# ---- tiny8_regfile_sb ----
<file path="src/rtl/tiny8_regfile_sb.sv">
// tiny8_regfile_sb: parametrised register file with two write ports, NREAD
// combinational read ports, optional write-to-read bypass and a per-register
// busy scoreboard for issue-time destination reservation.
//
// Ports:
//   clk, rst_n          clock / asynchronous active-low reset
//   we0/waddr0/wdata0   write port 0
//   we1/waddr1/wdata1   write port 1 (wins on same-address collision)
//   raddr               packed read addresses, port i at [i*AW +: AW]
//   rdata               packed read data, port i at [i*WIDTH +: WIDTH]
//   rbusy               per read port: addressed register still awaits writeback
//   rsv_en/rsv_addr     reserve (mark busy) a destination register
//   busy                scoreboard bit per register
//   wr_conflict         registered: both ports wrote one address last cycle
module tiny8_regfile_sb #(
  parameter int unsigned WIDTH     = 8,
  parameter int unsigned DEPTH     = 4,
  parameter int unsigned NREAD     = 2,
  parameter int unsigned BYPASS    = 1,
  parameter int unsigned ZERO_REG0 = 0,
  localparam int unsigned AW       = (DEPTH > 1) ? $clog2(DEPTH) : 1
) (
  input  logic                   clk,
  input  logic                   rst_n,
  input  logic                   we0,
  input  logic [AW-1:0]          waddr0,
  input  logic [WIDTH-1:0]       wdata0,
  input  logic                   we1,
  input  logic [AW-1:0]          waddr1,
  input  logic [WIDTH-1:0]       wdata1,
  input  logic [NREAD*AW-1:0]    raddr,
  output logic [NREAD*WIDTH-1:0] rdata,
  output logic [NREAD-1:0]       rbusy,
  input  logic                   rsv_en,
  input  logic [AW-1:0]          rsv_addr,
  output logic [DEPTH-1:0]       busy,
  output logic                   wr_conflict
);

  logic [WIDTH-1:0] regs [DEPTH];

  // One-hot write/reserve decode; register 0 is masked out when hard-wired.
  logic [DEPTH-1:0] hit0_c;
  logic [DEPTH-1:0] hit1_c;
  logic [DEPTH-1:0] rsv_hit_c;

  always_comb begin
    hit0_c            = '0;
    hit1_c            = '0;
    rsv_hit_c         = '0;
    hit0_c[waddr0]    = we0;
    hit1_c[waddr1]    = we1;
    rsv_hit_c[rsv_addr] = rsv_en;
    if (ZERO_REG0 != 0) begin
      hit0_c[0]    = 1'b0;
      hit1_c[0]    = 1'b0;
      rsv_hit_c[0] = 1'b0;
    end
  end

  // Storage, scoreboard and collision flag. Reservation beats writeback
  // clear because it names a newer producer.
  always_ff @(posedge clk or negedge rst_n) begin
    if (!rst_n) begin
      for (int unsigned r = 0; r < DEPTH; r++) begin
        regs[r] <= '0;
      end
      busy        <= '0;
      wr_conflict <= 1'b0;
    end else begin
      for (int unsigned r = 0; r < DEPTH; r++) begin
        if (hit1_c[r]) begin
          regs[r] <= wdata1;
        end else if (hit0_c[r]) begin
          regs[r] <= wdata0;
        end
      end
      busy        <= rsv_hit_c | (busy & ~(hit0_c | hit1_c));
      wr_conflict <= we0 & we1 & (waddr0 == waddr1);
    end
  end

  // Combinational read ports with optional forwarding of this cycle's write.
  logic [AW-1:0]    ra;
  logic [WIDTH-1:0] rd;
  logic             clr;

  always_comb begin
    rdata = '0;
    rbusy = '0;
    ra    = '0;
    rd    = '0;
    clr   = 1'b0;
    for (int unsigned p = 0; p < NREAD; p++) begin
      ra  = raddr[p*AW +: AW];
      rd  = regs[ra];
      clr = hit0_c[ra] | hit1_c[ra];
      if (BYPASS != 0) begin
        if (hit1_c[ra]) begin
          rd = wdata1;
        end else if (hit0_c[ra]) begin
          rd = wdata0;
        end
      end
      rbusy[p] = busy[ra] & ~(clr & (BYPASS != 0));
      if ((ZERO_REG0 != 0) && (ra == '0)) begin
        rd       = '0;
        rbusy[p] = 1'b0;
      end
      rdata[p*WIDTH +: WIDTH] = rd;
    end
  end

endmodule

</file>
<file path="config.mk">
export PLATFORM = sky130hd
export DESIGN_NAME = tiny8_regfile_sb
export DESIGN_NICKNAME = d
export VERILOG_FILES = /design/src/rtl/tiny8_regfile_sb.sv
export SDC_FILE = /design/constraint.sdc
export NUM_CORES = 1
export LEC_CHECK = 0
export CORE_UTILIZATION = 45
export CTS_BUF_LIST = sky130_fd_sc_hd__clkbuf_4 sky130_fd_sc_hd__clkbuf_8
export CTS_CLUSTER_SIZE = 25
export DETAILED_ROUTE_END_ITERATION = 16
export PLACE_DENSITY = 0.73
export SLEW_MARGIN = 10
export SYNTH_ARGS = -nofsm -noshare
export SYNTH_HDL_FRONTEND = slang
export SYNTH_SLANG_ARGS = --single-unit
</file>
<file path="constraint.sdc">
create_clock -name clk -period 1.6 [get_ports clk]
set_clock_uncertainty 0.1 [all_clocks]
set_input_delay 0.32 -clock clk [delete_from_list [all_inputs] [get_ports clk]]
set_output_delay 0.32 -clock clk [all_outputs]
set_load 0.01 [all_outputs]
</file>
# ---- mem_dma_engine ----
**src/rtl/mem_dma_pkg.sv**
```systemverilog
// Shared encodings for the memory DMA engine.
package mem_dma_pkg;

  typedef enum logic [1:0] {
    S_IDLE  = 2'd0,
    S_READ  = 2'd1,
    S_WRITE = 2'd2,
    S_DONE  = 2'd3
  } state_e;

  localparam logic MODE_COPY = 1'b0;
  localparam logic MODE_FILL = 1'b1;

endpackage

```
**src/rtl/mem_dma_engine.sv**
```systemverilog
// Memory bus initiator: copies LEN nibbles SRC->DST (read + write per nibble)
// or fills LEN nibbles at DST with a constant. The port is owned while busy=1.
module mem_dma_engine
  import mem_dma_pkg::*;
#(
  parameter int ADDR_W = 8,
  parameter int DATA_W = 4,
  parameter int LEN_W  = ADDR_W + 1
) (
  input  logic              clk,
  input  logic              rst,
  input  logic              start,
  input  logic              mode,
  input  logic [ADDR_W-1:0] src_addr,
  input  logic [ADDR_W-1:0] dst_addr,
  input  logic [LEN_W-1:0]  length,
  input  logic [DATA_W-1:0] fill_value,
  input  logic              abort,
  output logic              busy,
  output logic              done,
  output logic              mem_we,
  output logic [ADDR_W-1:0] mem_addr,
  output logic [DATA_W-1:0] mem_wdata,
  input  logic [DATA_W-1:0] mem_rdata
);

  state_e            state_q;
  logic              mode_q;
  logic [ADDR_W-1:0] src_q, dst_q;
  logic [LEN_W-1:0]  rem_q;
  logic [DATA_W-1:0] data_q;
  logic              busy_q, done_q, we_q;
  logic [ADDR_W-1:0] addr_q;
  logic [DATA_W-1:0] wdata_q;

  logic [ADDR_W-1:0] src_d, dst_d;

  // Pointer increments; natural overflow gives the 255->0 wrap.
  always_comb begin
    src_d = src_q + 1'b1;
    dst_d = dst_q + 1'b1;
  end

  // FSM with bus outputs registered alongside the state they belong to,
  // so every output is a pure flop and resets asynchronously.
  always_ff @(posedge clk or posedge rst) begin
    if (rst) begin
      state_q <= S_IDLE;
      mode_q  <= MODE_COPY;
      src_q   <= '0;
      dst_q   <= '0;
      rem_q   <= '0;
      data_q  <= '0;
      busy_q  <= 1'b0;
      done_q  <= 1'b0;
      we_q    <= 1'b0;
      addr_q  <= '0;
      wdata_q <= '0;
    end else begin
      done_q <= 1'b0;
      case (state_q)
        S_IDLE: begin
          if (start && !abort) begin
            mode_q <= mode;
            src_q  <= src_addr;
            dst_q  <= dst_addr;
            rem_q  <= length;
            data_q <= fill_value;
            if (length == '0) begin
              state_q <= S_DONE;
              done_q  <= 1'b1;
            end else if (mode == MODE_COPY) begin
              state_q <= S_READ;
              busy_q  <= 1'b1;
              addr_q  <= src_addr;
            end else begin
              state_q <= S_WRITE;
              busy_q  <= 1'b1;
              we_q    <= 1'b1;
              addr_q  <= dst_addr;
              wdata_q <= fill_value;
            end
          end
        end
        S_READ: begin
          if (abort) begin
            state_q <= S_IDLE;
            busy_q  <= 1'b0;
            addr_q  <= '0;
          end else begin
            data_q  <= mem_rdata;
            src_q   <= src_d;
            state_q <= S_WRITE;
            we_q    <= 1'b1;
            addr_q  <= dst_q;
            wdata_q <= mem_rdata;
          end
        end
        S_WRITE: begin
          if (abort) begin
            state_q <= S_IDLE;
            busy_q  <= 1'b0;
            we_q    <= 1'b0;
            addr_q  <= '0;
            wdata_q <= '0;
          end else begin
            dst_q <= dst_d;
            rem_q <= rem_q - 1'b1;
            if (rem_q == LEN_W'(1)) begin
              state_q <= S_DONE;
              done_q  <= 1'b1;
              busy_q  <= 1'b0;
              we_q    <= 1'b0;
              addr_q  <= '0;
              wdata_q <= '0;
            end else if (mode_q == MODE_COPY) begin
              state_q <= S_READ;
              we_q    <= 1'b0;
              addr_q  <= src_q;
              wdata_q <= '0;
            end else begin
              addr_q  <= dst_d;
              wdata_q <= data_q;
            end
          end
        end
        S_DONE: begin
          state_q <= S_IDLE;
          busy_q  <= 1'b0;
          we_q    <= 1'b0;
          addr_q  <= '0;
          wdata_q <= '0;
        end
        default: state_q <= S_IDLE;
      endcase
    end
  end

  assign busy      = busy_q;
  assign done      = done_q;
  assign mem_we    = we_q;
  assign mem_addr  = addr_q;
  assign mem_wdata = wdata_q;

endmodule

```
**config.mk**
```make
export PLATFORM = sky130hd
export DESIGN_NAME = mem_dma_engine
export DESIGN_NICKNAME = d
export VERILOG_FILES = /design/src/rtl/mem_dma_pkg.sv /design/src/rtl/mem_dma_engine.sv
export SDC_FILE = /design/constraint.sdc
export NUM_CORES = 1
export LEC_CHECK = 0
export ABC_CLOCK_PERIOD_IN_PS = 2300
export CORE_ASPECT_RATIO = 0.8
export CORE_MARGIN = 3
export CORE_UTILIZATION = 53
export DETAILED_ROUTE_END_ITERATION = 7
export PLACE_DENSITY = 0.82
export SLEW_MARGIN = 15
export SYNTH_ARGS = -nofsm -noshare
export SYNTH_HDL_FRONTEND = slang
export SYNTH_SLANG_ARGS = --single-unit
```
**constraint.sdc**
```tcl
create_clock -name clk -period 2.3 [get_ports clk]
set_input_delay 0.69 -clock clk [delete_from_list [all_inputs] [get_ports clk]]
set_output_delay 0.69 -clock clk [all_outputs]
set_load 0.1 [all_outputs]
```
# ---- stack_pointer_unit_flat ----
===== config.mk =====
export PLATFORM = sky130hd
export DESIGN_NAME = stack_pointer_unit_flat
export DESIGN_NICKNAME = d
export VERILOG_FILES = /design/src/rtl/stack_pointer_unit_if.sv /design/src/rtl/stack_pointer_unit.sv /design/src/flat_wrapper.sv
export SDC_FILE = /design/constraint.sdc
export NUM_CORES = 1
export LEC_CHECK = 0
export CELL_PAD_IN_SITES_DETAIL_PLACEMENT = 0
export CELL_PAD_IN_SITES_GLOBAL_PLACEMENT = 2
export CORE_ASPECT_RATIO = 0.5
export CORE_MARGIN = 2
export CORE_UTILIZATION = 36
export CTS_BUF_LIST = sky130_fd_sc_hd__clkbuf_8
export DETAILED_ROUTE_END_ITERATION = 16
export HOLD_SLACK_MARGIN = 0.02
export PLACE_DENSITY = 0.9
export SYNTH_ARGS = -nofsm -noshare
export SYNTH_HDL_FRONTEND = slang
export SYNTH_SLANG_ARGS = --single-unit

===== constraint.sdc =====
create_clock -name clk -period 6.4 [get_ports clk]
set_clock_uncertainty 0.15 [all_clocks]
set_input_delay 1.6 -clock clk [delete_from_list [all_inputs] [get_ports clk]]
set_output_delay 1.6 -clock clk [all_outputs]
set_load 0.01 [all_outputs]

===== src/rtl/stack_pointer_unit_if.sv =====
// Stack-pointer unit bundle: op request and pipeline control in, stack access and SP status out.
// master = upstream pipeline/decode side, slave = stack_pointer_unit side.
interface stack_pointer_unit_if #(
    parameter int SP_WIDTH = 32
);
    logic                stall;
    logic                flush;
    logic                is_stack_op;
    logic                stack_op;
    logic                two_word;
    logic [SP_WIDTH-1:0] mem_addr;
    logic                mem_en;
    logic                word_sel;
    logic [SP_WIDTH-1:0] sp;
    logic                busy;
    logic                stack_fault;

    modport master (
        output stall, flush, is_stack_op, stack_op, two_word,
        input  mem_addr, mem_en, word_sel, sp, busy, stack_fault
    );

    modport slave (
        input  stall, flush, is_stack_op, stack_op, two_word,
        output mem_addr, mem_en, word_sel, sp, busy, stack_fault
    );
endinterface


===== src/rtl/stack_pointer_unit.sv =====
// Architectural SP register plus stack address generation; two-word ops sequenced by an IDLE/SECOND FSM.
// Latency: push/pop 1 cycle, two-word op 2 cycles with busy high in the first; stall holds, flush aborts/rolls back.
// Optional macro STACK_GUARD_EN: suppress overflow/underflow accesses and raise a sticky stack_fault.
module stack_pointer_unit #(
    parameter int                  SP_WIDTH = 32,
    parameter logic [SP_WIDTH-1:0] SP_RESET = 32'h000F_FFFF,
    parameter logic [SP_WIDTH-1:0] SP_LIMIT = 32'h000F_F000
) (
    input  logic                 clk,
    input  logic                 rst,
    stack_pointer_unit_if.slave  bus
);
    typedef enum logic {ST_IDLE, ST_SECOND} state_t;

    localparam logic [SP_WIDTH-1:0] ONE = 1;

    state_t              r_state;
    logic [SP_WIDTH-1:0] r_sp;
    logic [SP_WIDTH-1:0] r_sp_save;
    logic                r_pop;

    logic                w_second;
    logic                w_pop;
    logic                w_active;
    logic                w_fault_hit;
    logic [SP_WIDTH-1:0] w_sp_inc;
    logic [SP_WIDTH-1:0] w_sp_dec;
    logic [SP_WIDTH-1:0] w_sp_next;
    logic [SP_WIDTH-1:0] w_addr;

    // In SECOND the direction comes from the latched op; the live op fields belong to the held instruction.
    assign w_second  = (r_state == ST_SECOND);
    assign w_pop     = w_second ? r_pop : bus.stack_op;
    assign w_active  = w_second | bus.is_stack_op;
    assign w_sp_inc  = r_sp + ONE;
    assign w_sp_dec  = r_sp - ONE;
    assign w_sp_next = w_pop ? w_sp_inc : w_sp_dec;
    assign w_addr    = w_pop ? w_sp_inc : r_sp;

`ifdef STACK_GUARD_EN
    logic r_fault;

    assign w_fault_hit = w_active & (w_pop ? (r_sp == SP_RESET) : (r_sp == SP_LIMIT));

    always_ff @(posedge clk or negedge rst) begin
        if (!rst) begin
            r_fault <= 1'b0;
        end else if (!bus.flush && !bus.stall && w_fault_hit) begin
            r_fault <= 1'b1;
        end
    end

    assign bus.stack_fault = r_fault;
`else
    logic w_unused_limit;

    assign w_fault_hit     = 1'b0;
    assign w_unused_limit  = ^SP_LIMIT;
    assign bus.stack_fault = 1'b0;
`endif

    always_ff @(posedge clk or negedge rst) begin
        if (!rst) begin
            r_state   <= ST_IDLE;
            r_sp      <= SP_RESET;
            r_sp_save <= SP_RESET;
            r_pop     <= 1'b0;
        end else if (bus.flush) begin
            // Aborting the second word undoes the first word's SP move.
            if (w_second) begin
                r_sp <= r_sp_save;
            end
            r_state <= ST_IDLE;
        end else if (!bus.stall && w_active) begin
            if (w_fault_hit) begin
                if (w_second) begin
                    r_sp <= r_sp_save;
                end
                r_state <= ST_IDLE;
            end else begin
                r_sp <= w_sp_next;
                if (!w_second && bus.two_word) begin
                    r_state   <= ST_SECOND;
                    r_pop     <= bus.stack_op;
                    r_sp_save <= r_sp;
                end else begin
                    r_state <= ST_IDLE;
                end
            end
        end
    end

    assign bus.sp       = r_sp;
    assign bus.mem_addr = w_active ? w_addr : r_sp;
    assign bus.mem_en   = w_active & ~w_fault_hit & ~bus.stall & ~bus.flush;
    assign bus.word_sel = w_second;
    assign bus.busy     = ~w_second & bus.is_stack_op & bus.two_word & ~w_fault_hit & ~bus.flush;
endmodule

===== src/flat_wrapper.sv =====
// flat-port wrapper written by rule: the top's interface ports become plain ports
module stack_pointer_unit_flat 
#(
    parameter int                  SP_WIDTH = 32,
    parameter logic [SP_WIDTH-1:0] SP_RESET = 32'h000F_FFFF,
    parameter logic [SP_WIDTH-1:0] SP_LIMIT = 32'h000F_F000
)
  (clk, rst, bus_stall, bus_flush, bus_is_stack_op, bus_stack_op, bus_two_word, bus_mem_addr, bus_mem_en, bus_word_sel, bus_sp, bus_busy, bus_stack_fault);
  stack_pointer_unit_if #(.SP_WIDTH(SP_WIDTH)) bus_i ();
  input  logic clk;
  input  logic rst;
  input wire logic [$bits(bus_i.stall)-1:0] bus_stall;
  input wire logic [$bits(bus_i.flush)-1:0] bus_flush;
  input wire logic [$bits(bus_i.is_stack_op)-1:0] bus_is_stack_op;
  input wire logic [$bits(bus_i.stack_op)-1:0] bus_stack_op;
  input wire logic [$bits(bus_i.two_word)-1:0] bus_two_word;
  output wire logic [$bits(bus_i.mem_addr)-1:0] bus_mem_addr;
  output wire logic [$bits(bus_i.mem_en)-1:0] bus_mem_en;
  output wire logic [$bits(bus_i.word_sel)-1:0] bus_word_sel;
  output wire logic [$bits(bus_i.sp)-1:0] bus_sp;
  output wire logic [$bits(bus_i.busy)-1:0] bus_busy;
  output wire logic [$bits(bus_i.stack_fault)-1:0] bus_stack_fault;
  assign bus_i.stall = bus_stall;
  assign bus_i.flush = bus_flush;
  assign bus_i.is_stack_op = bus_is_stack_op;
  assign bus_i.stack_op = bus_stack_op;
  assign bus_i.two_word = bus_two_word;
  assign bus_mem_addr = bus_i.mem_addr;
  assign bus_mem_en = bus_i.mem_en;
  assign bus_word_sel = bus_i.word_sel;
  assign bus_sp = bus_i.sp;
  assign bus_busy = bus_i.busy;
  assign bus_stack_fault = bus_i.stack_fault;
  stack_pointer_unit #(.SP_WIDTH(SP_WIDTH), .SP_RESET(SP_RESET), .SP_LIMIT(SP_LIMIT)) u_core (.clk(clk), .rst(rst), .bus(bus_i));
endmodule

# ---- nibble_serial_adsub ----
--- src/rtl/nibble_serial_adsub.sv ---
// WIDTH-bit add/subtract sequencer: feeds a 4-bit adder-subtractor slice one
// nibble per clock (LSB first), carrying between nibbles, with valid/ready on both sides.
module nibble_serial_adsub #(
  parameter int WIDTH = 16
) (
  input  logic             clk,
  input  logic             rst_n,
  input  logic             in_valid,
  output logic             in_ready,
  input  logic [WIDTH-1:0] in_a,
  input  logic [WIDTH-1:0] in_b,
  input  logic             in_mode,
  output logic             out_valid,
  input  logic             out_ready,
  output logic [WIDTH-1:0] out_sum,
  output logic             out_cout,
  output logic             out_ovf,
  output logic             out_zero,
  output logic             busy
);

  localparam int NIB  = WIDTH / 4;
  localparam int IDXW = (NIB > 1) ? $clog2(NIB) : 1;

  typedef enum logic [1:0] {
    S_IDLE = 2'd0,
    S_RUN  = 2'd1,
    S_DONE = 2'd2
  } state_t;

  state_t            state_q, state_d;
  logic [WIDTH-1:0]  a_q, a_d;
  logic [WIDTH-1:0]  b_q, b_d;
  logic              carry_q, carry_d;
  logic [IDXW-1:0]   idx_q, idx_d;
  logic [WIDTH-1:0]  sum_q, sum_d;
  logic              cout_q, cout_d;
  logic              ovf_q, ovf_d;
  logic              zero_q, zero_d;

  // 4-bit adder-subtractor slice operating on the current nibble
  logic [3:0] nib_a, nib_b;
  logic [4:0] nib_full;
  logic [3:0] nib_low3;
  logic       last_step;

  assign nib_a     = 4'(a_q >> {idx_q, 2'b00});
  assign nib_b     = 4'(b_q >> {idx_q, 2'b00});
  assign nib_full  = {1'b0, nib_a} + {1'b0, nib_b} + {4'b0000, carry_q};
  // Carry into bit 3 of the slice; on the top nibble this is the carry into the sign bit.
  assign nib_low3  = {1'b0, nib_a[2:0]} + {1'b0, nib_b[2:0]} + {3'b000, carry_q};
  assign last_step = (idx_q == IDXW'(NIB - 1));

  // NOTE: every flop is reset, including the operand latches and the result, so a
  // reset mid-operation leaves no stale data visible on the outputs.
  always_ff @(posedge clk) begin
    if (!rst_n) begin
      state_q <= S_IDLE;
      a_q     <= '0;
      b_q     <= '0;
      carry_q <= 1'b0;
      idx_q   <= '0;
      sum_q   <= '0;
      cout_q  <= 1'b0;
      ovf_q   <= 1'b0;
      zero_q  <= 1'b0;
    end else begin
      // NOTE: non-blocking assignments so every flop samples the pre-edge values.
      state_q <= state_d;
      a_q     <= a_d;
      b_q     <= b_d;
      carry_q <= carry_d;
      idx_q   <= idx_d;
      sum_q   <= sum_d;
      cout_q  <= cout_d;
      ovf_q   <= ovf_d;
      zero_q  <= zero_d;
    end
  end

  always_comb begin
    // NOTE: default first so no path through the case leaves state_d unassigned (latch).
    state_d = state_q;
    unique case (state_q)
      S_IDLE:  if (in_valid)  state_d = S_RUN;
      S_RUN:   if (last_step) state_d = S_DONE;
      S_DONE:  if (out_ready) state_d = S_IDLE;
      default:                state_d = S_IDLE;
    endcase
  end

  always_comb begin
    a_d     = a_q;
    b_d     = b_q;
    carry_d = carry_q;
    idx_d   = idx_q;
    sum_d   = sum_q;
    cout_d  = cout_q;
    ovf_d   = ovf_q;
    zero_d  = zero_q;
    unique case (state_q)
      S_IDLE: begin
        if (in_valid) begin
          // Subtract is a + ~b + 1: invert b once here and seed the carry with the mode.
          a_d     = in_a;
          b_d     = in_b ^ {WIDTH{in_mode}};
          carry_d = in_mode;
          idx_d   = '0;
        end
      end
      S_RUN: begin
        for (int n = 0; n < NIB; n++) begin
          if (idx_q == IDXW'(n)) sum_d[4*n +: 4] = nib_full[3:0];
        end
        carry_d = nib_full[4];
        if (last_step) begin
          idx_d  = '0;
          cout_d = nib_full[4];
          ovf_d  = nib_low3[3] ^ nib_full[4];
          zero_d = (sum_d == '0);
        end else begin
          idx_d = idx_q + 1'b1;
        end
      end
      default: ;
    endcase
  end

  always_comb begin
    in_ready  = (state_q == S_IDLE);
    out_valid = (state_q == S_DONE);
    busy      = (state_q != S_IDLE);
    out_sum   = sum_q;
    out_cout  = cout_q;
    out_ovf   = ovf_q;
    out_zero  = zero_q;
  end

endmodule

--- config.mk ---
export PLATFORM = sky130hd
export DESIGN_NAME = nibble_serial_adsub
export DESIGN_NICKNAME = d
export VERILOG_FILES = /design/src/rtl/nibble_serial_adsub.sv
export SDC_FILE = /design/constraint.sdc
export NUM_CORES = 1
export LEC_CHECK = 0
export ABC_AREA = 1
export ABC_CLOCK_PERIOD_IN_PS = 3290
export CAP_MARGIN = 20
export CORE_MARGIN = 1
export CORE_UTILIZATION = 40
export CTS_CLUSTER_SIZE = 40
export DETAILED_ROUTE_END_ITERATION = 6
export PLACE_DENSITY = 0.65
export SLEW_MARGIN = 10
export SYNTH_ARGS = -nofsm -noshare
export SYNTH_HDL_FRONTEND = slang
export SYNTH_SLANG_ARGS = --single-unit
--- constraint.sdc ---
create_clock -name clk -period 3.29 [get_ports clk]
set_input_delay 0.658 -clock clk [delete_from_list [all_inputs] [get_ports clk]]
set_output_delay 0.658 -clock clk [all_outputs]
set_load 0.01 [all_outputs]
Fig. 1: mem_dma_engine, cell sizes after repair
Scale: 6 px per um.
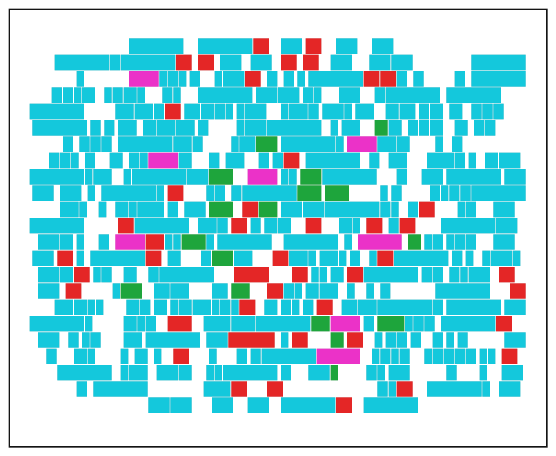
[magenta] _6 and larger | cells: 8 | share: 1.9%
[green] _2 cells | cells: 17 | share: 4.0%
[red] _3 and _4 cells | cells: 45 | share: 11%
[cyan] _0 and _1 cells | cells: 351 | share: 83%

==> results.yml, mem_dma_engine <==
# physical design summary
clock_network:
  clock_sinks: 47
  clockBufferDepth: 2
  cts_buffers: 5
  cts_tree: "built"
pwr:
  p_clk_share_pct: 10.1
  p_sw_mw: 2.85
  powerDensity_nw_per_um2: 1440
  p_int_mw: 2.51
  max-vdd-ir-drop_mv: 0.715
grt:
  grt_use_met2_pct: 37.8
floorplanning:
  io_pins: 53
  core_area_um2: 5180
timing:
  skew_ns: 0.00942
yosys:
  synth_cells: 357
  top_area_cell: "dfrtp_1"
  synth_flops: 47
  yosysTopAreaCellShare_pct: 39.9
  simple_gate_share_pct: 19.1
  edf_count: 0
  ys_sh_aoi_pct: 28.2
placement:
  place_area_um2: 3620
  place_ws_ns: -0.324
setup_path:
  r2r_start: "rem_q[0]"
outcome:
  status: "complete, no violations"
cells_and_area:
  seqAreaFraction_pct: 31.6
  comb.multi_input.count: 276
mem_dma_engine: what timing repair did:
action / CTS / global route
buffers inserted: 0 / 1
resized: 0 / 0
endpoints found under the hold margin: 0 / 0
endpoints found under the setup margin: 0 / 14
mem_dma_engine: worst max-delay path, cell delays in order:
cell and delay, ns:
clkdlybuf4s50_1 0.45, or4_4 0.55, o41a_1 0.39, a2bb2oi_1 0.19
o21ai_0 0.10, o21ai_1 0.08
mem_dma_engine: power by group through the flow:
stage	sequential (mW)	combinational (mW)	clock (mW)
2_1_floorplan	2.41	1.56	0
3_3_place_gp	1.69	3.00	0
3_5_place_dp	1.71	3.06	0
4_1_cts	1.69	3.08	0.552
5_1_grt	1.77	3.36	0.584
6_report	1.71	3.11	0.542
mem_dma_engine: per-layer routing:
layer	vias to the layer above	share of wire (%)
li1	1423	-
met1	1382	46
met2	142	45
met3	11	7.7
met4	0	0.93
met5	-	0
mem_dma_engine: worst min-delay path by stage:
stage	end	slack (ns)	cells after the start
final	data_q[0]	0.50	2
after global routing	data_q[3]	0.53	2
after CTS	data_q[1]	0.50	2
after detailed placement	data_q[1]	0.48	2
after global placement	data_q[1]	0.47	2
after floorplan	data_q[0]	0.45	2
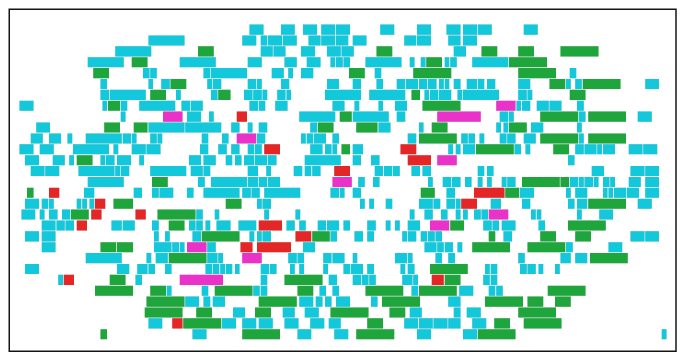
Fig. 2. Cell sizes after repair (stack_pointer_unit_flat).
Scale: 4 px per um.
[cyan] _0 and _1 cells | cells: 464 | share: 79%
[red] _3 and _4 cells | cells: 19 | share: 3.2%
[green] _2 cells | cells: 93 | share: 16%
[magenta] _6 and larger | cells: 11 | share: 1.9%
fin worst setup slack: 0.499 ns
Area Growth Syn to Fin: 20.2%
count of non-CTS buffers in the layout: 80

==> results.yml, stack_pointer_unit_flat <==
# physical design summary
placement:
  place_congestion: 0.855
yosys:
  yosysTopAreaCellShare_pct: 22.2
  synth_seq_share_pct: 35.9
  synth_flops: 66
  yosys_warnings: 0
  top_logic_kind: "simple AND/OR/NAND/NOR gates"
  yosys-top-cells-area: "dfstp_2 22%, dfrtp_1 14%, mux2_2 8.3%"
  synth_area_per_cell_um2: 8.70
  simple_gate_share_pct: 28.8
  adder_share_pct: 0.528
setup_path:
  rr_worst_depth: 7
  cp_cell_sequence: "clkdlybuf4s50_1 -> nor2b_1 -> a22o_1 -> nand2_1 -> nor3_1 -> nand2_1 -> xnor2_1 -> clkdlybuf4s50_1"
  critical_path_class: "input port to output pin"
  slowest_stage: "clkdlybuf4s50_1"
  crit_end: "bus_mem_addr[15]"
cells_and_area:
  antenna_cells: 0
  buf_share_pct: 13.6
  dominant-cell-class: "logic gates"
  comb_share_pct: 48.5
  fillers: 1273
  seqAreaFraction_pct: 29.9
pwr:
  power.leakage_nw: 2.04
clock_network:
  clkSlewWorstSetupHoldPaths_ns: 0.08
  holdBufCountCts: 0
  root_buffer: "clkbuf_8"
floorplanning:
  rows: 29
timing:
  setup_viol: 0
  post-route-min-period_ns: 5.90
  rsz0062_at_grt: "no"
  finalCritPeriodShare_pct: 92.2
  worst_slew_pin_slew_ns: 1.13
grt:
  grt_first_pass_wirelength_um: 22800
route:
  vias_per_cell: 5.74
  vias: 4345
  drtIter0Drc: 350
outcome:
  status: "complete, no violations"
## stack_pointer_unit_flat: metrics by stage
step	cell area (um2)	hold slack, ns	std cells
6_report	5700	0.358	757
5_1_grt	5700	0.364	757
4_1_cts	5700	0.356	757
3_5_place_dp	5480	0.338	741
3_3_place_gp	5480	0.330	741
2_1_floorplan	4740	0.322	545
## stack_pointer_unit_flat: where the power goes
group / leakage [nW] / internal, mW / total [mW] / switching (mW)
Clock: 0.107 / 0.219 / 0.401 / 0.183
Sequential: 0.708 / 0.647 / 0.915 / 0.269
Combinational: 1.23 / 0.474 / 0.847 / 0.372
Total: 2.04 / 1.34 / 2.16 / 0.824
## stack_pointer_unit_flat: routing by layer
metal  vias to the layer above  global-route usage (%)  routed length [um]
met5                         -                       0                   0
met4                         0                    3.92                 121
met3                        12                    4.01                 720
met2                       105                    30.2                6120
met1                      2162                    31.4                7250
li1                       2066                       -                   -
## stack_pointer_unit_flat: critical path, delay by kind of cell
kind / cells / cell delay [ns]
buffers and inverters: 2 / 1.03
AND-OR/OR-AND: 1 / 0.34
AND/OR/NAND/NOR: 4 / 1.02
XOR/XNOR: 1 / 0.15
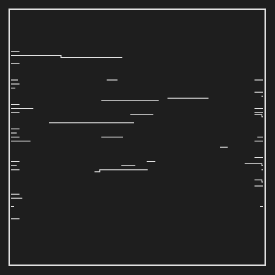
Fig. 3. M3 wires (nibble_serial_adsub).
Scale: 3 px per um.
wire length on this layer: 228 um
nets with wire on the layer: 41
main direction: horizontal
longest straight run: 28.1 um
share of all routed wire: 3.9%

Fig. 4: nibble_serial_adsub, cell sizes after repair
Scale: 6 px per um.
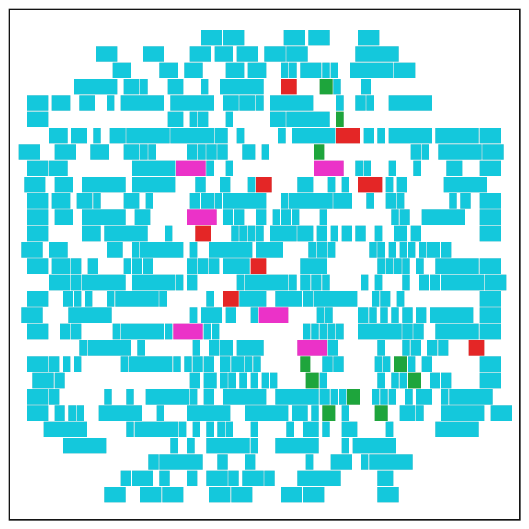
[red] _3 and _4 cells | cells: 8 | share: 1.9%
[green] _2 cells | cells: 10 | share: 2.3%
[cyan] _0 and _1 cells | cells: 402 | share: 94%
[magenta] _6 and larger | cells: 6 | share: 1.4%

==> results.yml, nibble_serial_adsub <==
# physical design summary
route:
  first_pass_iters: 6
  wl_per_cell_um: 11.7
  vias_per_cell: 4.87
  post-route-drc-count: 3
  wl_met3_um: 227
timing:
  finalCritPeriodShare_pct: 87.2
  hold_viol: 0
  tns_ns: 0
grt:
  grt_first_pass_wirelength_um: 10500
  grt_busiest_layer: "met2"
outcome:
  violations: "DRC"
  status: "finished with violations"
clock_network:
  holdBufCountCts: 0
  cts_tree: "built"
  clkLatencyLatePin_ns: 0.30
  post_cts_buffers: 0
  root_buffer: "clkbuf_8"
  clock_sinks: 56
  cts_max_level: 2
cells_and_area:
  clkbuf_count: 6
  dominant-cell-class: "logic gates"
  utilization_pct: 53.5
  flops: 56
  final-clk-cell-share_pct: 2.66
  layout.non_clock_buffers: 64
  antenna_cells: 0
placement:
  place_congestion: 0.826
yosys:
  ys_sh_aoi_pct: 20.5
  top_logic_kind: "simple AND/OR/NAND/NOR gates"
  synth_seq_share_pct: 40.8
setup_path:
  required_ns: 3.53
  critPathMaxStageDelay_ns: 0.56
  cp-start-kind: "register"
floorplanning:
  core_area_um2: 6490
pwr:
  total_power_mw: 1.58
==> nibble_serial_adsub: flip-flops by register name (all words and copies together), names as in the netlist <==
register  count
a_q          16
b_q          16
carry_q       1
idx_q         2
out_cout      1
out_ovf       1
out_sum      16
out_zero      1
state_q       2
==> nibble_serial_adsub: path summary, 6_finish.rpt <==
path | start | end | cells past startpoint
worst min register to register | out_sum[14] | out_sum[14] | 1
worst max-delay path | idx_q[0] | out_zero | 16
worst min-delay path | out_sum[14] | out_sum[14] | 1
worst max register to register | idx_q[0] | out_zero | 16
==> nibble_serial_adsub: where the power goes <==
group	switching [mW]	internal, mW	total (mW)
logic	0.240	0.195	0.435
registers	0.0341	0.731	0.765
clock network	0.215	0.169	0.384
total	0.489	1.09	1.58
==> nibble_serial_adsub: layout by cell type, fill, tap and decap left out, drive strengths merged, types with 7 or more instances in the layout <==
cell type / instances
xnor2: 14
nor2: 76
a211oi: 14
ha: 7
dfxtp: 56
nand2: 53
a21oi: 18
inv: 27
o21ai: 48
clkdlybuf4s50: 58
nand3: 11
Fig. 5: tiny8_regfile_sb, M2 wires
Scale: 3 px per um. Cells faint in the background.
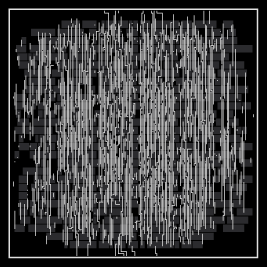
wire length on this layer: 6040 um
share of all routed wire: 44%
nets with wire on the layer: 402
main direction: vertical
longest straight run: 40.1 um

==> results.yml, tiny8_regfile_sb <==
# physical design summary
timing:
  rsz0062_at_grt: "yes"
  post-route-min-period_ns: 2.16
  setup_viol: 18
  setup_slack_ns: -0.559
clock_network:
  cts_tree: "built"
  clkSlewWorstSetupHoldPaths_ns: 0.09
  root_buffer: "clkbuf_8"
setup_path:
  critPathMaxStageDelay_ns: 0.65
  crit_end: "rdata[4]"
  cp.arrival_ns: 1.74
route:
  vias_per_cell: 7.26
  routed_wl_um: 13700
grt:
  use_met1_pct: 46.1
yosys:
  yosys_warnings: 0
  synth_seq_share_pct: 31.9
  ys_area_um2: 2900
placement:
  dp_cells: 459
outcome:
  violations: "setup timing"
  status: "finished with violations"
floorplanning:
  die_h_um: 82.3
  core_area_um2: 6060
cells_and_area:
  area_delta_synth_final_pct: 71.3
[tiny8_regfile_sb: report_power, final]
group          switching (mW)  internal (mW)
clock network           0.386          0.391
logic                    1.02           1.11
registers               0.171           1.10
total                    1.58           2.60
[tiny8_regfile_sb: layout make-up]
| type | count | area, um2 | area share (%) |
|---|---|---|---|
| multi-input combinational | 215 | 2420 | 48.8 |
| timing repair buffer | 146 | 1410 | 28.4 |
| sequential | 37 | 926 | 18.6 |
| clock buffer | 7 | 96.3 | 1.94 |
| tap | 75 | 93.8 | 1.89 |
| inverter | 3 | 12.5 | 0.252 |
| clock inverter | 1 | 5.00 | 0.101 |
[tiny8_regfile_sb: layer usage]
layer  vias up  share of wire (%)
met3       123                 15
li1       1347                  -
met5         -                  0
met2       404                 44
met4         0                7.9
met1      1642                 33
[tiny8_regfile_sb: sequential cells by signal, indices dropped and copies added (netlist names)]
signal and count:
busy 4, wr_conflict 1, regs 32
[tiny8_regfile_sb: repair_timing]
item,in CTS,in global routing
cloned,1,0
gates resized,182,53
buffers inserted,9,9
hold buffers,1,0
setup endpoints to repair,55,25
hold endpoints to repair,37,0
pin swaps,23,16

# ---- hd_sweep_ctrl_flat ----
File: src/rtl/hd_pkg.sv
// rtl/hd_pkg.sv - shared constants and state encoding for the truth-table sweep controller
package hd_pkg;

    localparam int HD_N_IN = 3;
    localparam logic [7:0] HD_EXP_MASK = 8'hA2;

    typedef logic [1:0] hd_state_t;

    localparam hd_state_t ST_IDLE   = 2'd0;
    localparam hd_state_t ST_APPLY  = 2'd1;
    localparam hd_state_t ST_SAMPLE = 2'd2;
    localparam hd_state_t ST_DONE   = 2'd3;

endpackage

File: src/rtl/hd_sweep_ctrl_if.sv
// rtl/hd_sweep_ctrl_if.sv - vector/response link between the sweep controller and the unit under test
interface hd_sweep_ctrl_if #(
    parameter int N_IN = 3
);
    logic [N_IN-1:0] dut_vec;
    logic            dut_y;

    modport master (output dut_vec, input dut_y);
    modport slave  (input dut_vec, output dut_y);
endinterface

File: src/rtl/hd_vec_counter.sv
// rtl/hd_vec_counter.sv - vector index and per-vector settle counter
module hd_vec_counter #(
    parameter int N_IN   = 3,
    parameter int SETTLE = 1
) (
    input  logic            clk,
    input  logic            rst,
    input  logic            clear,
    input  logic            run,
    input  logic            hold,
    input  logic            advance,
    output logic [N_IN-1:0] idx,
    output logic            settle_done,
    output logic            last_vec
);

    logic [3:0] cnt;

    assign settle_done = (cnt == 4'(SETTLE - 1));
    assign last_vec    = (idx == {N_IN{1'b1}});

    always_ff @(posedge clk) begin
        if (rst || clear) begin
            idx <= '0;
            cnt <= '0;
        end else if (advance) begin
            idx <= idx + 1'b1;
            cnt <= '0;
        end else if (run && !hold && !settle_done) begin
            cnt <= cnt + 4'd1;
        end
    end

endmodule

File: src/rtl/hd_sweep_ctrl.sv
// rtl/hd_sweep_ctrl.sv - exhaustive input sweep of a combinational unit with truth-table compare
module hd_sweep_ctrl
    import hd_pkg::*;
#(
    parameter int                 N_IN     = HD_N_IN,
    parameter int                 SETTLE   = 1,
    parameter logic [2**N_IN-1:0] EXP_MASK = HD_EXP_MASK
) (
    input  logic                 clk,
    input  logic                 rst,
    input  logic                 start,
    input  logic                 hold,
    hd_sweep_ctrl_if.master      dut_if,
    output logic                 busy,
    output logic                 done,
    output logic                 pass,
    output logic [2**N_IN-1:0]   tt,
    output logic [N_IN:0]        err_cnt,
    output logic [N_IN-1:0]      err_idx
);

    hd_state_t       state;
    logic [N_IN-1:0] idx;
    logic            settle_done;
    logic            last_vec;
    logic            clear;
    logic            advance;
    logic            mismatch;

    assign clear    = (state == ST_IDLE) && start;
    assign advance  = (state == ST_SAMPLE) && !hold && !last_vec;
    assign mismatch = (dut_if.dut_y != EXP_MASK[idx]);

    assign busy           = (state == ST_APPLY) || (state == ST_SAMPLE);
    assign done           = (state == ST_DONE);
    assign dut_if.dut_vec = idx;

    hd_vec_counter #(
        .N_IN   (N_IN),
        .SETTLE (SETTLE)
    ) u_vec_counter (
        .clk         (clk),
        .rst         (rst),
        .clear       (clear),
        .run         (state == ST_APPLY),
        .hold        (hold),
        .advance     (advance),
        .idx         (idx),
        .settle_done (settle_done),
        .last_vec    (last_vec)
    );

    always_ff @(posedge clk) begin
        if (rst) begin
            state   <= ST_IDLE;
            pass    <= 1'b0;
            tt      <= '0;
            err_cnt <= '0;
            err_idx <= '0;
        end else begin
            case (state)
                ST_IDLE: begin
                    if (start) begin
                        state   <= ST_APPLY;
                        pass    <= 1'b0;
                        tt      <= '0;
                        err_cnt <= '0;
                        err_idx <= '0;
                    end
                end
                ST_APPLY: begin
                    if (!hold && settle_done) state <= ST_SAMPLE;
                end
                ST_SAMPLE: begin
                    if (!hold) begin
                        tt[idx] <= dut_if.dut_y;
                        if (mismatch) begin
                            err_cnt <= err_cnt + (N_IN+1)'(1);
                            if (err_cnt == '0) err_idx <= idx;
                        end
                        // pass folds in the final vector so it is already valid during DONE
                        if (last_vec) begin
                            state <= ST_DONE;
                            pass  <= !mismatch && (err_cnt == '0);
                        end else begin
                            state <= ST_APPLY;
                        end
                    end
                end
                default: state <= ST_IDLE;
            endcase
        end
    end

endmodule

File: src/flat_wrapper.sv
// flat-port wrapper written by rule: the top's interface ports become plain ports
module hd_sweep_ctrl_flat import hd_pkg::*;
#(
    parameter int                 N_IN     = HD_N_IN,
    parameter int                 SETTLE   = 1,
    parameter logic [2**N_IN-1:0] EXP_MASK = HD_EXP_MASK
)
  (clk, rst, start, hold, busy, done, pass, tt, err_cnt, err_idx, dut_if_dut_vec, dut_if_dut_y);
  hd_sweep_ctrl_if #(.N_IN(N_IN)) dut_if_i ();
  input  logic clk;
  input  logic rst;
  input  logic start;
  input  logic hold;
  output logic busy;
  output logic done;
  output logic pass;
  output logic [2**N_IN-1:0] tt;
  output logic [N_IN:0] err_cnt;
  output logic [N_IN-1:0] err_idx;
  output wire logic [$bits(dut_if_i.dut_vec)-1:0] dut_if_dut_vec;
  input wire logic [$bits(dut_if_i.dut_y)-1:0] dut_if_dut_y;
  assign dut_if_dut_vec = dut_if_i.dut_vec;
  assign dut_if_i.dut_y = dut_if_dut_y;
  hd_sweep_ctrl #(.N_IN(N_IN), .SETTLE(SETTLE), .EXP_MASK(EXP_MASK)) u_core (.clk(clk), .rst(rst), .start(start), .hold(hold), .dut_if(dut_if_i), .busy(busy), .done(done), .pass(pass), .tt(tt), .err_cnt(err_cnt), .err_idx(err_idx));
endmodule
File: config.mk
export PLATFORM = sky130hd
export DESIGN_NAME = hd_sweep_ctrl_flat
export DESIGN_NICKNAME = d
export VERILOG_FILES = /design/src/rtl/hd_pkg.sv /design/src/rtl/hd_sweep_ctrl_if.sv /design/src/rtl/hd_vec_counter.sv /design/src/rtl/hd_sweep_ctrl.sv /design/src/flat_wrapper.sv
export SDC_FILE = /design/constraint.sdc
export NUM_CORES = 1
export LEC_CHECK = 0
export ABC_AREA = 1
export CAP_MARGIN = 20
export CORE_ASPECT_RATIO = 0.8
export CORE_MARGIN = 3
export CORE_UTILIZATION = 52
export DETAILED_ROUTE_END_ITERATION = 16
export PLACE_DENSITY = 0.86
export SLEW_MARGIN = 20
export SYNTH_ARGS = -nofsm -noshare
export SYNTH_HDL_FRONTEND = slang
export SYNTH_SLANG_ARGS = --single-unit
File: constraint.sdc
create_clock -name clk -period 2.02 [get_ports clk]
set_input_delay 0.404 -clock clk [delete_from_list [all_inputs] [get_ports clk]]
set_output_delay 0.404 -clock clk [all_outputs]
set_load 0.05 [all_outputs]
# ---- em_pick_drop_seq_flat ----
$ cat src/rtl/em_pick_drop_seq_if.sv
// Command handshake between the motion/path controller and the gripper
// electromagnet sequencer.
interface em_pick_drop_seq_if;
    logic cmd_valid;  // command present
    logic cmd_op;     // 0 = PICK, 1 = DROP
    logic cmd_ready;  // sequencer can accept a command this cycle

    // Controller side: offers commands, observes readiness.
    modport master (
        output cmd_valid,
        output cmd_op,
        input  cmd_ready
    );

    // Sequencer side: consumes commands, advertises readiness.
    modport slave (
        input  cmd_valid,
        input  cmd_op,
        output cmd_ready
    );
endinterface

$ cat src/rtl/em_pick_drop_seq.sv
// Gripper electromagnet pick/drop sequencer.
// PICK energises the coil and reports grip after a settle time; DROP drives
// a short reverse demagnetise pulse, then waits a release time before
// reporting empty. Redundant commands pulse err; abort cancels a pick in
// progress by running the drop sequence. All outputs are registered.
module em_pick_drop_seq #(
    parameter int unsigned SETTLE_CYC  = 50000,
    parameter int unsigned DEMAG_CYC   = 5000,
    parameter int unsigned RELEASE_CYC = 25000
) (
    input  logic                     clk,
    input  logic                     rst_n,
    em_pick_drop_seq_if.slave        cmd,
    input  logic                     i_abort,
    output logic [1:0]               o_em_out,
    output logic                     o_holding,
    output logic                     o_busy,
    output logic                     o_done,
    output logic                     o_err
);

    localparam int unsigned MAX_A   = (SETTLE_CYC > DEMAG_CYC) ? SETTLE_CYC : DEMAG_CYC;
    localparam int unsigned MAX_CYC = (MAX_A > RELEASE_CYC) ? MAX_A : RELEASE_CYC;
    localparam int unsigned CNT_W   = $clog2(MAX_CYC + 1);

    // Counter reload values: each timed state counts down to zero, so a load
    // of N-1 gives a state lasting exactly N cycles.
    localparam logic [CNT_W-1:0] SETTLE_LD  = CNT_W'(SETTLE_CYC - 1);
    localparam logic [CNT_W-1:0] DEMAG_LD   = CNT_W'(DEMAG_CYC - 1);
    localparam logic [CNT_W-1:0] RELEASE_LD = CNT_W'(RELEASE_CYC - 1);

    localparam logic OP_PICK = 1'b0;
    localparam logic OP_DROP = 1'b1;

    localparam logic [1:0] EM_OFF     = 2'b00;
    localparam logic [1:0] EM_ATTRACT = 2'b01;
    localparam logic [1:0] EM_REVERSE = 2'b10;

    typedef enum logic [2:0] {
        ST_EMPTY,
        ST_ENGAGE,
        ST_HOLDING,
        ST_DEMAG,
        ST_RELEASE
    } state_t;

    state_t           r_state;
    logic [CNT_W-1:0] r_cnt;
    logic             r_cmd_ready;
    logic [1:0]       r_em_out;
    logic             r_holding;
    logic             r_busy;
    logic             r_done;
    logic             r_err;

    wire w_accept   = cmd.cmd_valid & r_cmd_ready;
    wire w_cnt_zero = (r_cnt == '0);

    // Sequencer FSM: state, counter and every output are updated together
    // so outputs always reflect the state being entered.
    always_ff @(posedge clk or negedge rst_n) begin
        if (!rst_n) begin
            r_state     <= ST_EMPTY;
            r_cnt       <= '0;
            r_cmd_ready <= 1'b1;
            r_em_out    <= EM_OFF;
            r_holding   <= 1'b0;
            r_busy      <= 1'b0;
            r_done      <= 1'b0;
            r_err       <= 1'b0;
        end else begin
            // NOTE: non-blocking assignments throughout, so later statements
            // in this block see the pre-edge values of every register.
            r_done <= 1'b0;
            r_err  <= 1'b0;
            case (r_state)
                ST_EMPTY: begin
                    if (w_accept) begin
                        if (cmd.cmd_op == OP_PICK) begin
                            r_state     <= ST_ENGAGE;
                            r_cnt       <= SETTLE_LD;
                            r_em_out    <= EM_ATTRACT;
                            r_busy      <= 1'b1;
                            r_cmd_ready <= 1'b0;
                        end else begin
                            r_err <= 1'b1;  // DROP with nothing held
                        end
                    end
                end
                ST_ENGAGE: begin
                    // Abort outranks settle expiry: the part may be half
                    // gripped, so it always gets a full demagnetise/release.
                    if (i_abort) begin
                        r_state  <= ST_DEMAG;
                        r_cnt    <= DEMAG_LD;
                        r_em_out <= EM_REVERSE;
                    end else if (w_cnt_zero) begin
                        r_state     <= ST_HOLDING;
                        r_cnt       <= '0;
                        r_busy      <= 1'b0;
                        r_holding   <= 1'b1;
                        r_done      <= 1'b1;
                        r_cmd_ready <= 1'b1;
                    end else begin
                        r_cnt <= r_cnt - CNT_W'(1);
                    end
                end
                ST_HOLDING: begin
                    if (w_accept) begin
                        if (cmd.cmd_op == OP_DROP) begin
                            r_state     <= ST_DEMAG;
                            r_cnt       <= DEMAG_LD;
                            r_em_out    <= EM_REVERSE;
                            r_busy      <= 1'b1;
                            r_holding   <= 1'b0;
                            r_cmd_ready <= 1'b0;
                        end else begin
                            r_err <= 1'b1;  // PICK while already holding
                        end
                    end
                end
                ST_DEMAG: begin
                    if (w_cnt_zero) begin
                        r_state  <= ST_RELEASE;
                        r_cnt    <= RELEASE_LD;
                        r_em_out <= EM_OFF;
                    end else begin
                        r_cnt <= r_cnt - CNT_W'(1);
                    end
                end
                ST_RELEASE: begin
                    if (w_cnt_zero) begin
                        r_state     <= ST_EMPTY;
                        r_cnt       <= '0;
                        r_busy      <= 1'b0;
                        r_done      <= 1'b1;
                        r_cmd_ready <= 1'b1;
                    end else begin
                        r_cnt <= r_cnt - CNT_W'(1);
                    end
                end
                default: begin
                    // Unreachable encodings recover to a safe, coil-off idle.
                    r_state     <= ST_EMPTY;
                    r_cnt       <= '0;
                    r_cmd_ready <= 1'b1;
                    r_em_out    <= EM_OFF;
                    r_holding   <= 1'b0;
                    r_busy      <= 1'b0;
                end
            endcase
        end
    end

    assign cmd.cmd_ready = r_cmd_ready;
    assign o_em_out      = r_em_out;
    assign o_holding     = r_holding;
    assign o_busy        = r_busy;
    assign o_done        = r_done;
    assign o_err         = r_err;

endmodule

$ cat src/flat_wrapper.sv
// flat-port wrapper written by rule: the top's interface ports become plain ports
module em_pick_drop_seq_flat 
#(
    parameter int unsigned SETTLE_CYC  = 50000,
    parameter int unsigned DEMAG_CYC   = 5000,
    parameter int unsigned RELEASE_CYC = 25000
)
  (clk, rst_n, i_abort, o_em_out, o_holding, o_busy, o_done, o_err, cmd_cmd_valid, cmd_cmd_op, cmd_cmd_ready);
  em_pick_drop_seq_if cmd_i ();
  input  logic clk;
  input  logic rst_n;
  input  logic i_abort;
  output logic [1:0] o_em_out;
  output logic o_holding;
  output logic o_busy;
  output logic o_done;
  output logic o_err;
  input wire logic [$bits(cmd_i.cmd_valid)-1:0] cmd_cmd_valid;
  input wire logic [$bits(cmd_i.cmd_op)-1:0] cmd_cmd_op;
  output wire logic [$bits(cmd_i.cmd_ready)-1:0] cmd_cmd_ready;
  assign cmd_i.cmd_valid = cmd_cmd_valid;
  assign cmd_i.cmd_op = cmd_cmd_op;
  assign cmd_cmd_ready = cmd_i.cmd_ready;
  em_pick_drop_seq #(.SETTLE_CYC(SETTLE_CYC), .DEMAG_CYC(DEMAG_CYC), .RELEASE_CYC(RELEASE_CYC)) u_core (.clk(clk), .rst_n(rst_n), .cmd(cmd_i), .i_abort(i_abort), .o_em_out(o_em_out), .o_holding(o_holding), .o_busy(o_busy), .o_done(o_done), .o_err(o_err));
endmodule
$ cat config.mk
export PLATFORM = sky130hd
export DESIGN_NAME = em_pick_drop_seq_flat
export DESIGN_NICKNAME = d
export VERILOG_FILES = /design/src/rtl/em_pick_drop_seq_if.sv /design/src/rtl/em_pick_drop_seq.sv /design/src/flat_wrapper.sv
export SDC_FILE = /design/constraint.sdc
export NUM_CORES = 1
export LEC_CHECK = 0
export CORE_MARGIN = 2
export CORE_UTILIZATION = 55
export DETAILED_ROUTE_END_ITERATION = 10
export PLACE_DENSITY = 0.75
export SYNTH_ARGS = -nofsm -noshare
export SYNTH_HDL_FRONTEND = slang
export SYNTH_SLANG_ARGS = --single-unit
$ cat constraint.sdc
create_clock -name clk -period 3.2 [get_ports clk]
set_input_delay 0.48 -clock clk [delete_from_list [all_inputs] [get_ports clk]]
set_output_delay 0.48 -clock clk [all_outputs]
set_load 0.05 [all_outputs]
# ---- lut_fsm_engine ----
==> config.mk <==
export PLATFORM = sky130hd
export DESIGN_NAME = lut_fsm_engine
export DESIGN_NICKNAME = d
export VERILOG_FILES = /design/src/rtl/lut_fsm_engine.sv
export SDC_FILE = /design/constraint.sdc
export NUM_CORES = 1
export LEC_CHECK = 0
export CORE_UTILIZATION = 50
export CTS_BUF_LIST = sky130_fd_sc_hd__clkbuf_8
export DETAILED_ROUTE_END_ITERATION = 8
export PLACE_DENSITY = 0.66
export SLEW_MARGIN = 20
export SYNTH_ARGS = -nofsm -noshare
export SYNTH_HDL_FRONTEND = slang
export SYNTH_SLANG_ARGS = --single-unit
==> constraint.sdc <==
create_clock -name clk_in -period 2.6 [get_ports clk_in]
set_input_delay 0.52 -clock clk_in [delete_from_list [all_inputs] [get_ports clk_in]]
set_output_delay 0.52 -clock clk_in [all_outputs]
set_load 0.02 [all_outputs]
==> src/rtl/lut_fsm_engine.sv <==
// Table-driven Moore FSM: a serially loaded next-state/output table drives a small run-time engine.
// Optional per-state timer with capture/compare is built only when LUT_FSM_TIMER_EN is defined.
module lut_fsm_engine #(
    parameter int IN_W    = 5,
    parameter int OUT_W   = 5,
    parameter int NSTATES = 8,
    parameter int TMR_W   = 20,
    localparam int SW       = $clog2(NSTATES),
    localparam int ENTRY_W  = IN_W + 2*SW + OUT_W + 2,
    localparam int TBL_BITS = NSTATES*ENTRY_W
) (
    input  logic             clk_in,
    input  logic             reset,
    input  logic             cfg_clear,
    input  logic             cfg_en,
    input  logic             cfg_bit,
    input  logic [IN_W-1:0]  in,
    output logic [OUT_W-1:0] out,
    output logic [SW-1:0]    state,
    output logic             ready,
    output logic             tmr_eq
);

    // state   | meaning
    // LOAD    | shifting table bits in; engine parked at state 0, outputs 0
    // RUN     | table complete; engine steps every cycle, cfg_en ignored
    localparam logic [0:0] ST_LOAD = 1'b0;
    localparam logic [0:0] ST_RUN  = 1'b1;

    localparam int CW = $clog2(TBL_BITS);
    localparam logic [CW-1:0] LAST_BIT = CW'(TBL_BITS-1);
    localparam logic [SW:0]   NST_LIM  = (SW+1)'(NSTATES);

    logic [0:0]          ctrl;
    logic [CW-1:0]       bit_cnt;
    logic [TBL_BITS-1:0] tbl;
    logic [ENTRY_W-1:0]  cur;
    logic                run;
    logic                hit;
    logic [SW-1:0]       nxt_raw;
    logic [SW-1:0]       nxt;
    logic                tmr_run;
    logic                tmr_cap;

    assign run = (ctrl == ST_RUN);

    // Entry 0 is shifted in first, so it ends up in the top ENTRY_W bits.
    always_comb begin
        cur = '0;
        for (int k = 0; k < NSTATES; k++) begin
            if (state == SW'(k)) begin
                cur = tbl[TBL_BITS-1-k*ENTRY_W -: ENTRY_W];
            end
        end
    end

    assign hit     = (in == cur[IN_W-1:0]);
    assign nxt_raw = hit ? cur[IN_W +: SW] : cur[IN_W+SW +: SW];
    assign tmr_run = cur[ENTRY_W-2];
    assign tmr_cap = cur[ENTRY_W-1];

    generate
        if ((1 << SW) == NSTATES) begin : g_full
            assign nxt = nxt_raw;
        end else begin : g_wrap
            assign nxt = ({1'b0, nxt_raw} < NST_LIM) ? nxt_raw : '0;
        end
    endgenerate

    always_ff @(posedge clk_in or negedge reset) begin
        if (!reset) begin
            ctrl    <= ST_LOAD;
            bit_cnt <= '0;
            tbl     <= '0;
        end else if (cfg_clear) begin
            ctrl    <= ST_LOAD;
            bit_cnt <= '0;
            tbl     <= '0;
        end else if (ctrl == ST_LOAD && cfg_en) begin
            tbl <= {tbl[TBL_BITS-2:0], cfg_bit};
            if (bit_cnt == LAST_BIT) begin
                bit_cnt <= '0;
                ctrl    <= ST_RUN;
            end else begin
                bit_cnt <= bit_cnt + CW'(1);
            end
        end
    end

    always_ff @(posedge clk_in or negedge reset) begin
        if (!reset) begin
            state <= '0;
        end else if (cfg_clear) begin
            state <= '0;
        end else if (run) begin
            state <= nxt;
        end
    end

    assign out   = run ? cur[IN_W+2*SW +: OUT_W] : '0;
    assign ready = run;

`ifdef LUT_FSM_TIMER_EN
    logic [TMR_W-1:0] tmr_cnt;
    logic [TMR_W-1:0] tmr_capv;
    logic             clr_pend;

    // The clear lands one edge after the capture edge, so the captured value
    // stays visible against the count for one cycle.
    always_ff @(posedge clk_in or negedge reset) begin
        if (!reset) begin
            tmr_cnt  <= '0;
            tmr_capv <= '0;
            clr_pend <= 1'b0;
        end else if (cfg_clear || !run) begin
            tmr_cnt  <= '0;
            tmr_capv <= '0;
            clr_pend <= 1'b0;
        end else begin
            if (clr_pend) begin
                tmr_cnt <= '0;
            end else if (tmr_run && tmr_cnt != '1) begin
                tmr_cnt <= tmr_cnt + TMR_W'(1);
            end
            if (tmr_cap) begin
                tmr_capv <= tmr_cnt;
            end
            clr_pend <= tmr_cap;
        end
    end

    assign tmr_eq = run && (tmr_cnt == tmr_capv);
`else
    logic unused_tmr_bits;
    assign unused_tmr_bits = tmr_run ^ tmr_cap;
    assign tmr_eq = 1'b0;
`endif

endmodule
# ---- player_move_controller ----
**config.mk**
```make
export PLATFORM = sky130hd
export DESIGN_NAME = player_move_controller
export DESIGN_NICKNAME = d
export VERILOG_FILES = /design/src/rtl/player_move_controller.sv
export SDC_FILE = /design/constraint.sdc
export NUM_CORES = 1
export LEC_CHECK = 0
export CAP_MARGIN = 0
export CORE_UTILIZATION = 48
export CTS_CLUSTER_SIZE = 28
export DETAILED_ROUTE_END_ITERATION = 16
export PLACE_DENSITY = 0.71
export SYNTH_ARGS = -nofsm -noshare
export SYNTH_HDL_FRONTEND = slang
export SYNTH_SLANG_ARGS = --single-unit
```
**constraint.sdc**
```tcl
create_clock -name clk -period 5 [get_ports clk]
set_clock_uncertainty 0.05 [all_clocks]
set_input_delay 0.75 -clock clk [delete_from_list [all_inputs] [get_ports clk]]
set_output_delay 0.75 -clock clk [all_outputs]
set_load 0.01 [all_outputs]
```
**src/rtl/player_move_controller.sv**
```systemverilog
// Player position controller: samples direction keys on a game tick, drives a step request to the
// combinational collision detector, and commits or rejects the returned position.
module player_move_controller #(
  parameter int POS_W    = 4,
  parameter int MAX_X    = 14,
  parameter int MAX_Y    = 14,
  parameter int START_X  = 1,
  parameter int START_Y  = 1,
  parameter int TICK_DIV = 5000000,
  parameter int REPEAT   = 1
) (
  input  logic             clk,
  input  logic             resetn,
  input  logic             key_right,
  input  logic             key_up,
  input  logic             key_left,
  input  logic             key_down,
  input  logic             respawn,
  input  logic [POS_W-1:0] new_x,
  input  logic [POS_W-1:0] new_y,
  output logic [POS_W-1:0] cur_x,
  output logic [POS_W-1:0] cur_y,
  output logic [1:0]       move,
  output logic             busy,
  output logic             moved,
  output logic             blocked
);

  localparam int               CNT_W     = (TICK_DIV > 2) ? $clog2(TICK_DIV) : 1;
  localparam logic [CNT_W-1:0] CNT_LAST  = CNT_W'(TICK_DIV - 1);
  localparam logic [POS_W-1:0] START_X_L = POS_W'(START_X);
  localparam logic [POS_W-1:0] START_Y_L = POS_W'(START_Y);
  localparam logic [POS_W-1:0] MAX_X_L   = POS_W'(MAX_X);
  localparam logic [POS_W-1:0] MAX_Y_L   = POS_W'(MAX_Y);

  typedef enum logic [1:0] {IDLE, ISSUE, COMMIT, WAIT} state_t;

  state_t             state, state_nxt;
  logic [3:0]         key_p0, key_p1;
  logic [CNT_W-1:0]   cnt;
  logic               tick;
  logic [1:0]         move_nxt;
  logic [POS_W-1:0]   cur_x_nxt, cur_y_nxt;
  logic               moved_nxt, blocked_nxt;

  // Key vector order {down, left, up, right}; lowest set bit wins.
  function automatic logic [1:0] prio_code(input logic [3:0] k);
    if (k[0])      return 2'b00;
    else if (k[1]) return 2'b01;
    else if (k[2]) return 2'b10;
    else           return 2'b11;
  endfunction

  function automatic logic in_range(input logic [POS_W-1:0] x, input logic [POS_W-1:0] y);
    return (x <= MAX_X_L) && (y <= MAX_Y_L);
  endfunction

  // Stage p0/p1: two-flop synchronizer for the asynchronous keys
  always_ff @(posedge clk or negedge resetn) begin
    if (!resetn) begin
      key_p0 <= '0;
      key_p1 <= '0;
    end else begin
      key_p0 <= {key_down, key_left, key_up, key_right};
      key_p1 <= key_p0;
    end
  end

  assign tick = (cnt == CNT_LAST);

  always_ff @(posedge clk or negedge resetn) begin
    if (!resetn) cnt <= '0;
    else         cnt <= tick ? '0 : cnt + CNT_W'(1);
  end

  always_comb begin
    state_nxt   = state;
    move_nxt    = move;
    cur_x_nxt   = cur_x;
    cur_y_nxt   = cur_y;
    moved_nxt   = 1'b0;
    blocked_nxt = 1'b0;
    if (respawn) begin
      state_nxt = IDLE;
      cur_x_nxt = START_X_L;
      cur_y_nxt = START_Y_L;
    end else begin
      case (state)
        IDLE: begin
          if (tick && (|key_p1)) begin
            move_nxt  = prio_code(key_p1);
            state_nxt = ISSUE;
          end
        end
        ISSUE: state_nxt = COMMIT;
        COMMIT: begin
          // A result equal to the current cell means the detector hit a wall.
          if (!in_range(new_x, new_y) || ((new_x == cur_x) && (new_y == cur_y))) begin
            blocked_nxt = 1'b1;
          end else begin
            cur_x_nxt = new_x;
            cur_y_nxt = new_y;
            moved_nxt = 1'b1;
          end
          state_nxt = (REPEAT != 0) ? IDLE : WAIT;
        end
        WAIT: begin
          if (!(|key_p1)) state_nxt = IDLE;
        end
        default: state_nxt = IDLE;
      endcase
    end
  end

  always_ff @(posedge clk or negedge resetn) begin
    if (!resetn) begin
      state   <= IDLE;
      move    <= 2'b00;
      cur_x   <= START_X_L;
      cur_y   <= START_Y_L;
      moved   <= 1'b0;
      blocked <= 1'b0;
    end else begin
      state   <= state_nxt;
      move    <= move_nxt;
      cur_x   <= cur_x_nxt;
      cur_y   <= cur_y_nxt;
      moved   <= moved_nxt;
      blocked <= blocked_nxt;
    end
  end

  assign busy = (state == ISSUE) || (state == COMMIT);

endmodule

```
Fig. 6: hd_sweep_ctrl_flat, cell sizes after repair
Scale: 8 px per um.
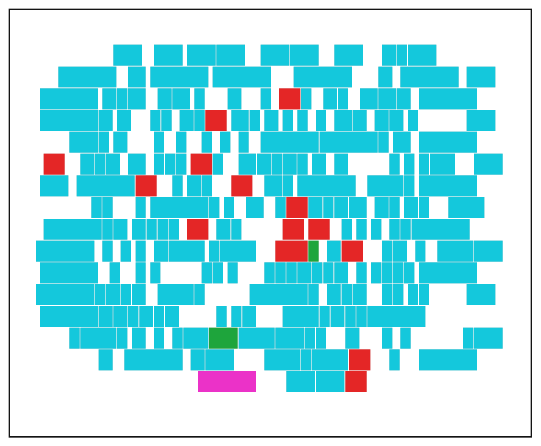
[cyan] _0 and _1 cells | cells: 223 | share: 93%
[green] _2 cells | cells: 2 | share: 0.83%
[red] _3 and _4 cells | cells: 14 | share: 5.8%
[magenta] _6 and larger | cells: 1 | share: 0.42%

Fig. 7: hd_sweep_ctrl_flat, gate families picked out
Scale: 8 px per um.
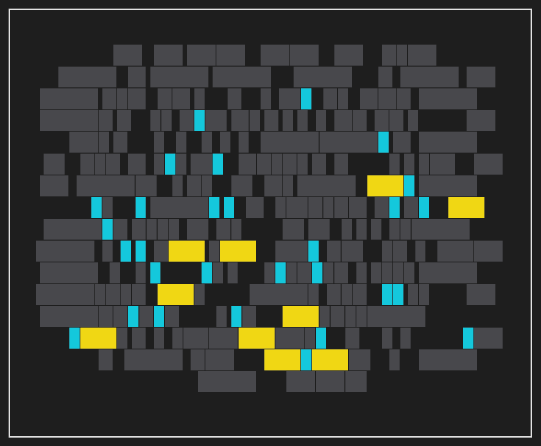
[cyan] inv cells | cells: 29 | most used: inv_1
[yellow] fa/ha/maj cells | cells: 10 | most used: ha_1
Layout Cells excl Fill: 276
Comb area share: 43.3%
Commonest Layout Cell: nand2_1

==> results.yml, hd_sweep_ctrl_flat <==
# physical design summary
outcome:
  status: "complete, no violations"
yosys:
  yosysTopAreaCellShare_pct: 35.9
  yosys_warnings: 0
  synth.distinct_cells: 17
  synth_seq_share_pct: 35.9
  yosys-top-cells-area: "dfxtp_1 36%, nand2_1 12%, ha_1 8.6%"
  fp_nets: 226
  ys_area_um2: 1450
setup_path:
  cp.arrival_ns: 1.56
  rr_endpoint: "u_core.err_cnt[1]"
  endpoint_kind: "output pin"
  crit_start: "u_core.err_cnt[2]"
  cp_cell_sequence: "clkdlybuf4s50_1"
  slowest_stage: "clkdlybuf4s50_1"
  cp.depth: 1
  r2r_start: "u_core.state[0]"
worst_hold_path:
  hold_start: "u_core.tt[7]"
  hold_depth: 2
  hold_path_class: "register to register"
placement:
  place_area_um2: 1750
  dp_cells: 273
clock_network:
  clkSlewWorstSetupHoldPaths_ns: 0.14
  holdBufCountCts: 0
  cts_max_level: 1
timing:
  clock.fmax_mhz: 508
floorplanning:
  io_pins: 26
  die_area_um2: 3470
  chipWidth_um: 65.1
  taps: 36
cells_and_area:
  antenna_cells: 0
  fillers: 240
  seqAreaFraction_pct: 29.4
  dominant-cell-class: "logic gates"
  comb_area_um2: 767
grt:
  grt_pass1_vias: 1243
route:
  wl_per_cell_um: 11.3
pwr:
  seq_cell_power_mw: 0.614
  pg_comb_mw: 1.20
-- hd_sweep_ctrl_flat: worst reg2reg max path, delay by kind of cell (launching register included) --
family                     cells  cell delay [ns]
adders and majority gates      1             0.26
buffers and inverters          3             0.40
DFF                            1             0.44
and+or+nand+nor                5             0.51
-- hd_sweep_ctrl_flat: what timing repair did --
item,4_1_cts,5_1_grt
endpoints found under the setup margin,0,1
gates resized,0,1
hold endpoints to repair,0,0
buffers inserted,0,0
-- hd_sweep_ctrl_flat: layer usage --
| metal | global-route usage (%) | up-vias | share of wire, % |
|---|---|---|---|
| li1 | - | 752 | - |
| met1 | 27.2 | 634 | 48 |
| met2 | 31.9 | 48 | 46 |
| met3 | 5.31 | 0 | 6.1 |
| met4 | 3.79 | 0 | 0 |
| met5 | 0 | - | 0 |
-- hd_sweep_ctrl_flat: cell families (layout without fill, tap and decap cells) --
family / after synthesis / after routing / synth area share [%]
adders and majority gates: 10 / 10 / 8.62
AOI/OAI and AO/OA: 35 / 35 / 12.1
buffers and inverters: 35 / 64 / 11.3
and+or+nand+nor: 103 / 103 / 30.9
xor gates and xnor gates: 2 / 2 / 1.21
DFF: 26 / 26 / 35.9
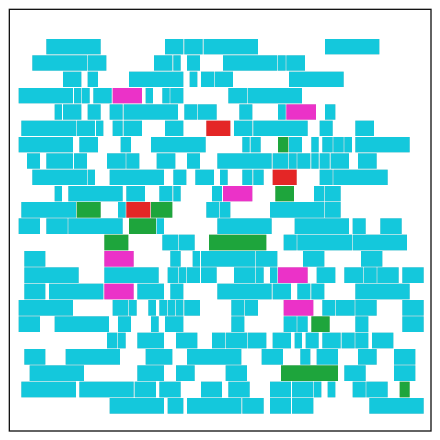
Fig. 8. Cell sizes after repair (player_move_controller).
Scale: 6 px per um.
[cyan] _0 and _1 cells | cells: 215 | share: 91%
[red] _3 and _4 cells | cells: 3 | share: 1.3%
[green] _2 cells | cells: 10 | share: 4.3%
[magenta] _6 and larger | cells: 7 | share: 3.0%
count of non-CTS buffers in the layout: 27
fin worst setup slack: 2.56 ns
Finished Cell Area: 2620 um2
Area Growth Syn to Fin: 17.8%

Fig. 9: player_move_controller, M3 wires
Scale: 4 px per um.
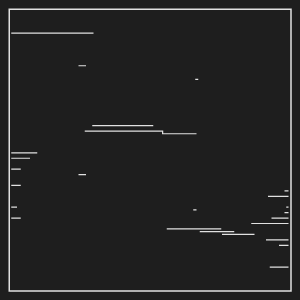
nets with wire on the layer: 20
share of all routed wire: 3.6%
longest straight run: 20.2 um

==> results.yml, player_move_controller <==
# physical design summary
placement:
  place_congestion: 0.765
  place_area_um2: 2520
clock_network:
  clkSlewWorstSetupHoldPaths_ns: 0.08
  clockBufferDepth: 2
  post_cts_buffers: 0
floorplanning:
  io_pins: 28
  core_area_um2: 4410
worst_hold_path:
  hold_start: "key_p0[0]"
  hold_path_class: "register to register"
  min_delay_worst_endpoint: "key_p1[0]"
pwr:
  p_sw_mw: 0.138
  powerDensity_nw_per_um2: 246
  p_clk_share_pct: 38.0
  total_power_mw: 0.644
cells_and_area:
  nets: 254
  flop_area_um2: 1130
  comb_area_um2: 1040
yosys:
  synth_area_per_cell_um2: 10.8
  synthTopCellsByCount: "43 x dfrtp_1, 19 x xor2_1, 16 x nor2_1, 15 x nand2_1, 12 x nand2b_1"
  synth.distinct_cells: 39
  adder_share_pct: 2.82
timing:
  post-route-min-period_ns: 2.44
  slew_headroom_pct: 35.9
route:
  post-route-drc-count: 0
  wl_per_cell_um: 14.1
setup_path:
  cp.arrival_ns: 1.64
  cp_max_fo: 6
  path_buffers: 2
  cp-start-kind: "register"
  worst-r2r-setup-slack_ns: 2.80
grt:
  grt_max_degree: 46
  antenna_found_initial: 0
outcome:
  status: "complete, no violations"
flow_run:
  warnings: 29
[player_move_controller: area by class of cell]
cell class	count	share of cell area, %
Clock buffer	7	3.68
Clock inverter	1	0.191
Inverter	4	0.573
Multi-Input combinational cell	151	39.8
Sequential cell	45	43.1
Tap cell	52	2.48
Timing Repair Buffer	27	10.1
[player_move_controller: per-layer routing]
layer  wire [um]  vias up  GRT usage, %
met5           0        -             0
met4          82        0          9.33
met3         145        8          4.04
met2        1880       27          29.0
met1        1950      778          24.0
li1            -      777             -
[player_move_controller: layout by cell type, fill, tap and decap left out, types with 3 or more instances in the layout]
cell and count:
a21oi_1 6, and2_1 3, and3_1 4, and4_1 4, clkbuf_8 7, clkdlybuf4s50_1 26
dfrtp_1 43, ha_1 5, inv_1 4, mux2i_1 9, nand2_1 15, nand2b_1 12
nand3_1 6, nand4_1 9, nor2_1 16, nor3_1 3, nor4_1 4, o21ai_0 3
or3_1 3, or4_1 4, xnor2_1 6, xor2_1 19
[player_move_controller: state kept, by name, summed over array words and instances (netlist names)]
register,flops
blocked,1
move,2
cur_x,4
state,2
cnt,23
key_p1,4
cur_y,4
key_p0,4
moved,1
Fig. 10: em_pick_drop_seq_flat, routing congestion map
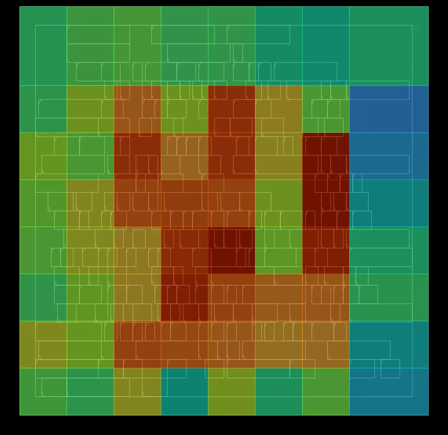
met1 usage: 38.9%
Tot GR Track Use: 27.0%
final design utilization: 62.7%
Routed WL per cell: 17.2 um
GRT busiest layer: met2

Fig. 11: em_pick_drop_seq_flat, cell sizes after repair
Scale: 8 px per um.
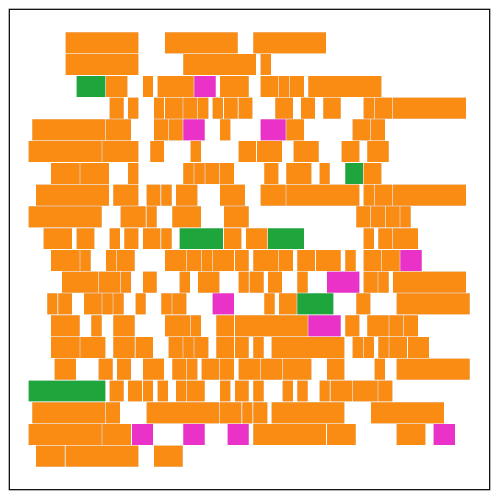
[orange] _0 and _1 cells | cells: 201 | share: 92%
[magenta] _3 and _4 cells | cells: 11 | share: 5.0%
[green] _2 cells | cells: 6 | share: 2.8%

==> results.yml, em_pick_drop_seq_flat <==
# physical design summary
yosys:
  synth.distinct_cells: 53
  ff_type: "dfrtp_1"
  synthXorXnorAreaFrac_pct: 0.510
  yosysTopAreaCellShare_pct: 36.4
  fp_nets: 217
  top_cell: "dfrtp_1"
  top_area_cell: "dfrtp_1"
pwr:
  pg_comb_mw: 1.04
  powerClk_mw: 0.147
  pwr-share-comb_pct: 58.8
  power.leakage_nw: 0.756
route:
  wl_met1_um: 1970
  vias: 1669
  routed_wl_um: 4320
  vias_per_cell: 6.65
setup_path:
  path_delay_family: "simple AND/OR/NAND/NOR gates"
  required_ns: 3.48
  slowest_stage: "and4_1"
  crit_start: "u_core.r_cnt[0]"
  endpoint_kind: "register"
  cp_max_fo: 10
  critical_path_class: "register to register"
timing:
  rsz0062_at_grt: "no"
  clock.fmax_mhz: 397
  skew_ns: 0.00972
  setup_viol: 0
  slew_headroom_pct: 53.6
  finalCritPeriodShare_pct: 78.7
floorplanning:
  io_pins: 12
  die_area_um2: 3580
grt:
  antenna_found_initial: 0
  grt_first_pass_wirelength_um: 7250
  grt_pass1_vias: 1503
  grt_max_degree: 27
outcome:
  status: "complete, no violations"
clock_network:
  post_cts_buffers: 0
  clockBufferDepth: 2
  clock_sinks: 26
placement:
  portBuffers: 11
## em_pick_drop_seq_flat: layer usage
metal | global-route usage (%) | vias up
li1 | - | 793
met1 | 38.9 | 780
met2 | 39.3 | 81
met3 | 3.03 | 15
met4 | 14.6 | 0
met5 | 0 | -
## em_pick_drop_seq_flat: state kept, by name, indices dropped and copies added, names as in the netlist
register and cells:
u_core.o_err 1, u_core.o_busy 1, u_core.r_state 3, u_core.r_cnt 16, u_core.o_em_out 2, u_core.cmd.cmd_ready 1
u_core.o_holding 1, u_core.o_done 1
## em_pick_drop_seq_flat: cell type report
type | count | area (um2)
Tap cell | 33 | 41.3
Fill cell | 265 | 1120
Sequential cell | 26 | 652
Inverter | 10 | 37.5
Timing Repair Buffer | 16 | 148
Multi-Input combinational cell | 162 | 977
Clock buffer | 4 | 26.3
## em_pick_drop_seq_flat: worst paths after layout
kind	cells past startpoint	slack (ns)	endpoint
worst min-delay path	2	0.49	u_core.r_cnt[15]
min in group clk	1	0.54	u_core.o_em_out[0]
max in group asynchronous	2	2.41	u_core.cmd.cmd_ready
worst max register to register	7	0.68	u_core.r_cnt[8]
worst min register to register	1	0.54	u_core.o_em_out[0]
worst max-delay path	7	0.68	u_core.r_cnt[8]
Fig. 12: lut_fsm_engine, M3 wires
Scale: 2 px per um.
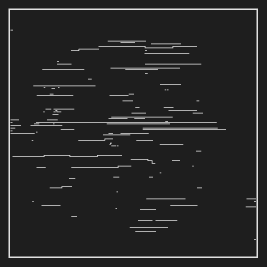
main direction: horizontal
longest straight run: 90.2 um
share of all routed wire: 5.5%
drt total wl: 18000 um
grt met3 use: 5.95%

Fig. 13: lut_fsm_engine, cell sizes after repair
Scale: 4 px per um.
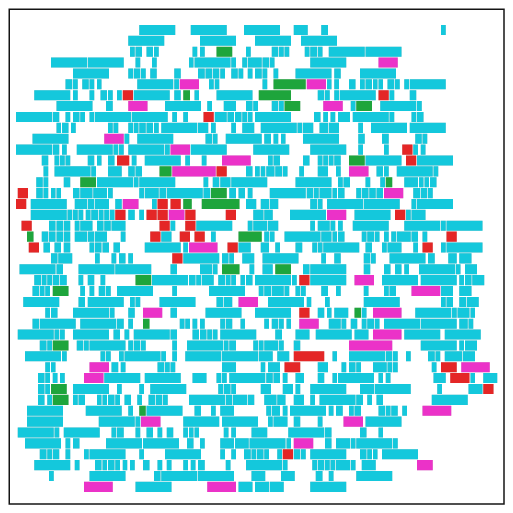
[magenta] _6 and larger | cells: 33 | share: 3.8%
[red] _3 and _4 cells | cells: 36 | share: 4.1%
[green] _2 cells | cells: 25 | share: 2.9%
[cyan] _0 and _1 cells | cells: 778 | share: 89%

==> results.yml, lut_fsm_engine <==
# physical design summary
setup_path:
  cp_max_fo: 7
  rr_worst_depth: 9
  critical_path_class: "register to output pin"
  rr_endpoint: "state[0]"
  endpoint_kind: "output pin"
grt:
  grt_util_all_layers_pct: 25.0
  use_met1_pct: 32.7
  grt_use_met2_pct: 40.2
placement:
  place_ws_ns: 0.0400
  place_area_um2: 7820
  dp_cells: 1016
  place_congestion: 0.860
cells_and_area:
  nets: 870
  drive_gt1_share_pct: 10.8
clock_network:
  clkLatencyLatePin_ns: 0.46
  clkSlewWorstSetupHoldPaths_ns: 0.08
pwr:
  powerDensity_nw_per_um2: 535
  total_power_mw: 4.41
yosys:
  edf_count: 0
  yosys_warnings: 0
  top_area_cell: "dfrtp_1"
timing:
  setup_slack_ns: 0.0676
flow_run:
  maxCapViolCount: 0
floorplanning:
  core_area_um2: 14100
outcome:
  status: "complete, no violations"
lut_fsm_engine: layout by cell type (no fill, tap or decap), drive strengths merged, types with 8 or more instances in the layout:
cell           count
dfrtp            154
buf               40
mux2i             24
clkdlybuf4s50     11
a21oi            165
o21ai             13
nor2              21
nand2            308
clkbuf            19
o221ai             8
mux2              12
nand3             13
lut_fsm_engine: area by class of cell:
cell class | count | area, um2 | share of cell area, %
Clock buffer | 19 | 262 | 3.17
Multi-Input combinational cell | 628 | 3210 | 38.9
Tap cell | 180 | 225 | 2.73
Clock inverter | 13 | 128 | 1.55
Timing Repair Buffer | 52 | 543 | 6.59
Inverter | 6 | 22.5 | 0.273
Sequential cell | 154 | 3850 | 46.8
lut_fsm_engine: cells by family after synthesis:
logic type | after synthesis | synth area share [%]
mux | 38 | 5.71
flops | 154 | 52.4
simple gates | 361 | 19.7
fa+ha+maj | 1 | 0.170
other cells | 1 | 0.0510
xor+xnor | 10 | 1.29
compound gates | 217 | 16.4
buf+inv | 73 | 4.30
lut_fsm_engine: where the power goes:
part / internal [mW] / total [mW] / switching, mW
Clock: 0.890 / 1.78 / 0.891
Sequential: 2.40 / 2.40 / 0.00461
Combinational: 0.0532 / 0.229 / 0.176

# ---- mcu_bus_transmitter ----
--- src/rtl/mcu_bus_pkg.sv ---
// Shared MCU bus definitions: FSM encoding, command/data flag values and the
// default strobe timing used by both the transmit and the msgpu receive side.
package mcu_bus_pkg;

  typedef enum logic [1:0] {
    ST_IDLE  = 2'd0,
    ST_SETUP = 2'd1,
    ST_HIGH  = 2'd2,
    ST_HOLD  = 2'd3
  } mcu_bus_state_e;

  localparam logic MCU_BUS_COMMAND = 1'b1;
  localparam logic MCU_BUS_DATA    = 1'b0;

  localparam int MCU_BUS_SETUP_CYCLES = 2;
  localparam int MCU_BUS_HIGH_CYCLES  = 4;
  localparam int MCU_BUS_HOLD_CYCLES  = 2;
  localparam int MCU_BUS_FIFO_DEPTH   = 8;

  // Buffer entry is {command flag, byte}
  localparam int MCU_BUS_ENTRY_W = 9;

  function automatic int max3(input int a, input int b, input int c);
    int m;
    m = (a > b) ? a : b;
    return (m > c) ? m : c;
  endfunction

endpackage

--- src/rtl/mcu_bus_tx_fifo.sv ---
// Synchronous FIFO for queued MCU bus entries; full/empty come straight from
// the registered pointers (extra wrap bit distinguishes full from empty).
module mcu_bus_tx_fifo #(
  parameter int DEPTH = 8,
  parameter int WIDTH = 9
) (
  input  logic             clk,
  input  logic             reset,
  input  logic             push,
  input  logic [WIDTH-1:0] push_data,
  input  logic             pop,
  output logic [WIDTH-1:0] pop_data,
  output logic             full,
  output logic             empty
);

  localparam int AW = $clog2(DEPTH);

  logic [WIDTH-1:0] mem [DEPTH];
  logic [AW:0]      wr_ptr, rd_ptr;
  logic             do_push, do_pop;

  assign do_push = push & ~full;
  assign do_pop  = pop & ~empty;

  always_ff @(posedge clk) begin
    if (reset) begin
      wr_ptr <= '0;
      rd_ptr <= '0;
    end else begin
      if (do_push) wr_ptr <= wr_ptr + 1'b1;
      if (do_pop)  rd_ptr <= rd_ptr + 1'b1;
    end
  end

  always_ff @(posedge clk) begin
    if (do_push) mem[wr_ptr[AW-1:0]] <= push_data;
  end

  assign pop_data = mem[rd_ptr[AW-1:0]];
  assign empty    = (wr_ptr == rd_ptr);
  assign full     = (wr_ptr[AW] != rd_ptr[AW]) && (wr_ptr[AW-1:0] == rd_ptr[AW-1:0]);

endmodule

--- src/rtl/mcu_bus_transmitter.sv ---
// MCU bus driver: buffers command/data bytes and strobes them out with
// SETUP/HIGH/HOLD timing. Define MCU_BUS_TX_FIFO_EN for a FIFO buffer.
module mcu_bus_transmitter
  import mcu_bus_pkg::*;
#(
  parameter int SETUP_CYCLES = MCU_BUS_SETUP_CYCLES,
  parameter int HIGH_CYCLES  = MCU_BUS_HIGH_CYCLES,
  parameter int HOLD_CYCLES  = MCU_BUS_HOLD_CYCLES,
  parameter int FIFO_DEPTH   = MCU_BUS_FIFO_DEPTH
) (
  input  logic       system_clock,
  input  logic       reset,
  input  logic       tx_valid,
  output logic       tx_ready,
  input  logic [7:0] tx_data,
  input  logic       tx_command,
  output logic       mcu_bus_clock,
  output logic [7:0] mcu_bus,
  output logic       mcu_bus_command_data,
  output logic       busy
);

  localparam int CW = $clog2(max3(SETUP_CYCLES, HIGH_CYCLES, HOLD_CYCLES)) + 1;

  if (SETUP_CYCLES < 1 || HIGH_CYCLES < 1 || HOLD_CYCLES < 1 ||
      FIFO_DEPTH < 2 || (FIFO_DEPTH & (FIFO_DEPTH - 1)) != 0) begin : g_bad_param
    $error("mcu_bus_transmitter: illegal timing or FIFO_DEPTH parameter");
  end

  mcu_bus_state_e             state_q, state_d;
  logic [CW-1:0]              cnt_q, cnt_d;
  logic                       strobe_q, strobe_d;
  logic                       push, pop, last;
  logic                       buf_full, buf_empty;
  logic [MCU_BUS_ENTRY_W-1:0] buf_out;

  assign tx_ready = ~reset & ~buf_full;
  assign push     = tx_valid & tx_ready;

`ifdef MCU_BUS_TX_FIFO_EN
  mcu_bus_tx_fifo #(
    .DEPTH (FIFO_DEPTH),
    .WIDTH (MCU_BUS_ENTRY_W)
  ) u_fifo (
    .clk       (system_clock),
    .reset     (reset),
    .push      (push),
    .push_data ({tx_command, tx_data}),
    .pop       (pop),
    .pop_data  (buf_out),
    .full      (buf_full),
    .empty     (buf_empty)
  );
`else
  // Single holding register: push only when empty, pop only when full.
  logic [MCU_BUS_ENTRY_W-1:0] hold_q;
  logic                       hold_full;

  always_ff @(posedge system_clock) begin
    if (reset) begin
      hold_q    <= '0;
      hold_full <= 1'b0;
    end else if (push) begin
      hold_q    <= {tx_command, tx_data};
      hold_full <= 1'b1;
    end else if (pop) begin
      hold_full <= 1'b0;
    end
  end

  assign buf_out   = hold_q;
  assign buf_full  = hold_full;
  assign buf_empty = ~hold_full;
`endif

  assign last = (cnt_q == CW'(1));

  always_comb begin
    state_d  = state_q;
    cnt_d    = cnt_q;
    strobe_d = 1'b0;
    pop      = 1'b0;
    case (state_q)
      ST_IDLE: begin
        if (!buf_empty) begin
          pop     = 1'b1;
          cnt_d   = CW'(SETUP_CYCLES);
          state_d = ST_SETUP;
        end
      end
      ST_SETUP: begin
        if (last) begin
          strobe_d = 1'b1;
          cnt_d    = CW'(HIGH_CYCLES);
          state_d  = ST_HIGH;
        end else begin
          cnt_d = cnt_q - 1'b1;
        end
      end
      ST_HIGH: begin
        if (last) begin
          cnt_d   = CW'(HOLD_CYCLES);
          state_d = ST_HOLD;
        end else begin
          strobe_d = 1'b1;
          cnt_d    = cnt_q - 1'b1;
        end
      end
      ST_HOLD: begin
        // Chain straight into the next byte so back-to-back has no idle gap.
        if (last) begin
          if (!buf_empty) begin
            pop     = 1'b1;
            cnt_d   = CW'(SETUP_CYCLES);
            state_d = ST_SETUP;
          end else begin
            state_d = ST_IDLE;
          end
        end else begin
          cnt_d = cnt_q - 1'b1;
        end
      end
      default: state_d = ST_IDLE;
    endcase
  end

  always_ff @(posedge system_clock) begin
    if (reset) begin
      state_q              <= ST_IDLE;
      cnt_q                <= '0;
      strobe_q             <= 1'b0;
      mcu_bus              <= '0;
      mcu_bus_command_data <= MCU_BUS_DATA;
    end else begin
      state_q  <= state_d;
      cnt_q    <= cnt_d;
      strobe_q <= strobe_d;
      if (pop) begin
        mcu_bus              <= buf_out[7:0];
        mcu_bus_command_data <= buf_out[8];
      end
    end
  end

  assign mcu_bus_clock = strobe_q;
  assign busy          = (state_q != ST_IDLE) | ~buf_empty;

endmodule

--- config.mk ---
export PLATFORM = sky130hd
export DESIGN_NAME = mcu_bus_transmitter
export DESIGN_NICKNAME = d
export VERILOG_FILES = /design/src/rtl/mcu_bus_pkg.sv /design/src/rtl/mcu_bus_tx_fifo.sv /design/src/rtl/mcu_bus_transmitter.sv
export SDC_FILE = /design/constraint.sdc
export NUM_CORES = 1
export LEC_CHECK = 0
export CAP_MARGIN = 20
export CORE_ASPECT_RATIO = 0.7
export CORE_MARGIN = 2
export CORE_UTILIZATION = 45
export DETAILED_ROUTE_END_ITERATION = 12
export PLACE_DENSITY = 0.76
export SLEW_MARGIN = 10
export SYNTH_ARGS = -nofsm -noshare
export SYNTH_HDL_FRONTEND = slang
export SYNTH_HIERARCHICAL = 1
export SYNTH_SLANG_ARGS = --single-unit
--- constraint.sdc ---
create_clock -name system_clock -period 1.9 [get_ports system_clock]
set_clock_uncertainty 0.15 [all_clocks]
set_input_delay 0.38 -clock system_clock [delete_from_list [all_inputs] [get_ports system_clock]]
set_output_delay 0.38 -clock system_clock [all_outputs]
set_load 0.05 [all_outputs]
# ---- active_demapper_flat ----
==> config.mk <==
export PLATFORM = sky130hd
export DESIGN_NAME = active_demapper_flat
export DESIGN_NICKNAME = d
export VERILOG_FILES = /design/src/rtl/dp_sym_pkg.sv /design/src/rtl/active_demapper_if.sv /design/src/rtl/active_demapper_tu_cnt.sv /design/src/rtl/active_demapper.sv /design/src/flat_wrapper.sv
export SDC_FILE = /design/constraint.sdc
export NUM_CORES = 1
export LEC_CHECK = 0
export CAP_MARGIN = 5
export CORE_UTILIZATION = 30
export DETAILED_ROUTE_END_ITERATION = 10
export PLACE_DENSITY_LB_ADDON = 0.12
export SLEW_MARGIN = 10
export SYNTH_ARGS = -nofsm -noshare
export SYNTH_HDL_FRONTEND = slang
export SYNTH_SLANG_ARGS = --single-unit
==> constraint.sdc <==
create_clock -name clk -period 1.9 [get_ports clk]
set_input_delay 0.475 -clock clk [delete_from_list [all_inputs] [get_ports clk]]
set_output_delay 0.475 -clock clk [all_outputs]
set_load 0.02 [all_outputs]
==> src/rtl/dp_sym_pkg.sv <==
// rtl/dp_sym_pkg.sv - shared DisplayPort-style stuffing symbol constants and FSM type
//
// Purpose: symbol codes used by both the transmit-side mapper and the
// receive-side demapper, plus the demapper framing-state enum.
// Ports: none (package).
package dp_sym_pkg;

  localparam logic [7:0] SYM_STUFF_START = 8'hFA;
  localparam logic [7:0] SYM_STUFF_END   = 8'hFF;
  localparam logic [7:0] SYM_STUFF_FILL  = 8'h00;

  typedef enum logic {
    ST_DATA  = 1'b0,
    ST_STUFF = 1'b1
  } dm_state_e;

endpackage

==> src/rtl/active_demapper_if.sv <==
// rtl/active_demapper_if.sv - symbol-in / recovered-data-out bundle of the active demapper
//
// Purpose: groups the control inputs, the received symbol stream and the
// demapper results into one interface.
// master : upstream side (drives symbols, enable, err_clr; observes results)
// slave  : the demapper itself
// Signals:
//   dm_en, err_clr, in_valid, in_symbol[7:0], in_control_flag   (master -> slave)
//   dm_data[7:0], dm_data_valid, dm_stuff_active, dm_tu_done,
//   dm_tu_data_count[CNT_W-1:0], dm_err_pulse, dm_err_sticky  (slave -> master)
interface active_demapper_if #(
  parameter int TU_SIZE = 64,
  parameter int CNT_W   = $clog2(TU_SIZE + 1)
);

  logic             dm_en;
  logic             err_clr;
  logic             in_valid;
  logic [7:0]       in_symbol;
  logic             in_control_flag;

  logic [7:0]       dm_data;
  logic             dm_data_valid;
  logic             dm_stuff_active;
  logic             dm_tu_done;
  logic [CNT_W-1:0] dm_tu_data_count;
  logic             dm_err_pulse;
  logic             dm_err_sticky;

  modport master (
    output dm_en, err_clr, in_valid, in_symbol, in_control_flag,
    input  dm_data, dm_data_valid, dm_stuff_active, dm_tu_done,
           dm_tu_data_count, dm_err_pulse, dm_err_sticky
  );

  modport slave (
    input  dm_en, err_clr, in_valid, in_symbol, in_control_flag,
    output dm_data, dm_data_valid, dm_stuff_active, dm_tu_done,
           dm_tu_data_count, dm_err_pulse, dm_err_sticky
  );

endinterface

==> src/rtl/active_demapper_tu_cnt.sv <==
// rtl/active_demapper_tu_cnt.sv - transfer-unit symbol index and per-TU data counter
//
// Purpose: counts accepted symbols modulo TU_SIZE and data symbols within the
// current TU; flags the last symbol of a TU.
// Ports:
//   clk, rst_n   clock, asynchronous active-low reset
//   clr          synchronous clear (demapper disabled)
//   accept       a symbol is consumed this cycle
//   is_data      the consumed symbol is a main-stream data byte
//   last_sym     combinational: this accepted symbol closes the TU
//   tu_total     combinational: data count of the TU including this symbol
module active_demapper_tu_cnt #(
  parameter int TU_SIZE = 64,
  parameter int CNT_W   = $clog2(TU_SIZE + 1)
) (
  input  logic             clk,
  input  logic             rst_n,
  input  logic             clr,
  input  logic             accept,
  input  logic             is_data,
  output logic             last_sym,
  output logic [CNT_W-1:0] tu_total
);

  localparam int IDX_W = (TU_SIZE > 2) ? $clog2(TU_SIZE) : 1;
  localparam logic [IDX_W-1:0] IDX_LAST = IDX_W'(TU_SIZE - 1);

  logic [IDX_W-1:0] sym_idx;
  logic [CNT_W-1:0] tu_data_cnt;

  assign last_sym = accept && (sym_idx == IDX_LAST);
  // Never exceeds TU_SIZE, which CNT_W is sized to hold.
  assign tu_total = tu_data_cnt + CNT_W'(is_data);

  always_ff @(posedge clk or negedge rst_n) begin
    if (!rst_n) begin
      sym_idx     <= '0;
      tu_data_cnt <= '0;
    end else if (clr) begin
      sym_idx     <= '0;
      tu_data_cnt <= '0;
    end else if (accept) begin
      if (last_sym) begin
        sym_idx     <= '0;
        tu_data_cnt <= '0;
      end else begin
        sym_idx     <= sym_idx + 1'b1;
        tu_data_cnt <= tu_total;
      end
    end
  end

endmodule

==> src/rtl/active_demapper.sv <==
// rtl/active_demapper.sv - receive-side stuffing removal, TU tracking and framing checks
//
// Purpose: strips FA..FF stuffing runs from the per-lane symbol stream,
// outputs main-stream data bytes, reports per-TU data counts and flags
// framing violations. All outputs are registered (1-cycle latency).
// Ports:
//   clk    symbol clock
//   rst_n  asynchronous active-low reset
//   bus    active_demapper_if.slave (inputs dm_en, err_clr, in_valid,
//          in_symbol, in_control_flag; outputs dm_data, dm_data_valid,
//          dm_stuff_active, dm_tu_done, dm_tu_data_count, dm_err_pulse,
//          dm_err_sticky)
module active_demapper
  import dp_sym_pkg::*;
#(
  parameter int TU_SIZE = 64,
  parameter int CNT_W   = $clog2(TU_SIZE + 1)
) (
  input  logic               clk,
  input  logic               rst_n,
  active_demapper_if.slave   bus
);

  dm_state_e        state_q, state_d;
  logic             accept;
  logic             is_data;
  logic             err;
  logic             last_sym;
  logic [CNT_W-1:0] tu_total;

  logic [7:0]       data_q;
  logic             data_valid_q;
  logic             tu_done_q;
  logic [CNT_W-1:0] tu_count_q;
  logic             err_pulse_q;
  logic             err_sticky_q;

  assign accept = bus.dm_en && bus.in_valid;

  active_demapper_tu_cnt #(
    .TU_SIZE (TU_SIZE),
    .CNT_W   (CNT_W)
  ) u_tu_cnt (
    .clk      (clk),
    .rst_n    (rst_n),
    .clr      (!bus.dm_en),
    .accept   (accept),
    .is_data  (is_data),
    .last_sym (last_sym),
    .tu_total (tu_total)
  );

  always_ff @(posedge clk or negedge rst_n) begin
    if (!rst_n) state_q <= ST_DATA;
    else        state_q <= state_d;
  end

  // All error causes of one symbol fold into the single err strobe.
  always_comb begin
    state_d = state_q;
    is_data = 1'b0;
    err     = 1'b0;
    if (accept) begin
      if (!bus.in_control_flag) begin
        if (state_q == ST_DATA)                     is_data = 1'b1;
        else if (bus.in_symbol != SYM_STUFF_FILL)   err     = 1'b1;
      end else begin
        case (bus.in_symbol)
          SYM_STUFF_START: begin
            if (state_q == ST_DATA) state_d = ST_STUFF;
            else                    err     = 1'b1;
          end
          SYM_STUFF_END: begin
            if (state_q == ST_STUFF) state_d = ST_DATA;
            else                     err     = 1'b1;
          end
          default: err = 1'b1;
        endcase
      end
      // A stuffing run may not straddle a TU boundary.
      if (last_sym && (state_d == ST_STUFF)) begin
        err     = 1'b1;
        state_d = ST_DATA;
      end
    end
    if (!bus.dm_en) state_d = ST_DATA;
  end

  always_ff @(posedge clk or negedge rst_n) begin
    if (!rst_n) begin
      data_q       <= 8'h00;
      data_valid_q <= 1'b0;
      tu_done_q    <= 1'b0;
      tu_count_q   <= '0;
      err_pulse_q  <= 1'b0;
      err_sticky_q <= 1'b0;
    end else begin
      data_valid_q <= is_data;
      tu_done_q    <= last_sym;
      err_pulse_q  <= err;
      if (is_data)  data_q     <= bus.in_symbol;
      if (last_sym) tu_count_q <= tu_total;
      // A new error beats a coincident clear; disabled block holds sticky.
      if (err)                           err_sticky_q <= 1'b1;
      else if (bus.dm_en && bus.err_clr) err_sticky_q <= 1'b0;
    end
  end

  assign bus.dm_data          = data_q;
  assign bus.dm_data_valid    = data_valid_q;
  assign bus.dm_stuff_active  = (state_q == ST_STUFF);
  assign bus.dm_tu_done       = tu_done_q;
  assign bus.dm_tu_data_count = tu_count_q;
  assign bus.dm_err_pulse     = err_pulse_q;
  assign bus.dm_err_sticky    = err_sticky_q;

endmodule
==> src/flat_wrapper.sv <==
// flat-port wrapper written by rule: the top's interface ports become plain ports
module active_demapper_flat import dp_sym_pkg::*;
#(
  parameter int TU_SIZE = 64,
  parameter int CNT_W   = $clog2(TU_SIZE + 1)
)
  (clk, rst_n, bus_dm_en, bus_err_clr, bus_in_valid, bus_in_symbol, bus_in_control_flag, bus_dm_data, bus_dm_data_valid, bus_dm_stuff_active, bus_dm_tu_done, bus_dm_tu_data_count, bus_dm_err_pulse, bus_dm_err_sticky);
  active_demapper_if #(.TU_SIZE(TU_SIZE), .CNT_W(CNT_W)) bus_i ();
  input  logic clk;
  input  logic rst_n;
  input wire logic [$bits(bus_i.dm_en)-1:0] bus_dm_en;
  input wire logic [$bits(bus_i.err_clr)-1:0] bus_err_clr;
  input wire logic [$bits(bus_i.in_valid)-1:0] bus_in_valid;
  input wire logic [$bits(bus_i.in_symbol)-1:0] bus_in_symbol;
  input wire logic [$bits(bus_i.in_control_flag)-1:0] bus_in_control_flag;
  output wire logic [$bits(bus_i.dm_data)-1:0] bus_dm_data;
  output wire logic [$bits(bus_i.dm_data_valid)-1:0] bus_dm_data_valid;
  output wire logic [$bits(bus_i.dm_stuff_active)-1:0] bus_dm_stuff_active;
  output wire logic [$bits(bus_i.dm_tu_done)-1:0] bus_dm_tu_done;
  output wire logic [$bits(bus_i.dm_tu_data_count)-1:0] bus_dm_tu_data_count;
  output wire logic [$bits(bus_i.dm_err_pulse)-1:0] bus_dm_err_pulse;
  output wire logic [$bits(bus_i.dm_err_sticky)-1:0] bus_dm_err_sticky;
  assign bus_i.dm_en = bus_dm_en;
  assign bus_i.err_clr = bus_err_clr;
  assign bus_i.in_valid = bus_in_valid;
  assign bus_i.in_symbol = bus_in_symbol;
  assign bus_i.in_control_flag = bus_in_control_flag;
  assign bus_dm_data = bus_i.dm_data;
  assign bus_dm_data_valid = bus_i.dm_data_valid;
  assign bus_dm_stuff_active = bus_i.dm_stuff_active;
  assign bus_dm_tu_done = bus_i.dm_tu_done;
  assign bus_dm_tu_data_count = bus_i.dm_tu_data_count;
  assign bus_dm_err_pulse = bus_i.dm_err_pulse;
  assign bus_dm_err_sticky = bus_i.dm_err_sticky;
  active_demapper #(.TU_SIZE(TU_SIZE), .CNT_W(CNT_W)) u_core (.clk(clk), .rst_n(rst_n), .bus(bus_i));
endmodule
# ---- pwm_decoder ----
[src/rtl/pwm_decoder_pkg.sv]
// Shared definitions for the PWM generator/decoder pair: measurement states,
// default counter width and the synchronizer reset level.
package pwm_decoder_pkg;

  typedef enum logic [1:0] {
    ST_IDLE  = 2'd0,
    ST_HIGH  = 2'd1,
    ST_LOW   = 2'd2,
    ST_STUCK = 2'd3
  } pwm_state_e;

  localparam int unsigned PWM_CNT_NBITS_DEF = 16;

  // Idle-high reset level keeps a high input from looking like a fresh rising edge.
  localparam logic SYNC_RST_VAL = 1'b1;

endpackage

[src/rtl/pwm_decoder_sync_ff.sv]
// Multi-flop metastability synchronizer with synchronous active-low reset
// to a configurable level; reusable for any slow asynchronous pin.
module sync_ff
  import pwm_decoder_pkg::*;
#(
  parameter int unsigned STAGES  = 2,
  parameter logic        RST_VAL = SYNC_RST_VAL
) (
  input  logic clk,
  input  logic rst_n,
  input  logic d_i,
  output logic q_o
);

  logic [STAGES-1:0] chain_q;

  // Shift chain; bit 0 takes the raw pin, the top bit is the synchronized copy.
  always_ff @(posedge clk) begin
    if (!rst_n) begin
      chain_q <= {STAGES{RST_VAL}};
    end else begin
      chain_q <= {chain_q[STAGES-2:0], d_i};
    end
  end

  assign q_o = chain_q[STAGES-1];

endmodule

[src/rtl/pwm_decoder.sv]
// Measures high time and period of an incoming PWM waveform in en-sample ticks
// and flags an input stuck high or low through a saturating timeout.
module pwm_decoder
  import pwm_decoder_pkg::*;
#(
  parameter int unsigned CNT_NBITS   = PWM_CNT_NBITS_DEF,
  parameter int unsigned SYNC_STAGES = 2
) (
  input  logic                 clk,
  input  logic                 rst_n,
  input  logic                 en,
  input  logic                 pwm_in,
  output logic [CNT_NBITS-1:0] high_time,
  output logic [CNT_NBITS-1:0] period,
  output logic                 valid,
  output logic                 stuck_high,
  output logic                 stuck_low
);

  localparam logic [CNT_NBITS-1:0] CNT_MAX = {CNT_NBITS{1'b1}};
  localparam logic [CNT_NBITS-1:0] CNT_ONE = {{(CNT_NBITS-1){1'b0}}, 1'b1};

  pwm_state_e state_q, state_d;
  logic [CNT_NBITS-1:0] hcnt_q, hcnt_d;
  logic [CNT_NBITS-1:0] pcnt_q, pcnt_d;
  logic [CNT_NBITS-1:0] high_time_q, high_time_d;
  logic [CNT_NBITS-1:0] period_q, period_d;
  logic valid_q, valid_d;
  logic stuck_high_q, stuck_high_d;
  logic stuck_low_q, stuck_low_d;
  logic prev_q, prev_d;

  logic sync_s;
  logic rise_s;
  logic fall_s;
  logic [CNT_NBITS-1:0] hcnt_inc_s;
  logic [CNT_NBITS-1:0] pcnt_inc_s;

  sync_ff #(
    .STAGES  (SYNC_STAGES),
    .RST_VAL (SYNC_RST_VAL)
  ) u_sync (
    .clk   (clk),
    .rst_n (rst_n),
    .d_i   (pwm_in),
    .q_o   (sync_s)
  );

  assign rise_s     = en & sync_s & ~prev_q;
  assign fall_s     = en & ~sync_s & prev_q;
  assign hcnt_inc_s = (hcnt_q == CNT_MAX) ? CNT_MAX : hcnt_q + CNT_ONE;
  assign pcnt_inc_s = (pcnt_q == CNT_MAX) ? CNT_MAX : pcnt_q + CNT_ONE;

  // Next-state, counter and report logic; nothing moves on non-en cycles except valid.
  always_comb begin
    state_d      = state_q;
    hcnt_d       = hcnt_q;
    pcnt_d       = pcnt_q;
    high_time_d  = high_time_q;
    period_d     = period_q;
    valid_d      = 1'b0;
    stuck_high_d = stuck_high_q;
    stuck_low_d  = stuck_low_q;
    prev_d       = prev_q;

    if (en) begin
      prev_d = sync_s;
      case (state_q)
        ST_IDLE: begin
          if (rise_s) begin
            hcnt_d  = CNT_ONE;
            pcnt_d  = CNT_ONE;
            state_d = ST_HIGH;
          end else begin
            pcnt_d = pcnt_inc_s;
            if (pcnt_inc_s == CNT_MAX) begin
              stuck_high_d = sync_s;
              stuck_low_d  = ~sync_s;
              state_d      = ST_STUCK;
            end else begin
              state_d = ST_IDLE;
            end
          end
        end
        ST_HIGH: begin
          // An edge on the saturating sample wins over the timeout.
          if (fall_s) begin
            pcnt_d  = pcnt_inc_s;
            state_d = ST_LOW;
          end else begin
            hcnt_d = hcnt_inc_s;
            pcnt_d = pcnt_inc_s;
            if (pcnt_inc_s == CNT_MAX) begin
              stuck_high_d = 1'b1;
              state_d      = ST_STUCK;
            end else begin
              state_d = ST_HIGH;
            end
          end
        end
        ST_LOW: begin
          if (rise_s) begin
            high_time_d = hcnt_q;
            period_d    = pcnt_q;
            valid_d     = 1'b1;
            hcnt_d      = CNT_ONE;
            pcnt_d      = CNT_ONE;
            state_d     = ST_HIGH;
          end else begin
            pcnt_d = pcnt_inc_s;
            if (pcnt_inc_s == CNT_MAX) begin
              stuck_low_d = 1'b1;
              state_d     = ST_STUCK;
            end else begin
              state_d = ST_LOW;
            end
          end
        end
        ST_STUCK: begin
          if (rise_s) begin
            stuck_high_d = 1'b0;
            stuck_low_d  = 1'b0;
            hcnt_d       = CNT_ONE;
            pcnt_d       = CNT_ONE;
            state_d      = ST_HIGH;
          end else begin
            state_d = ST_STUCK;
          end
        end
        default: begin
          state_d = ST_IDLE;
        end
      endcase
    end else begin
      prev_d = prev_q;
    end
  end

  // State, counters and registered outputs with synchronous active-low reset.
  always_ff @(posedge clk) begin
    if (!rst_n) begin
      state_q      <= ST_IDLE;
      hcnt_q       <= {CNT_NBITS{1'b0}};
      pcnt_q       <= {CNT_NBITS{1'b0}};
      high_time_q  <= {CNT_NBITS{1'b0}};
      period_q     <= {CNT_NBITS{1'b0}};
      valid_q      <= 1'b0;
      stuck_high_q <= 1'b0;
      stuck_low_q  <= 1'b0;
      prev_q       <= SYNC_RST_VAL;
    end else begin
      state_q      <= state_d;
      hcnt_q       <= hcnt_d;
      pcnt_q       <= pcnt_d;
      high_time_q  <= high_time_d;
      period_q     <= period_d;
      valid_q      <= valid_d;
      stuck_high_q <= stuck_high_d;
      stuck_low_q  <= stuck_low_d;
      prev_q       <= prev_d;
    end
  end

  assign high_time  = high_time_q;
  assign period     = period_q;
  assign valid      = valid_q;
  assign stuck_high = stuck_high_q;
  assign stuck_low  = stuck_low_q;

endmodule

[config.mk]
export PLATFORM = sky130hd
export DESIGN_NAME = pwm_decoder
export DESIGN_NICKNAME = d
export VERILOG_FILES = /design/src/rtl/pwm_decoder_pkg.sv /design/src/rtl/pwm_decoder_sync_ff.sv /design/src/rtl/pwm_decoder.sv
export SDC_FILE = /design/constraint.sdc
export NUM_CORES = 1
export LEC_CHECK = 0
export CORE_MARGIN = 10
export CORE_UTILIZATION = 45
export DETAILED_ROUTE_END_ITERATION = 6
export GPL_TIMING_DRIVEN = 0
export PLACE_DENSITY = 0.75
export REMOVE_ABC_BUFFERS = 1
export SLEW_MARGIN = 20
export SYNTH_ARGS = -nofsm -noshare
export SYNTH_HDL_FRONTEND = slang
export SYNTH_SLANG_ARGS = --single-unit
export TNS_END_PERCENT = 50
[constraint.sdc]
create_clock -name clk -period 2.9 [get_ports clk]
set_input_delay 0.29 -clock clk [delete_from_list [all_inputs] [get_ports clk]]
set_output_delay 0.29 -clock clk [all_outputs]
set_load 0.05 [all_outputs]
# ---- bus_arbiter ----
`src/rtl/bus_arbiter.sv`:
```
// Round-robin arbiter sharing one bus slave port between NREQ masters.
// Optional watchdog abort of unacknowledged transactions: define BUS_ARB_TIMEOUT_EN.
module bus_arbiter #(
  parameter int NREQ    = 2,
  parameter int AW      = 32,
  parameter int DW      = 32,
  parameter int TIMEOUT = 255
) (
  input  logic               clk,
  input  logic               rst,
  input  logic [NREQ-1:0]    m_req,
  input  logic [NREQ-1:0]    m_we,
  input  logic [NREQ*AW-1:0] m_addr,
  input  logic [NREQ*DW-1:0] m_wdata,
  output logic [NREQ-1:0]    m_ack,
  output logic [NREQ-1:0]    m_err,
  output logic [DW-1:0]      m_rdata,
  output logic               s_req,
  output logic               s_we,
  output logic [AW-1:0]      s_addr,
  output logic [DW-1:0]      s_wdata,
  input  logic               s_ack,
  input  logic [DW-1:0]      s_rdata,
  output logic               busy,
  output logic [2:0]         gnt_idx
);

  // state | meaning
  // IDLE  | no transaction; arbitrate m_req starting at ptr
  // BUSY  | granted master routed to slave; wait for s_ack (or watchdog)
  typedef enum logic {IDLE, BUSY} state_t;

  state_t          state;
  logic [2:0]      ptr;
  logic [2:0]      ptr_nxt;
  logic            found;
  logic [2:0]      win;
  logic [3:0]      cand;
  logic [NREQ-1:0] gnt_oh;
  logic            tmo;

  // Rotating priority search: first requester at or after ptr, wrapping mod NREQ.
  always_comb begin
    found = 1'b0;
    win   = ptr;
    cand  = '0;
    for (int i = 0; i < NREQ; i++) begin
      cand = {1'b0, ptr} + 4'(i);
      if (cand >= 4'(NREQ)) cand = cand - 4'(NREQ);
      for (int j = 0; j < NREQ; j++) begin
        if (!found && cand[2:0] == 3'(j) && m_req[j]) begin
          found = 1'b1;
          win   = 3'(j);
        end
      end
    end
  end

  assign ptr_nxt = (gnt_idx == 3'(NREQ - 1)) ? 3'd0 : gnt_idx + 3'd1;

  always_comb begin
    for (int i = 0; i < NREQ; i++) gnt_oh[i] = (gnt_idx == 3'(i));
  end

  always_comb begin
    s_we    = 1'b0;
    s_addr  = '0;
    s_wdata = '0;
    if (state == BUSY) begin
      for (int i = 0; i < NREQ; i++) begin
        if (gnt_idx == 3'(i)) begin
          s_we    = m_we[i];
          s_addr  = m_addr[i*AW +: AW];
          s_wdata = m_wdata[i*DW +: DW];
        end
      end
    end
  end

`ifdef BUS_ARB_TIMEOUT_EN
  logic [15:0] cnt;
  // s_ack in the final watchdog cycle wins over the abort.
  assign tmo = (state == BUSY) && !s_ack && (cnt == 16'(TIMEOUT - 1));
`else
  assign tmo = 1'b0;
`endif

  assign busy    = (state == BUSY);
  assign s_req   = busy;
  assign m_rdata = s_rdata;
  assign m_ack   = (busy && s_ack) ? gnt_oh : '0;
  assign m_err   = tmo ? gnt_oh : '0;

  always_ff @(posedge clk or negedge rst) begin
    if (!rst) begin
      state   <= IDLE;
      ptr     <= 3'd0;
      gnt_idx <= 3'd0;
`ifdef BUS_ARB_TIMEOUT_EN
      cnt     <= 16'd0;
`endif
    end else begin
      case (state)
        IDLE: begin
          if (found) begin
            gnt_idx <= win;
            state   <= BUSY;
`ifdef BUS_ARB_TIMEOUT_EN
            cnt     <= 16'd0;
`endif
          end
        end
        BUSY: begin
          if (s_ack || tmo) begin
            state <= IDLE;
            ptr   <= ptr_nxt;
          end
`ifdef BUS_ARB_TIMEOUT_EN
          else begin
            cnt <= cnt + 16'd1;
          end
`endif
        end
        default: state <= IDLE;
      endcase
    end
  end

endmodule

```
`config.mk`:
```
export PLATFORM = sky130hd
export DESIGN_NAME = bus_arbiter
export DESIGN_NICKNAME = d
export VERILOG_FILES = /design/src/rtl/bus_arbiter.sv
export SDC_FILE = /design/constraint.sdc
export NUM_CORES = 1
export LEC_CHECK = 0
export ABC_AREA = 1
export CORE_AREA = 2 2 107 109
export DETAILED_ROUTE_END_ITERATION = 10
export DIE_AREA = 0 0 109 111
export PLACE_DENSITY = 0.65
export SETUP_SLACK_MARGIN = 0.4
export SYNTH_ARGS = -nofsm -noshare
export SYNTH_HDL_FRONTEND = slang
export SYNTH_SLANG_ARGS = --single-unit
```
`constraint.sdc`:
```
create_clock -name clk -period 1.9 [get_ports clk]
set_clock_uncertainty 0.05 [all_clocks]
set_input_delay 0.285 -clock clk [delete_from_list [all_inputs] [get_ports clk]]
set_output_delay 0.285 -clock clk [all_outputs]
set_load 0.01 [all_outputs]
```
Fig. 14: active_demapper_flat, gate families picked out
Scale: 6 px per um.
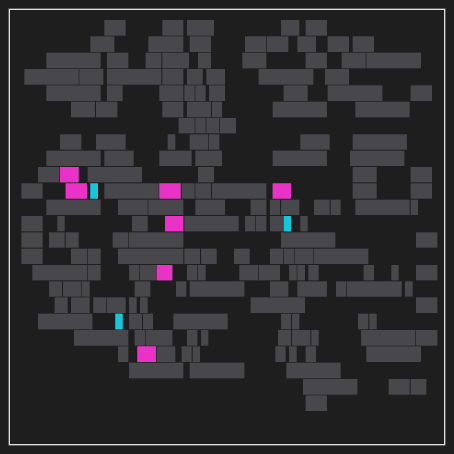
[cyan] inv cells | cells: 3 | most used: inv_1
[magenta] non-inverting ao/oa cells | cells: 7 | most used: a22o_1
Layout Cells excl Fill: 255
Comb area share: 31.2%
Commonest Layout Cell: dfrtp_1

Fig. 15: active_demapper_flat, routing congestion map
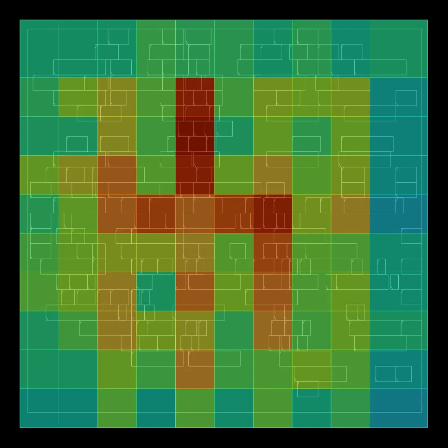
met1 usage: 20.3%
GRT busiest layer: met1
grt met3 use: 4.03%

==> results.yml, active_demapper_flat <==
# physical design summary
outcome:
  status: "complete, no violations"
setup_path:
  crit_end: "u_core.u_tu_cnt.tu_data_cnt[4]"
  cp_max_fo: 3
  rr_endpoint: "u_core.u_tu_cnt.tu_data_cnt[4]"
yosys:
  synth_area_um2: 1480
  synthXorXnorAreaFrac_pct: 4.72
floorplanning:
  rows: 25
  core_area_um2: 4750
  die_area_um2: 5230
pwr:
  seq_cell_power_mw: 0.765
  power.group.top: "sequential cells"
  p_seq_share_pct: 44.5
clock_network:
  cts_max_level: 2
timing:
  slew_headroom_pct: 71.9
  skew_ns: 0.00455
placement:
  hpwl_um: 2400
cells_and_area:
  clkbuf_count: 7
  seqAreaFraction_pct: 37.6
flow_run:
  maxCapViolCount: 0
-- active_demapper_flat: metrics by stage --
| stage | cell area (um2) | utilization [%] | total power, mW | setup WS (ns) |
|---|---|---|---|---|
| after global routing | 2200 | 46.2 | 1.80 | -0.0189 |
| after detailed placement | 2050 | 43.1 | 1.05 | -0.350 |
| after global placement | 2050 | 43.1 | 1.05 | -0.281 |
| after floorplan | 1510 | - | 0.885 | 0.00228 |
| after CTS | 2180 | 45.9 | 1.74 | 0.00508 |
| final | 2200 | 46.2 | 1.72 | 0.0649 |
-- active_demapper_flat: state kept, by name (all words and copies together) (netlist names) --
| name | flops |
|---|---|
| u_core.bus.dm_err_sticky | 1 |
| u_core.bus.dm_err_pulse | 1 |
| u_core.bus.dm_stuff_active | 1 |
| u_core.bus.dm_tu_data_count | 7 |
| u_core.u_tu_cnt.tu_data_cnt | 7 |
| u_core.bus.dm_tu_done | 1 |
| u_core.bus.dm_data | 8 |
| u_core.u_tu_cnt.sym_idx | 6 |
| u_core.bus.dm_data_valid | 1 |
-- active_demapper_flat: layer usage --
layer	wire, um	vias to the layer above
li1	-	581
met1	1650	596
met2	1480	29
met3	114	8
met4	78	0
met5	0	-
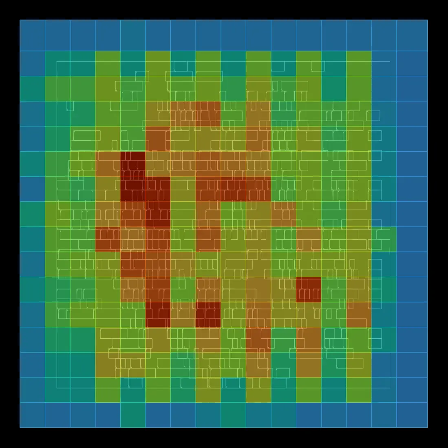
Fig. 16. Routing congestion map (pwm_decoder).
Tot GR Track Use: 14.1%
GRT busiest layer: met2
met1 usage: 17.6%
final design utilization: 52.4%

Fig. 17: pwm_decoder, gate families picked out
Scale: 4 px per um.
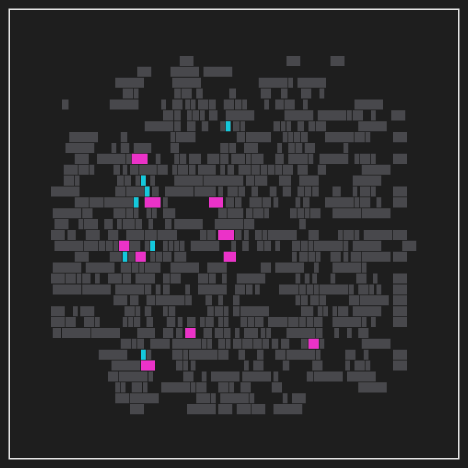
[magenta] non-inverting ao/oa cells | cells: 10 | most used: a21o_1
[cyan] inv cells | cells: 7 | most used: inv_1

==> results.yml, pwm_decoder <==
# physical design summary
pwr:
  max-vdd-ir-drop_mv: 0.271
yosys:
  top_cell: "nand2_1"
  yosys_warnings: 0
  top_area_cell: "dfxtp_1"
  yosys-stat-cells: 489
timing:
  setup_slack_ns: 0.264
  post-route-min-period_ns: 2.64
grt:
  grt_use_met2_pct: 22.1
clock_network:
  cts_resized: 0
route:
  wl_met3_um: 660
  wl_per_cell_um: 14.5
  wl_met1_um: 4190
cells_and_area:
  nets: 516
  mostFrequentLayoutCells: "99 x nand2_1, 72 x dfxtp_1, 57 x a21boi_0, 50 x o21ai_0"
outcome:
  status: "complete, no violations"
worst_hold_path:
  hold_depth: 1
## pwm_decoder: power groups by stage
stage | clock network, mW | logic (mW) | registers (mW)
final | 0.631 | 0.131 | 1.01
after CTS | 0.651 | 0.130 | 1.01
after global routing | 0.685 | 0.146 | 1.01
after detailed placement | 0 | 0.129 | 1.03
after global placement | 0 | 0.125 | 1.03
after floorplan | 0 | 0.0754 | 1.03
## pwm_decoder: registers in the layout, summed over array words and instances (netlist names)
signal          cells
valid               1
pcnt_q             16
prev_q              1
period             16
u_sync.chain_q      2
state_q             2
stuck_low           1
hcnt_q             16
stuck_high          1
high_time          16
## pwm_decoder: final cells by class
| type | instances | area, um2 | area share, % |
|---|---|---|---|
| Sequential cell | 72 | 1440 | 33.5 |
| Tap cell | 105 | 131 | 3.05 |
| Clock inverter | 2 | 10.0 | 0.232 |
| Inverter | 7 | 26.3 | 0.610 |
| Multi-Input combinational cell | 377 | 2170 | 50.4 |
| Clock buffer | 11 | 131 | 3.05 |
| Timing Repair Buffer | 39 | 395 | 9.18 |
Fig. 18: mcu_bus_transmitter, routing congestion map
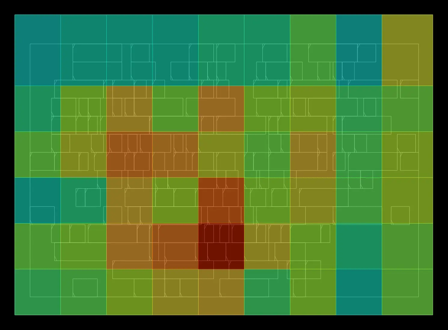
final design utilization: 62.6%
grt met3 use: 5.24%
met1 usage: 21.0%
GRT met2 Usage: 28.8%

==> results.yml, mcu_bus_transmitter <==
# physical design summary
timing:
  finalCritPeriodShare_pct: 96.5
  setup_viol: 0
  hold-worst-slack_ns: 0.318
  hold_viol: 0
  tns_ns: 0
  clock.fmax_mhz: 546
outcome:
  status: "complete, no violations"
cells_and_area:
  comb.multi_input.count: 87
  drive_gt1_share_pct: 20.0
  largest_reg_flops: 9
  dominant-cell-class: "logic gates"
pwr:
  p_sw_mw: 0.677
  power.leakage_nw: 0.555
  pwr-share-comb_pct: 47.3
  p_seq_share_pct: 39.0
  p_clk_share_pct: 13.7
  p_int_mw: 1.04
  power.group.top: "combinational logic"
  sw_frac_of_total_pct: 39.4
  total_power_mw: 1.72
route:
  wl_met2_um: 1060
  routed_wl_um: 2210
  wl_met1_um: 1040
  wl_per_cell_um: 12.1
setup_path:
  r2r_start: "state_q[0]"
  crit_start: "state_q[1]"
  path_delay_family: "flip-flops"
yosys:
  yosys-stat-cells: 123
  edf_count: 0
  postSynth.asyncResetShare_pct: 0
  synth_area_um2: 1090
  ys_area_um2: 1090
floorplanning:
  io_pins: 24
  chipWidth_um: 62.9
  core_area_um2: 2220
  rows: 14
clock_network:
  cts_max_level: 1
  clkSlewWorstSetupHoldPaths_ns: 0.13
  root_buffer: "clkbuf_4"
grt:
  overflow: 0
  antenna_found_initial: 0
  grt_busiest_layer: "met2"
  grt_pass1_vias: 823
  grt_util_all_layers_pct: 16.7
placement:
  hpwl_um: 1650
  place_congestion: 0.830
mcu_bus_transmitter: worst min-delay path: cells and delay by family, from the launching register on:
family	cells	cell delay, ns
AND-OR/OR-AND	1	0.04
flip-flops	1	0.34
AND/OR/NAND/NOR	1	0.06
mcu_bus_transmitter: cells in the mapped netlist, drive strengths merged, types with 2 or more instances:
cell type	count
dfxtp	25
nor2	6
nand2b	2
ha	7
and2	2
buf	5
a21oi	5
nand3	9
nand2	18
or2	2
o21ai	23
and2b	2
inv	5
mux2i	2
nor3	2
mcu_bus_transmitter: worst min path at each step:
stage,slack (ns),start,depth (start not counted),to
6_report,0.32,mcu_bus[6],2,mcu_bus[6]
5_1_grt,0.34,mcu_bus[6],2,mcu_bus[6]
4_1_cts,0.32,mcu_bus[6],2,mcu_bus[6]
3_5_place_dp,0.31,mcu_bus[6],2,mcu_bus[6]
3_3_place_gp,0.29,buf_out[3],2,buf_out[3]
2_1_floorplan,0.28,buf_out[3],2,buf_out[3]
mcu_bus_transmitter: kinds of logic after synthesis:
group | synth area share [%]
AND-OR/OR-AND | 17.5
adder cells (fa/ha/maj) | 8.03
buffers and inverters | 5.96
flip-flops | 45.9
multiplexers | 1.83
AND/OR/NAND/NOR | 20.8
Fig. 19: bus_arbiter, cell sizes after repair
Scale: 4 px per um.
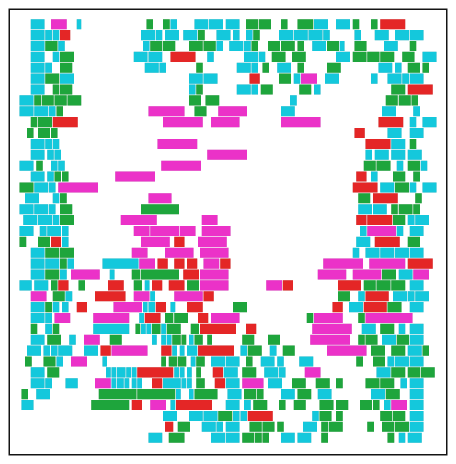
[magenta] _6 and larger | cells: 56 | share: 10%
[cyan] _0 and _1 cells | cells: 259 | share: 47%
[red] _3 and _4 cells | cells: 52 | share: 9.4%
[green] _2 cells | cells: 187 | share: 34%
Finished Cell Area: 5400 um2
Area Growth Syn to Fin: 169%

==> results.yml, bus_arbiter <==
# physical design summary
cells_and_area:
  seqAreaFraction_pct: 3.36
  nets: 727
  mostFrequentLayoutCells: "134 x clkdlybuf4s50_1, 73 x nand3_1, 58 x buf_2, 57 x a21oi_2, 47 x nand3_2"
  n_all_inverters: 15
route:
  wl_met3_um: 1160
  first_pass_iters: 4
  drtIter0Drc: 130
outcome:
  status: "finished with violations"
  violations: "setup timing"
timing:
  setup_viol: 32
  setup_slack_ns: -0.0662
  hold-worst-slack_ns: 0.281
placement:
  place_area_um2: 4230
yosys:
  yosysTopAreaCellShare_pct: 32.9
setup_path:
  cp_cell_sequence: "nor2_4 -> buf_6 -> buf_12 -> buf_12 -> clkbuf_16 -> nand3_2 -> a21oi_2 -> buf_2"
clock_network:
  cts_buffers: 3
[bus_arbiter: synthesized netlist by cell type]
library cell and number:
nor2_2 4, nand2_1 26, inv_2 3, a21oi_1 66, nand2_2 2, dfrtp_1 7, nor4_1 1, nor2_1 7
a21oi_2 1, ha_1 5, o21ai_0 2, o41ai_2 1, conb_1 1, buf_1 1, buf_4 36, nand3_1 132
buf_2 12, clkbuf_1 13, a31oi_1 1, nand3b_1 1, inv_1 12, buf_6 9, nor2_4 1, o21ai_1 1
[bus_arbiter: state kept, by name, summed over array words and instances (netlist names)]
register and count:
gnt_idx 3, ptr 3, busy 1
[bus_arbiter: cell families after synthesis]
family	share of synthesized area, %
adders and majority gates	3.12
other	0.187
AOI/OAI and AO/OA	18.8
buffers and inverters	26.9
and+or+nand+nor	42.2
DFF	8.73
[bus_arbiter: repair_timing]
item | in CTS | in global routing
buffers inserted | 20 | 11
pin swaps | 45 | 41
endpoints found under the setup margin | 76 | 73
resized | 371 | 73
cloned | 12 | 2
[bus_arbiter: metrics by stage]
stage | util (%) | std cells
final | 48.7 | 697
after global routing | 48.7 | 697
after CTS | 44.4 | 684
after detailed placement | 38.2 | 648
after global placement | 38.2 | 648
after floorplan | - | 346

==> layout pictures side by side <==
M3 wires.
Plate I
Scale: 4 px per um.
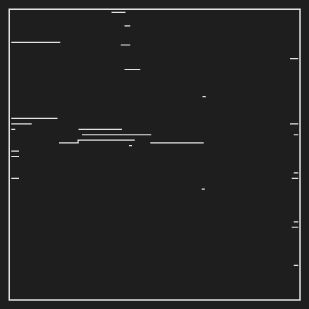
Plate II
Scale: 2 px per um.
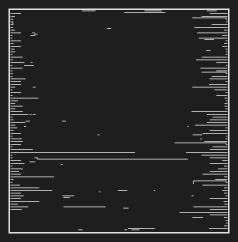
Plate III
Scale: 4 px per um.
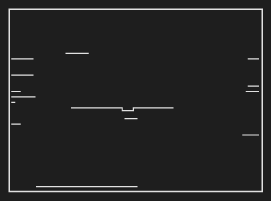
Plate IV
Scale: 2 px per um.
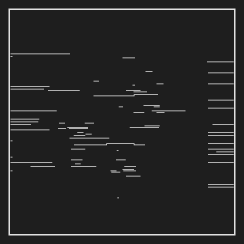
- smallest die: Plate III
- Plate II = bus_arbiter
- Plate IV = pwm_decoder
- Plate III = mcu_bus_transmitter
- Plate I = active_demapper_flat



==> notes/layouts.md <==
Pictures saved along the way, in no particular order.

Gate families picked out.
(a)
Scale: 6 px per um.
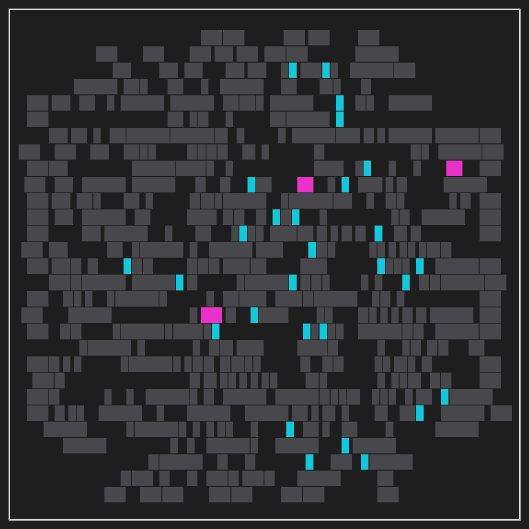
(b)
Scale: 4 px per um.
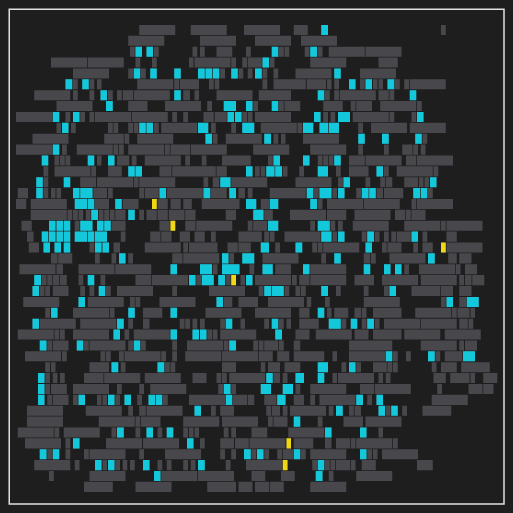
(c)
Scale: 8 px per um.
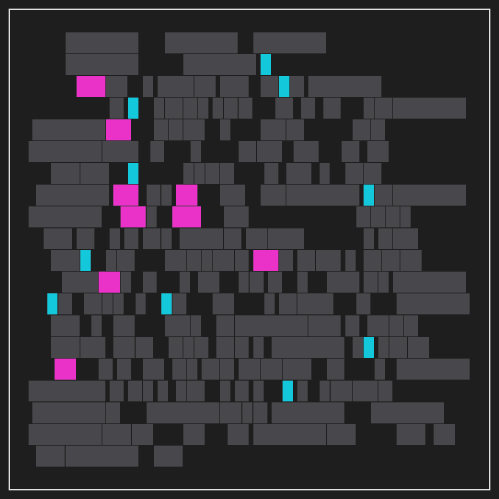
(d)
Scale: 6 px per um.
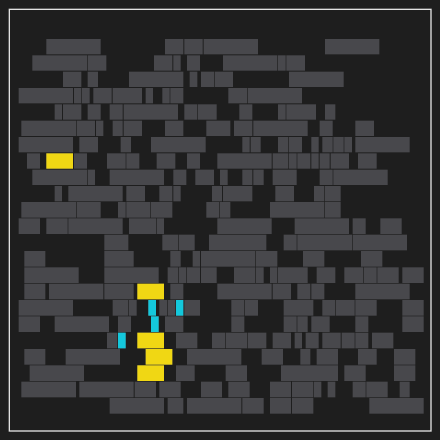
(e)
Scale: 4 px per um.
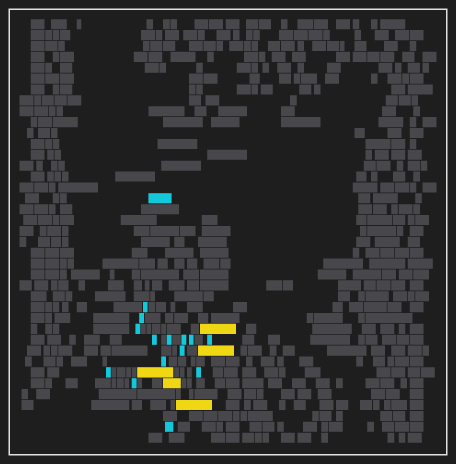
(f)
Scale: 4 px per um.
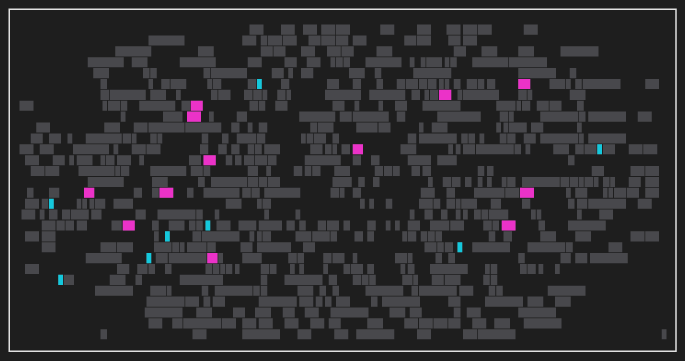
- bus_arbiter = (e)
- nibble_serial_adsub = (a)
- lut_fsm_engine = (b)
- stack_pointer_unit_flat = (f)
- player_move_controller = (d)
- em_pick_drop_seq_flat = (c)
Of these, smallest die: (c)
Of these, most cells: (b)


==> notes/layouts.md <==
Pictures saved along the way, in no particular order.

Gate families picked out.
panel A
Scale: 6 px per um.
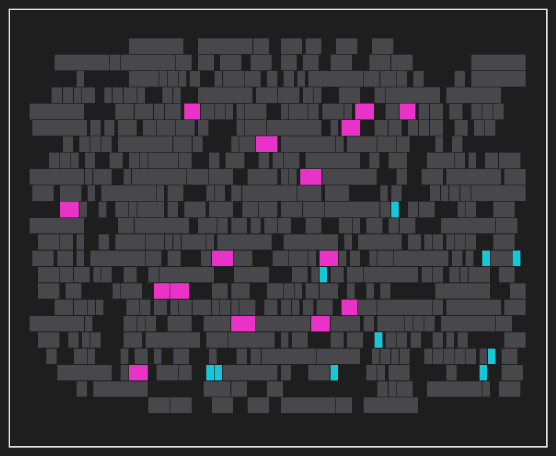
panel B
Scale: 6 px per um.
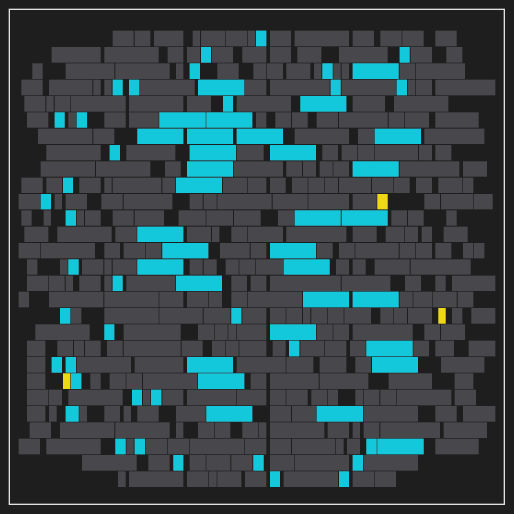
panel C
Scale: 8 px per um.
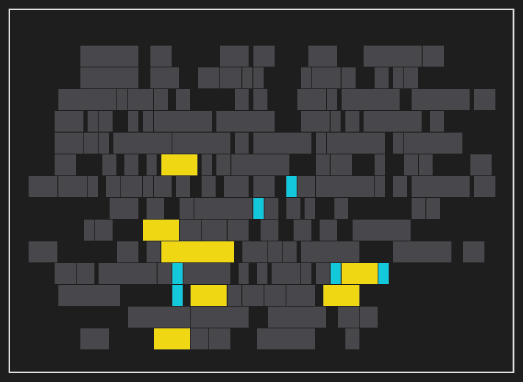
The one with the smallest die is panel C.
The one with the fewest cells is panel C.
panel A: mem_dma_engine
panel B: tiny8_regfile_sb
panel C: mcu_bus_transmitter

Key to panel B:
[yellow] inv cells | cells: 3
[cyan] aoi and oai cells | cells: 68 | most used: a21oi_1 | where: widely spread

Power figures rest on the tool's default switching activity, not on a simulated workload.
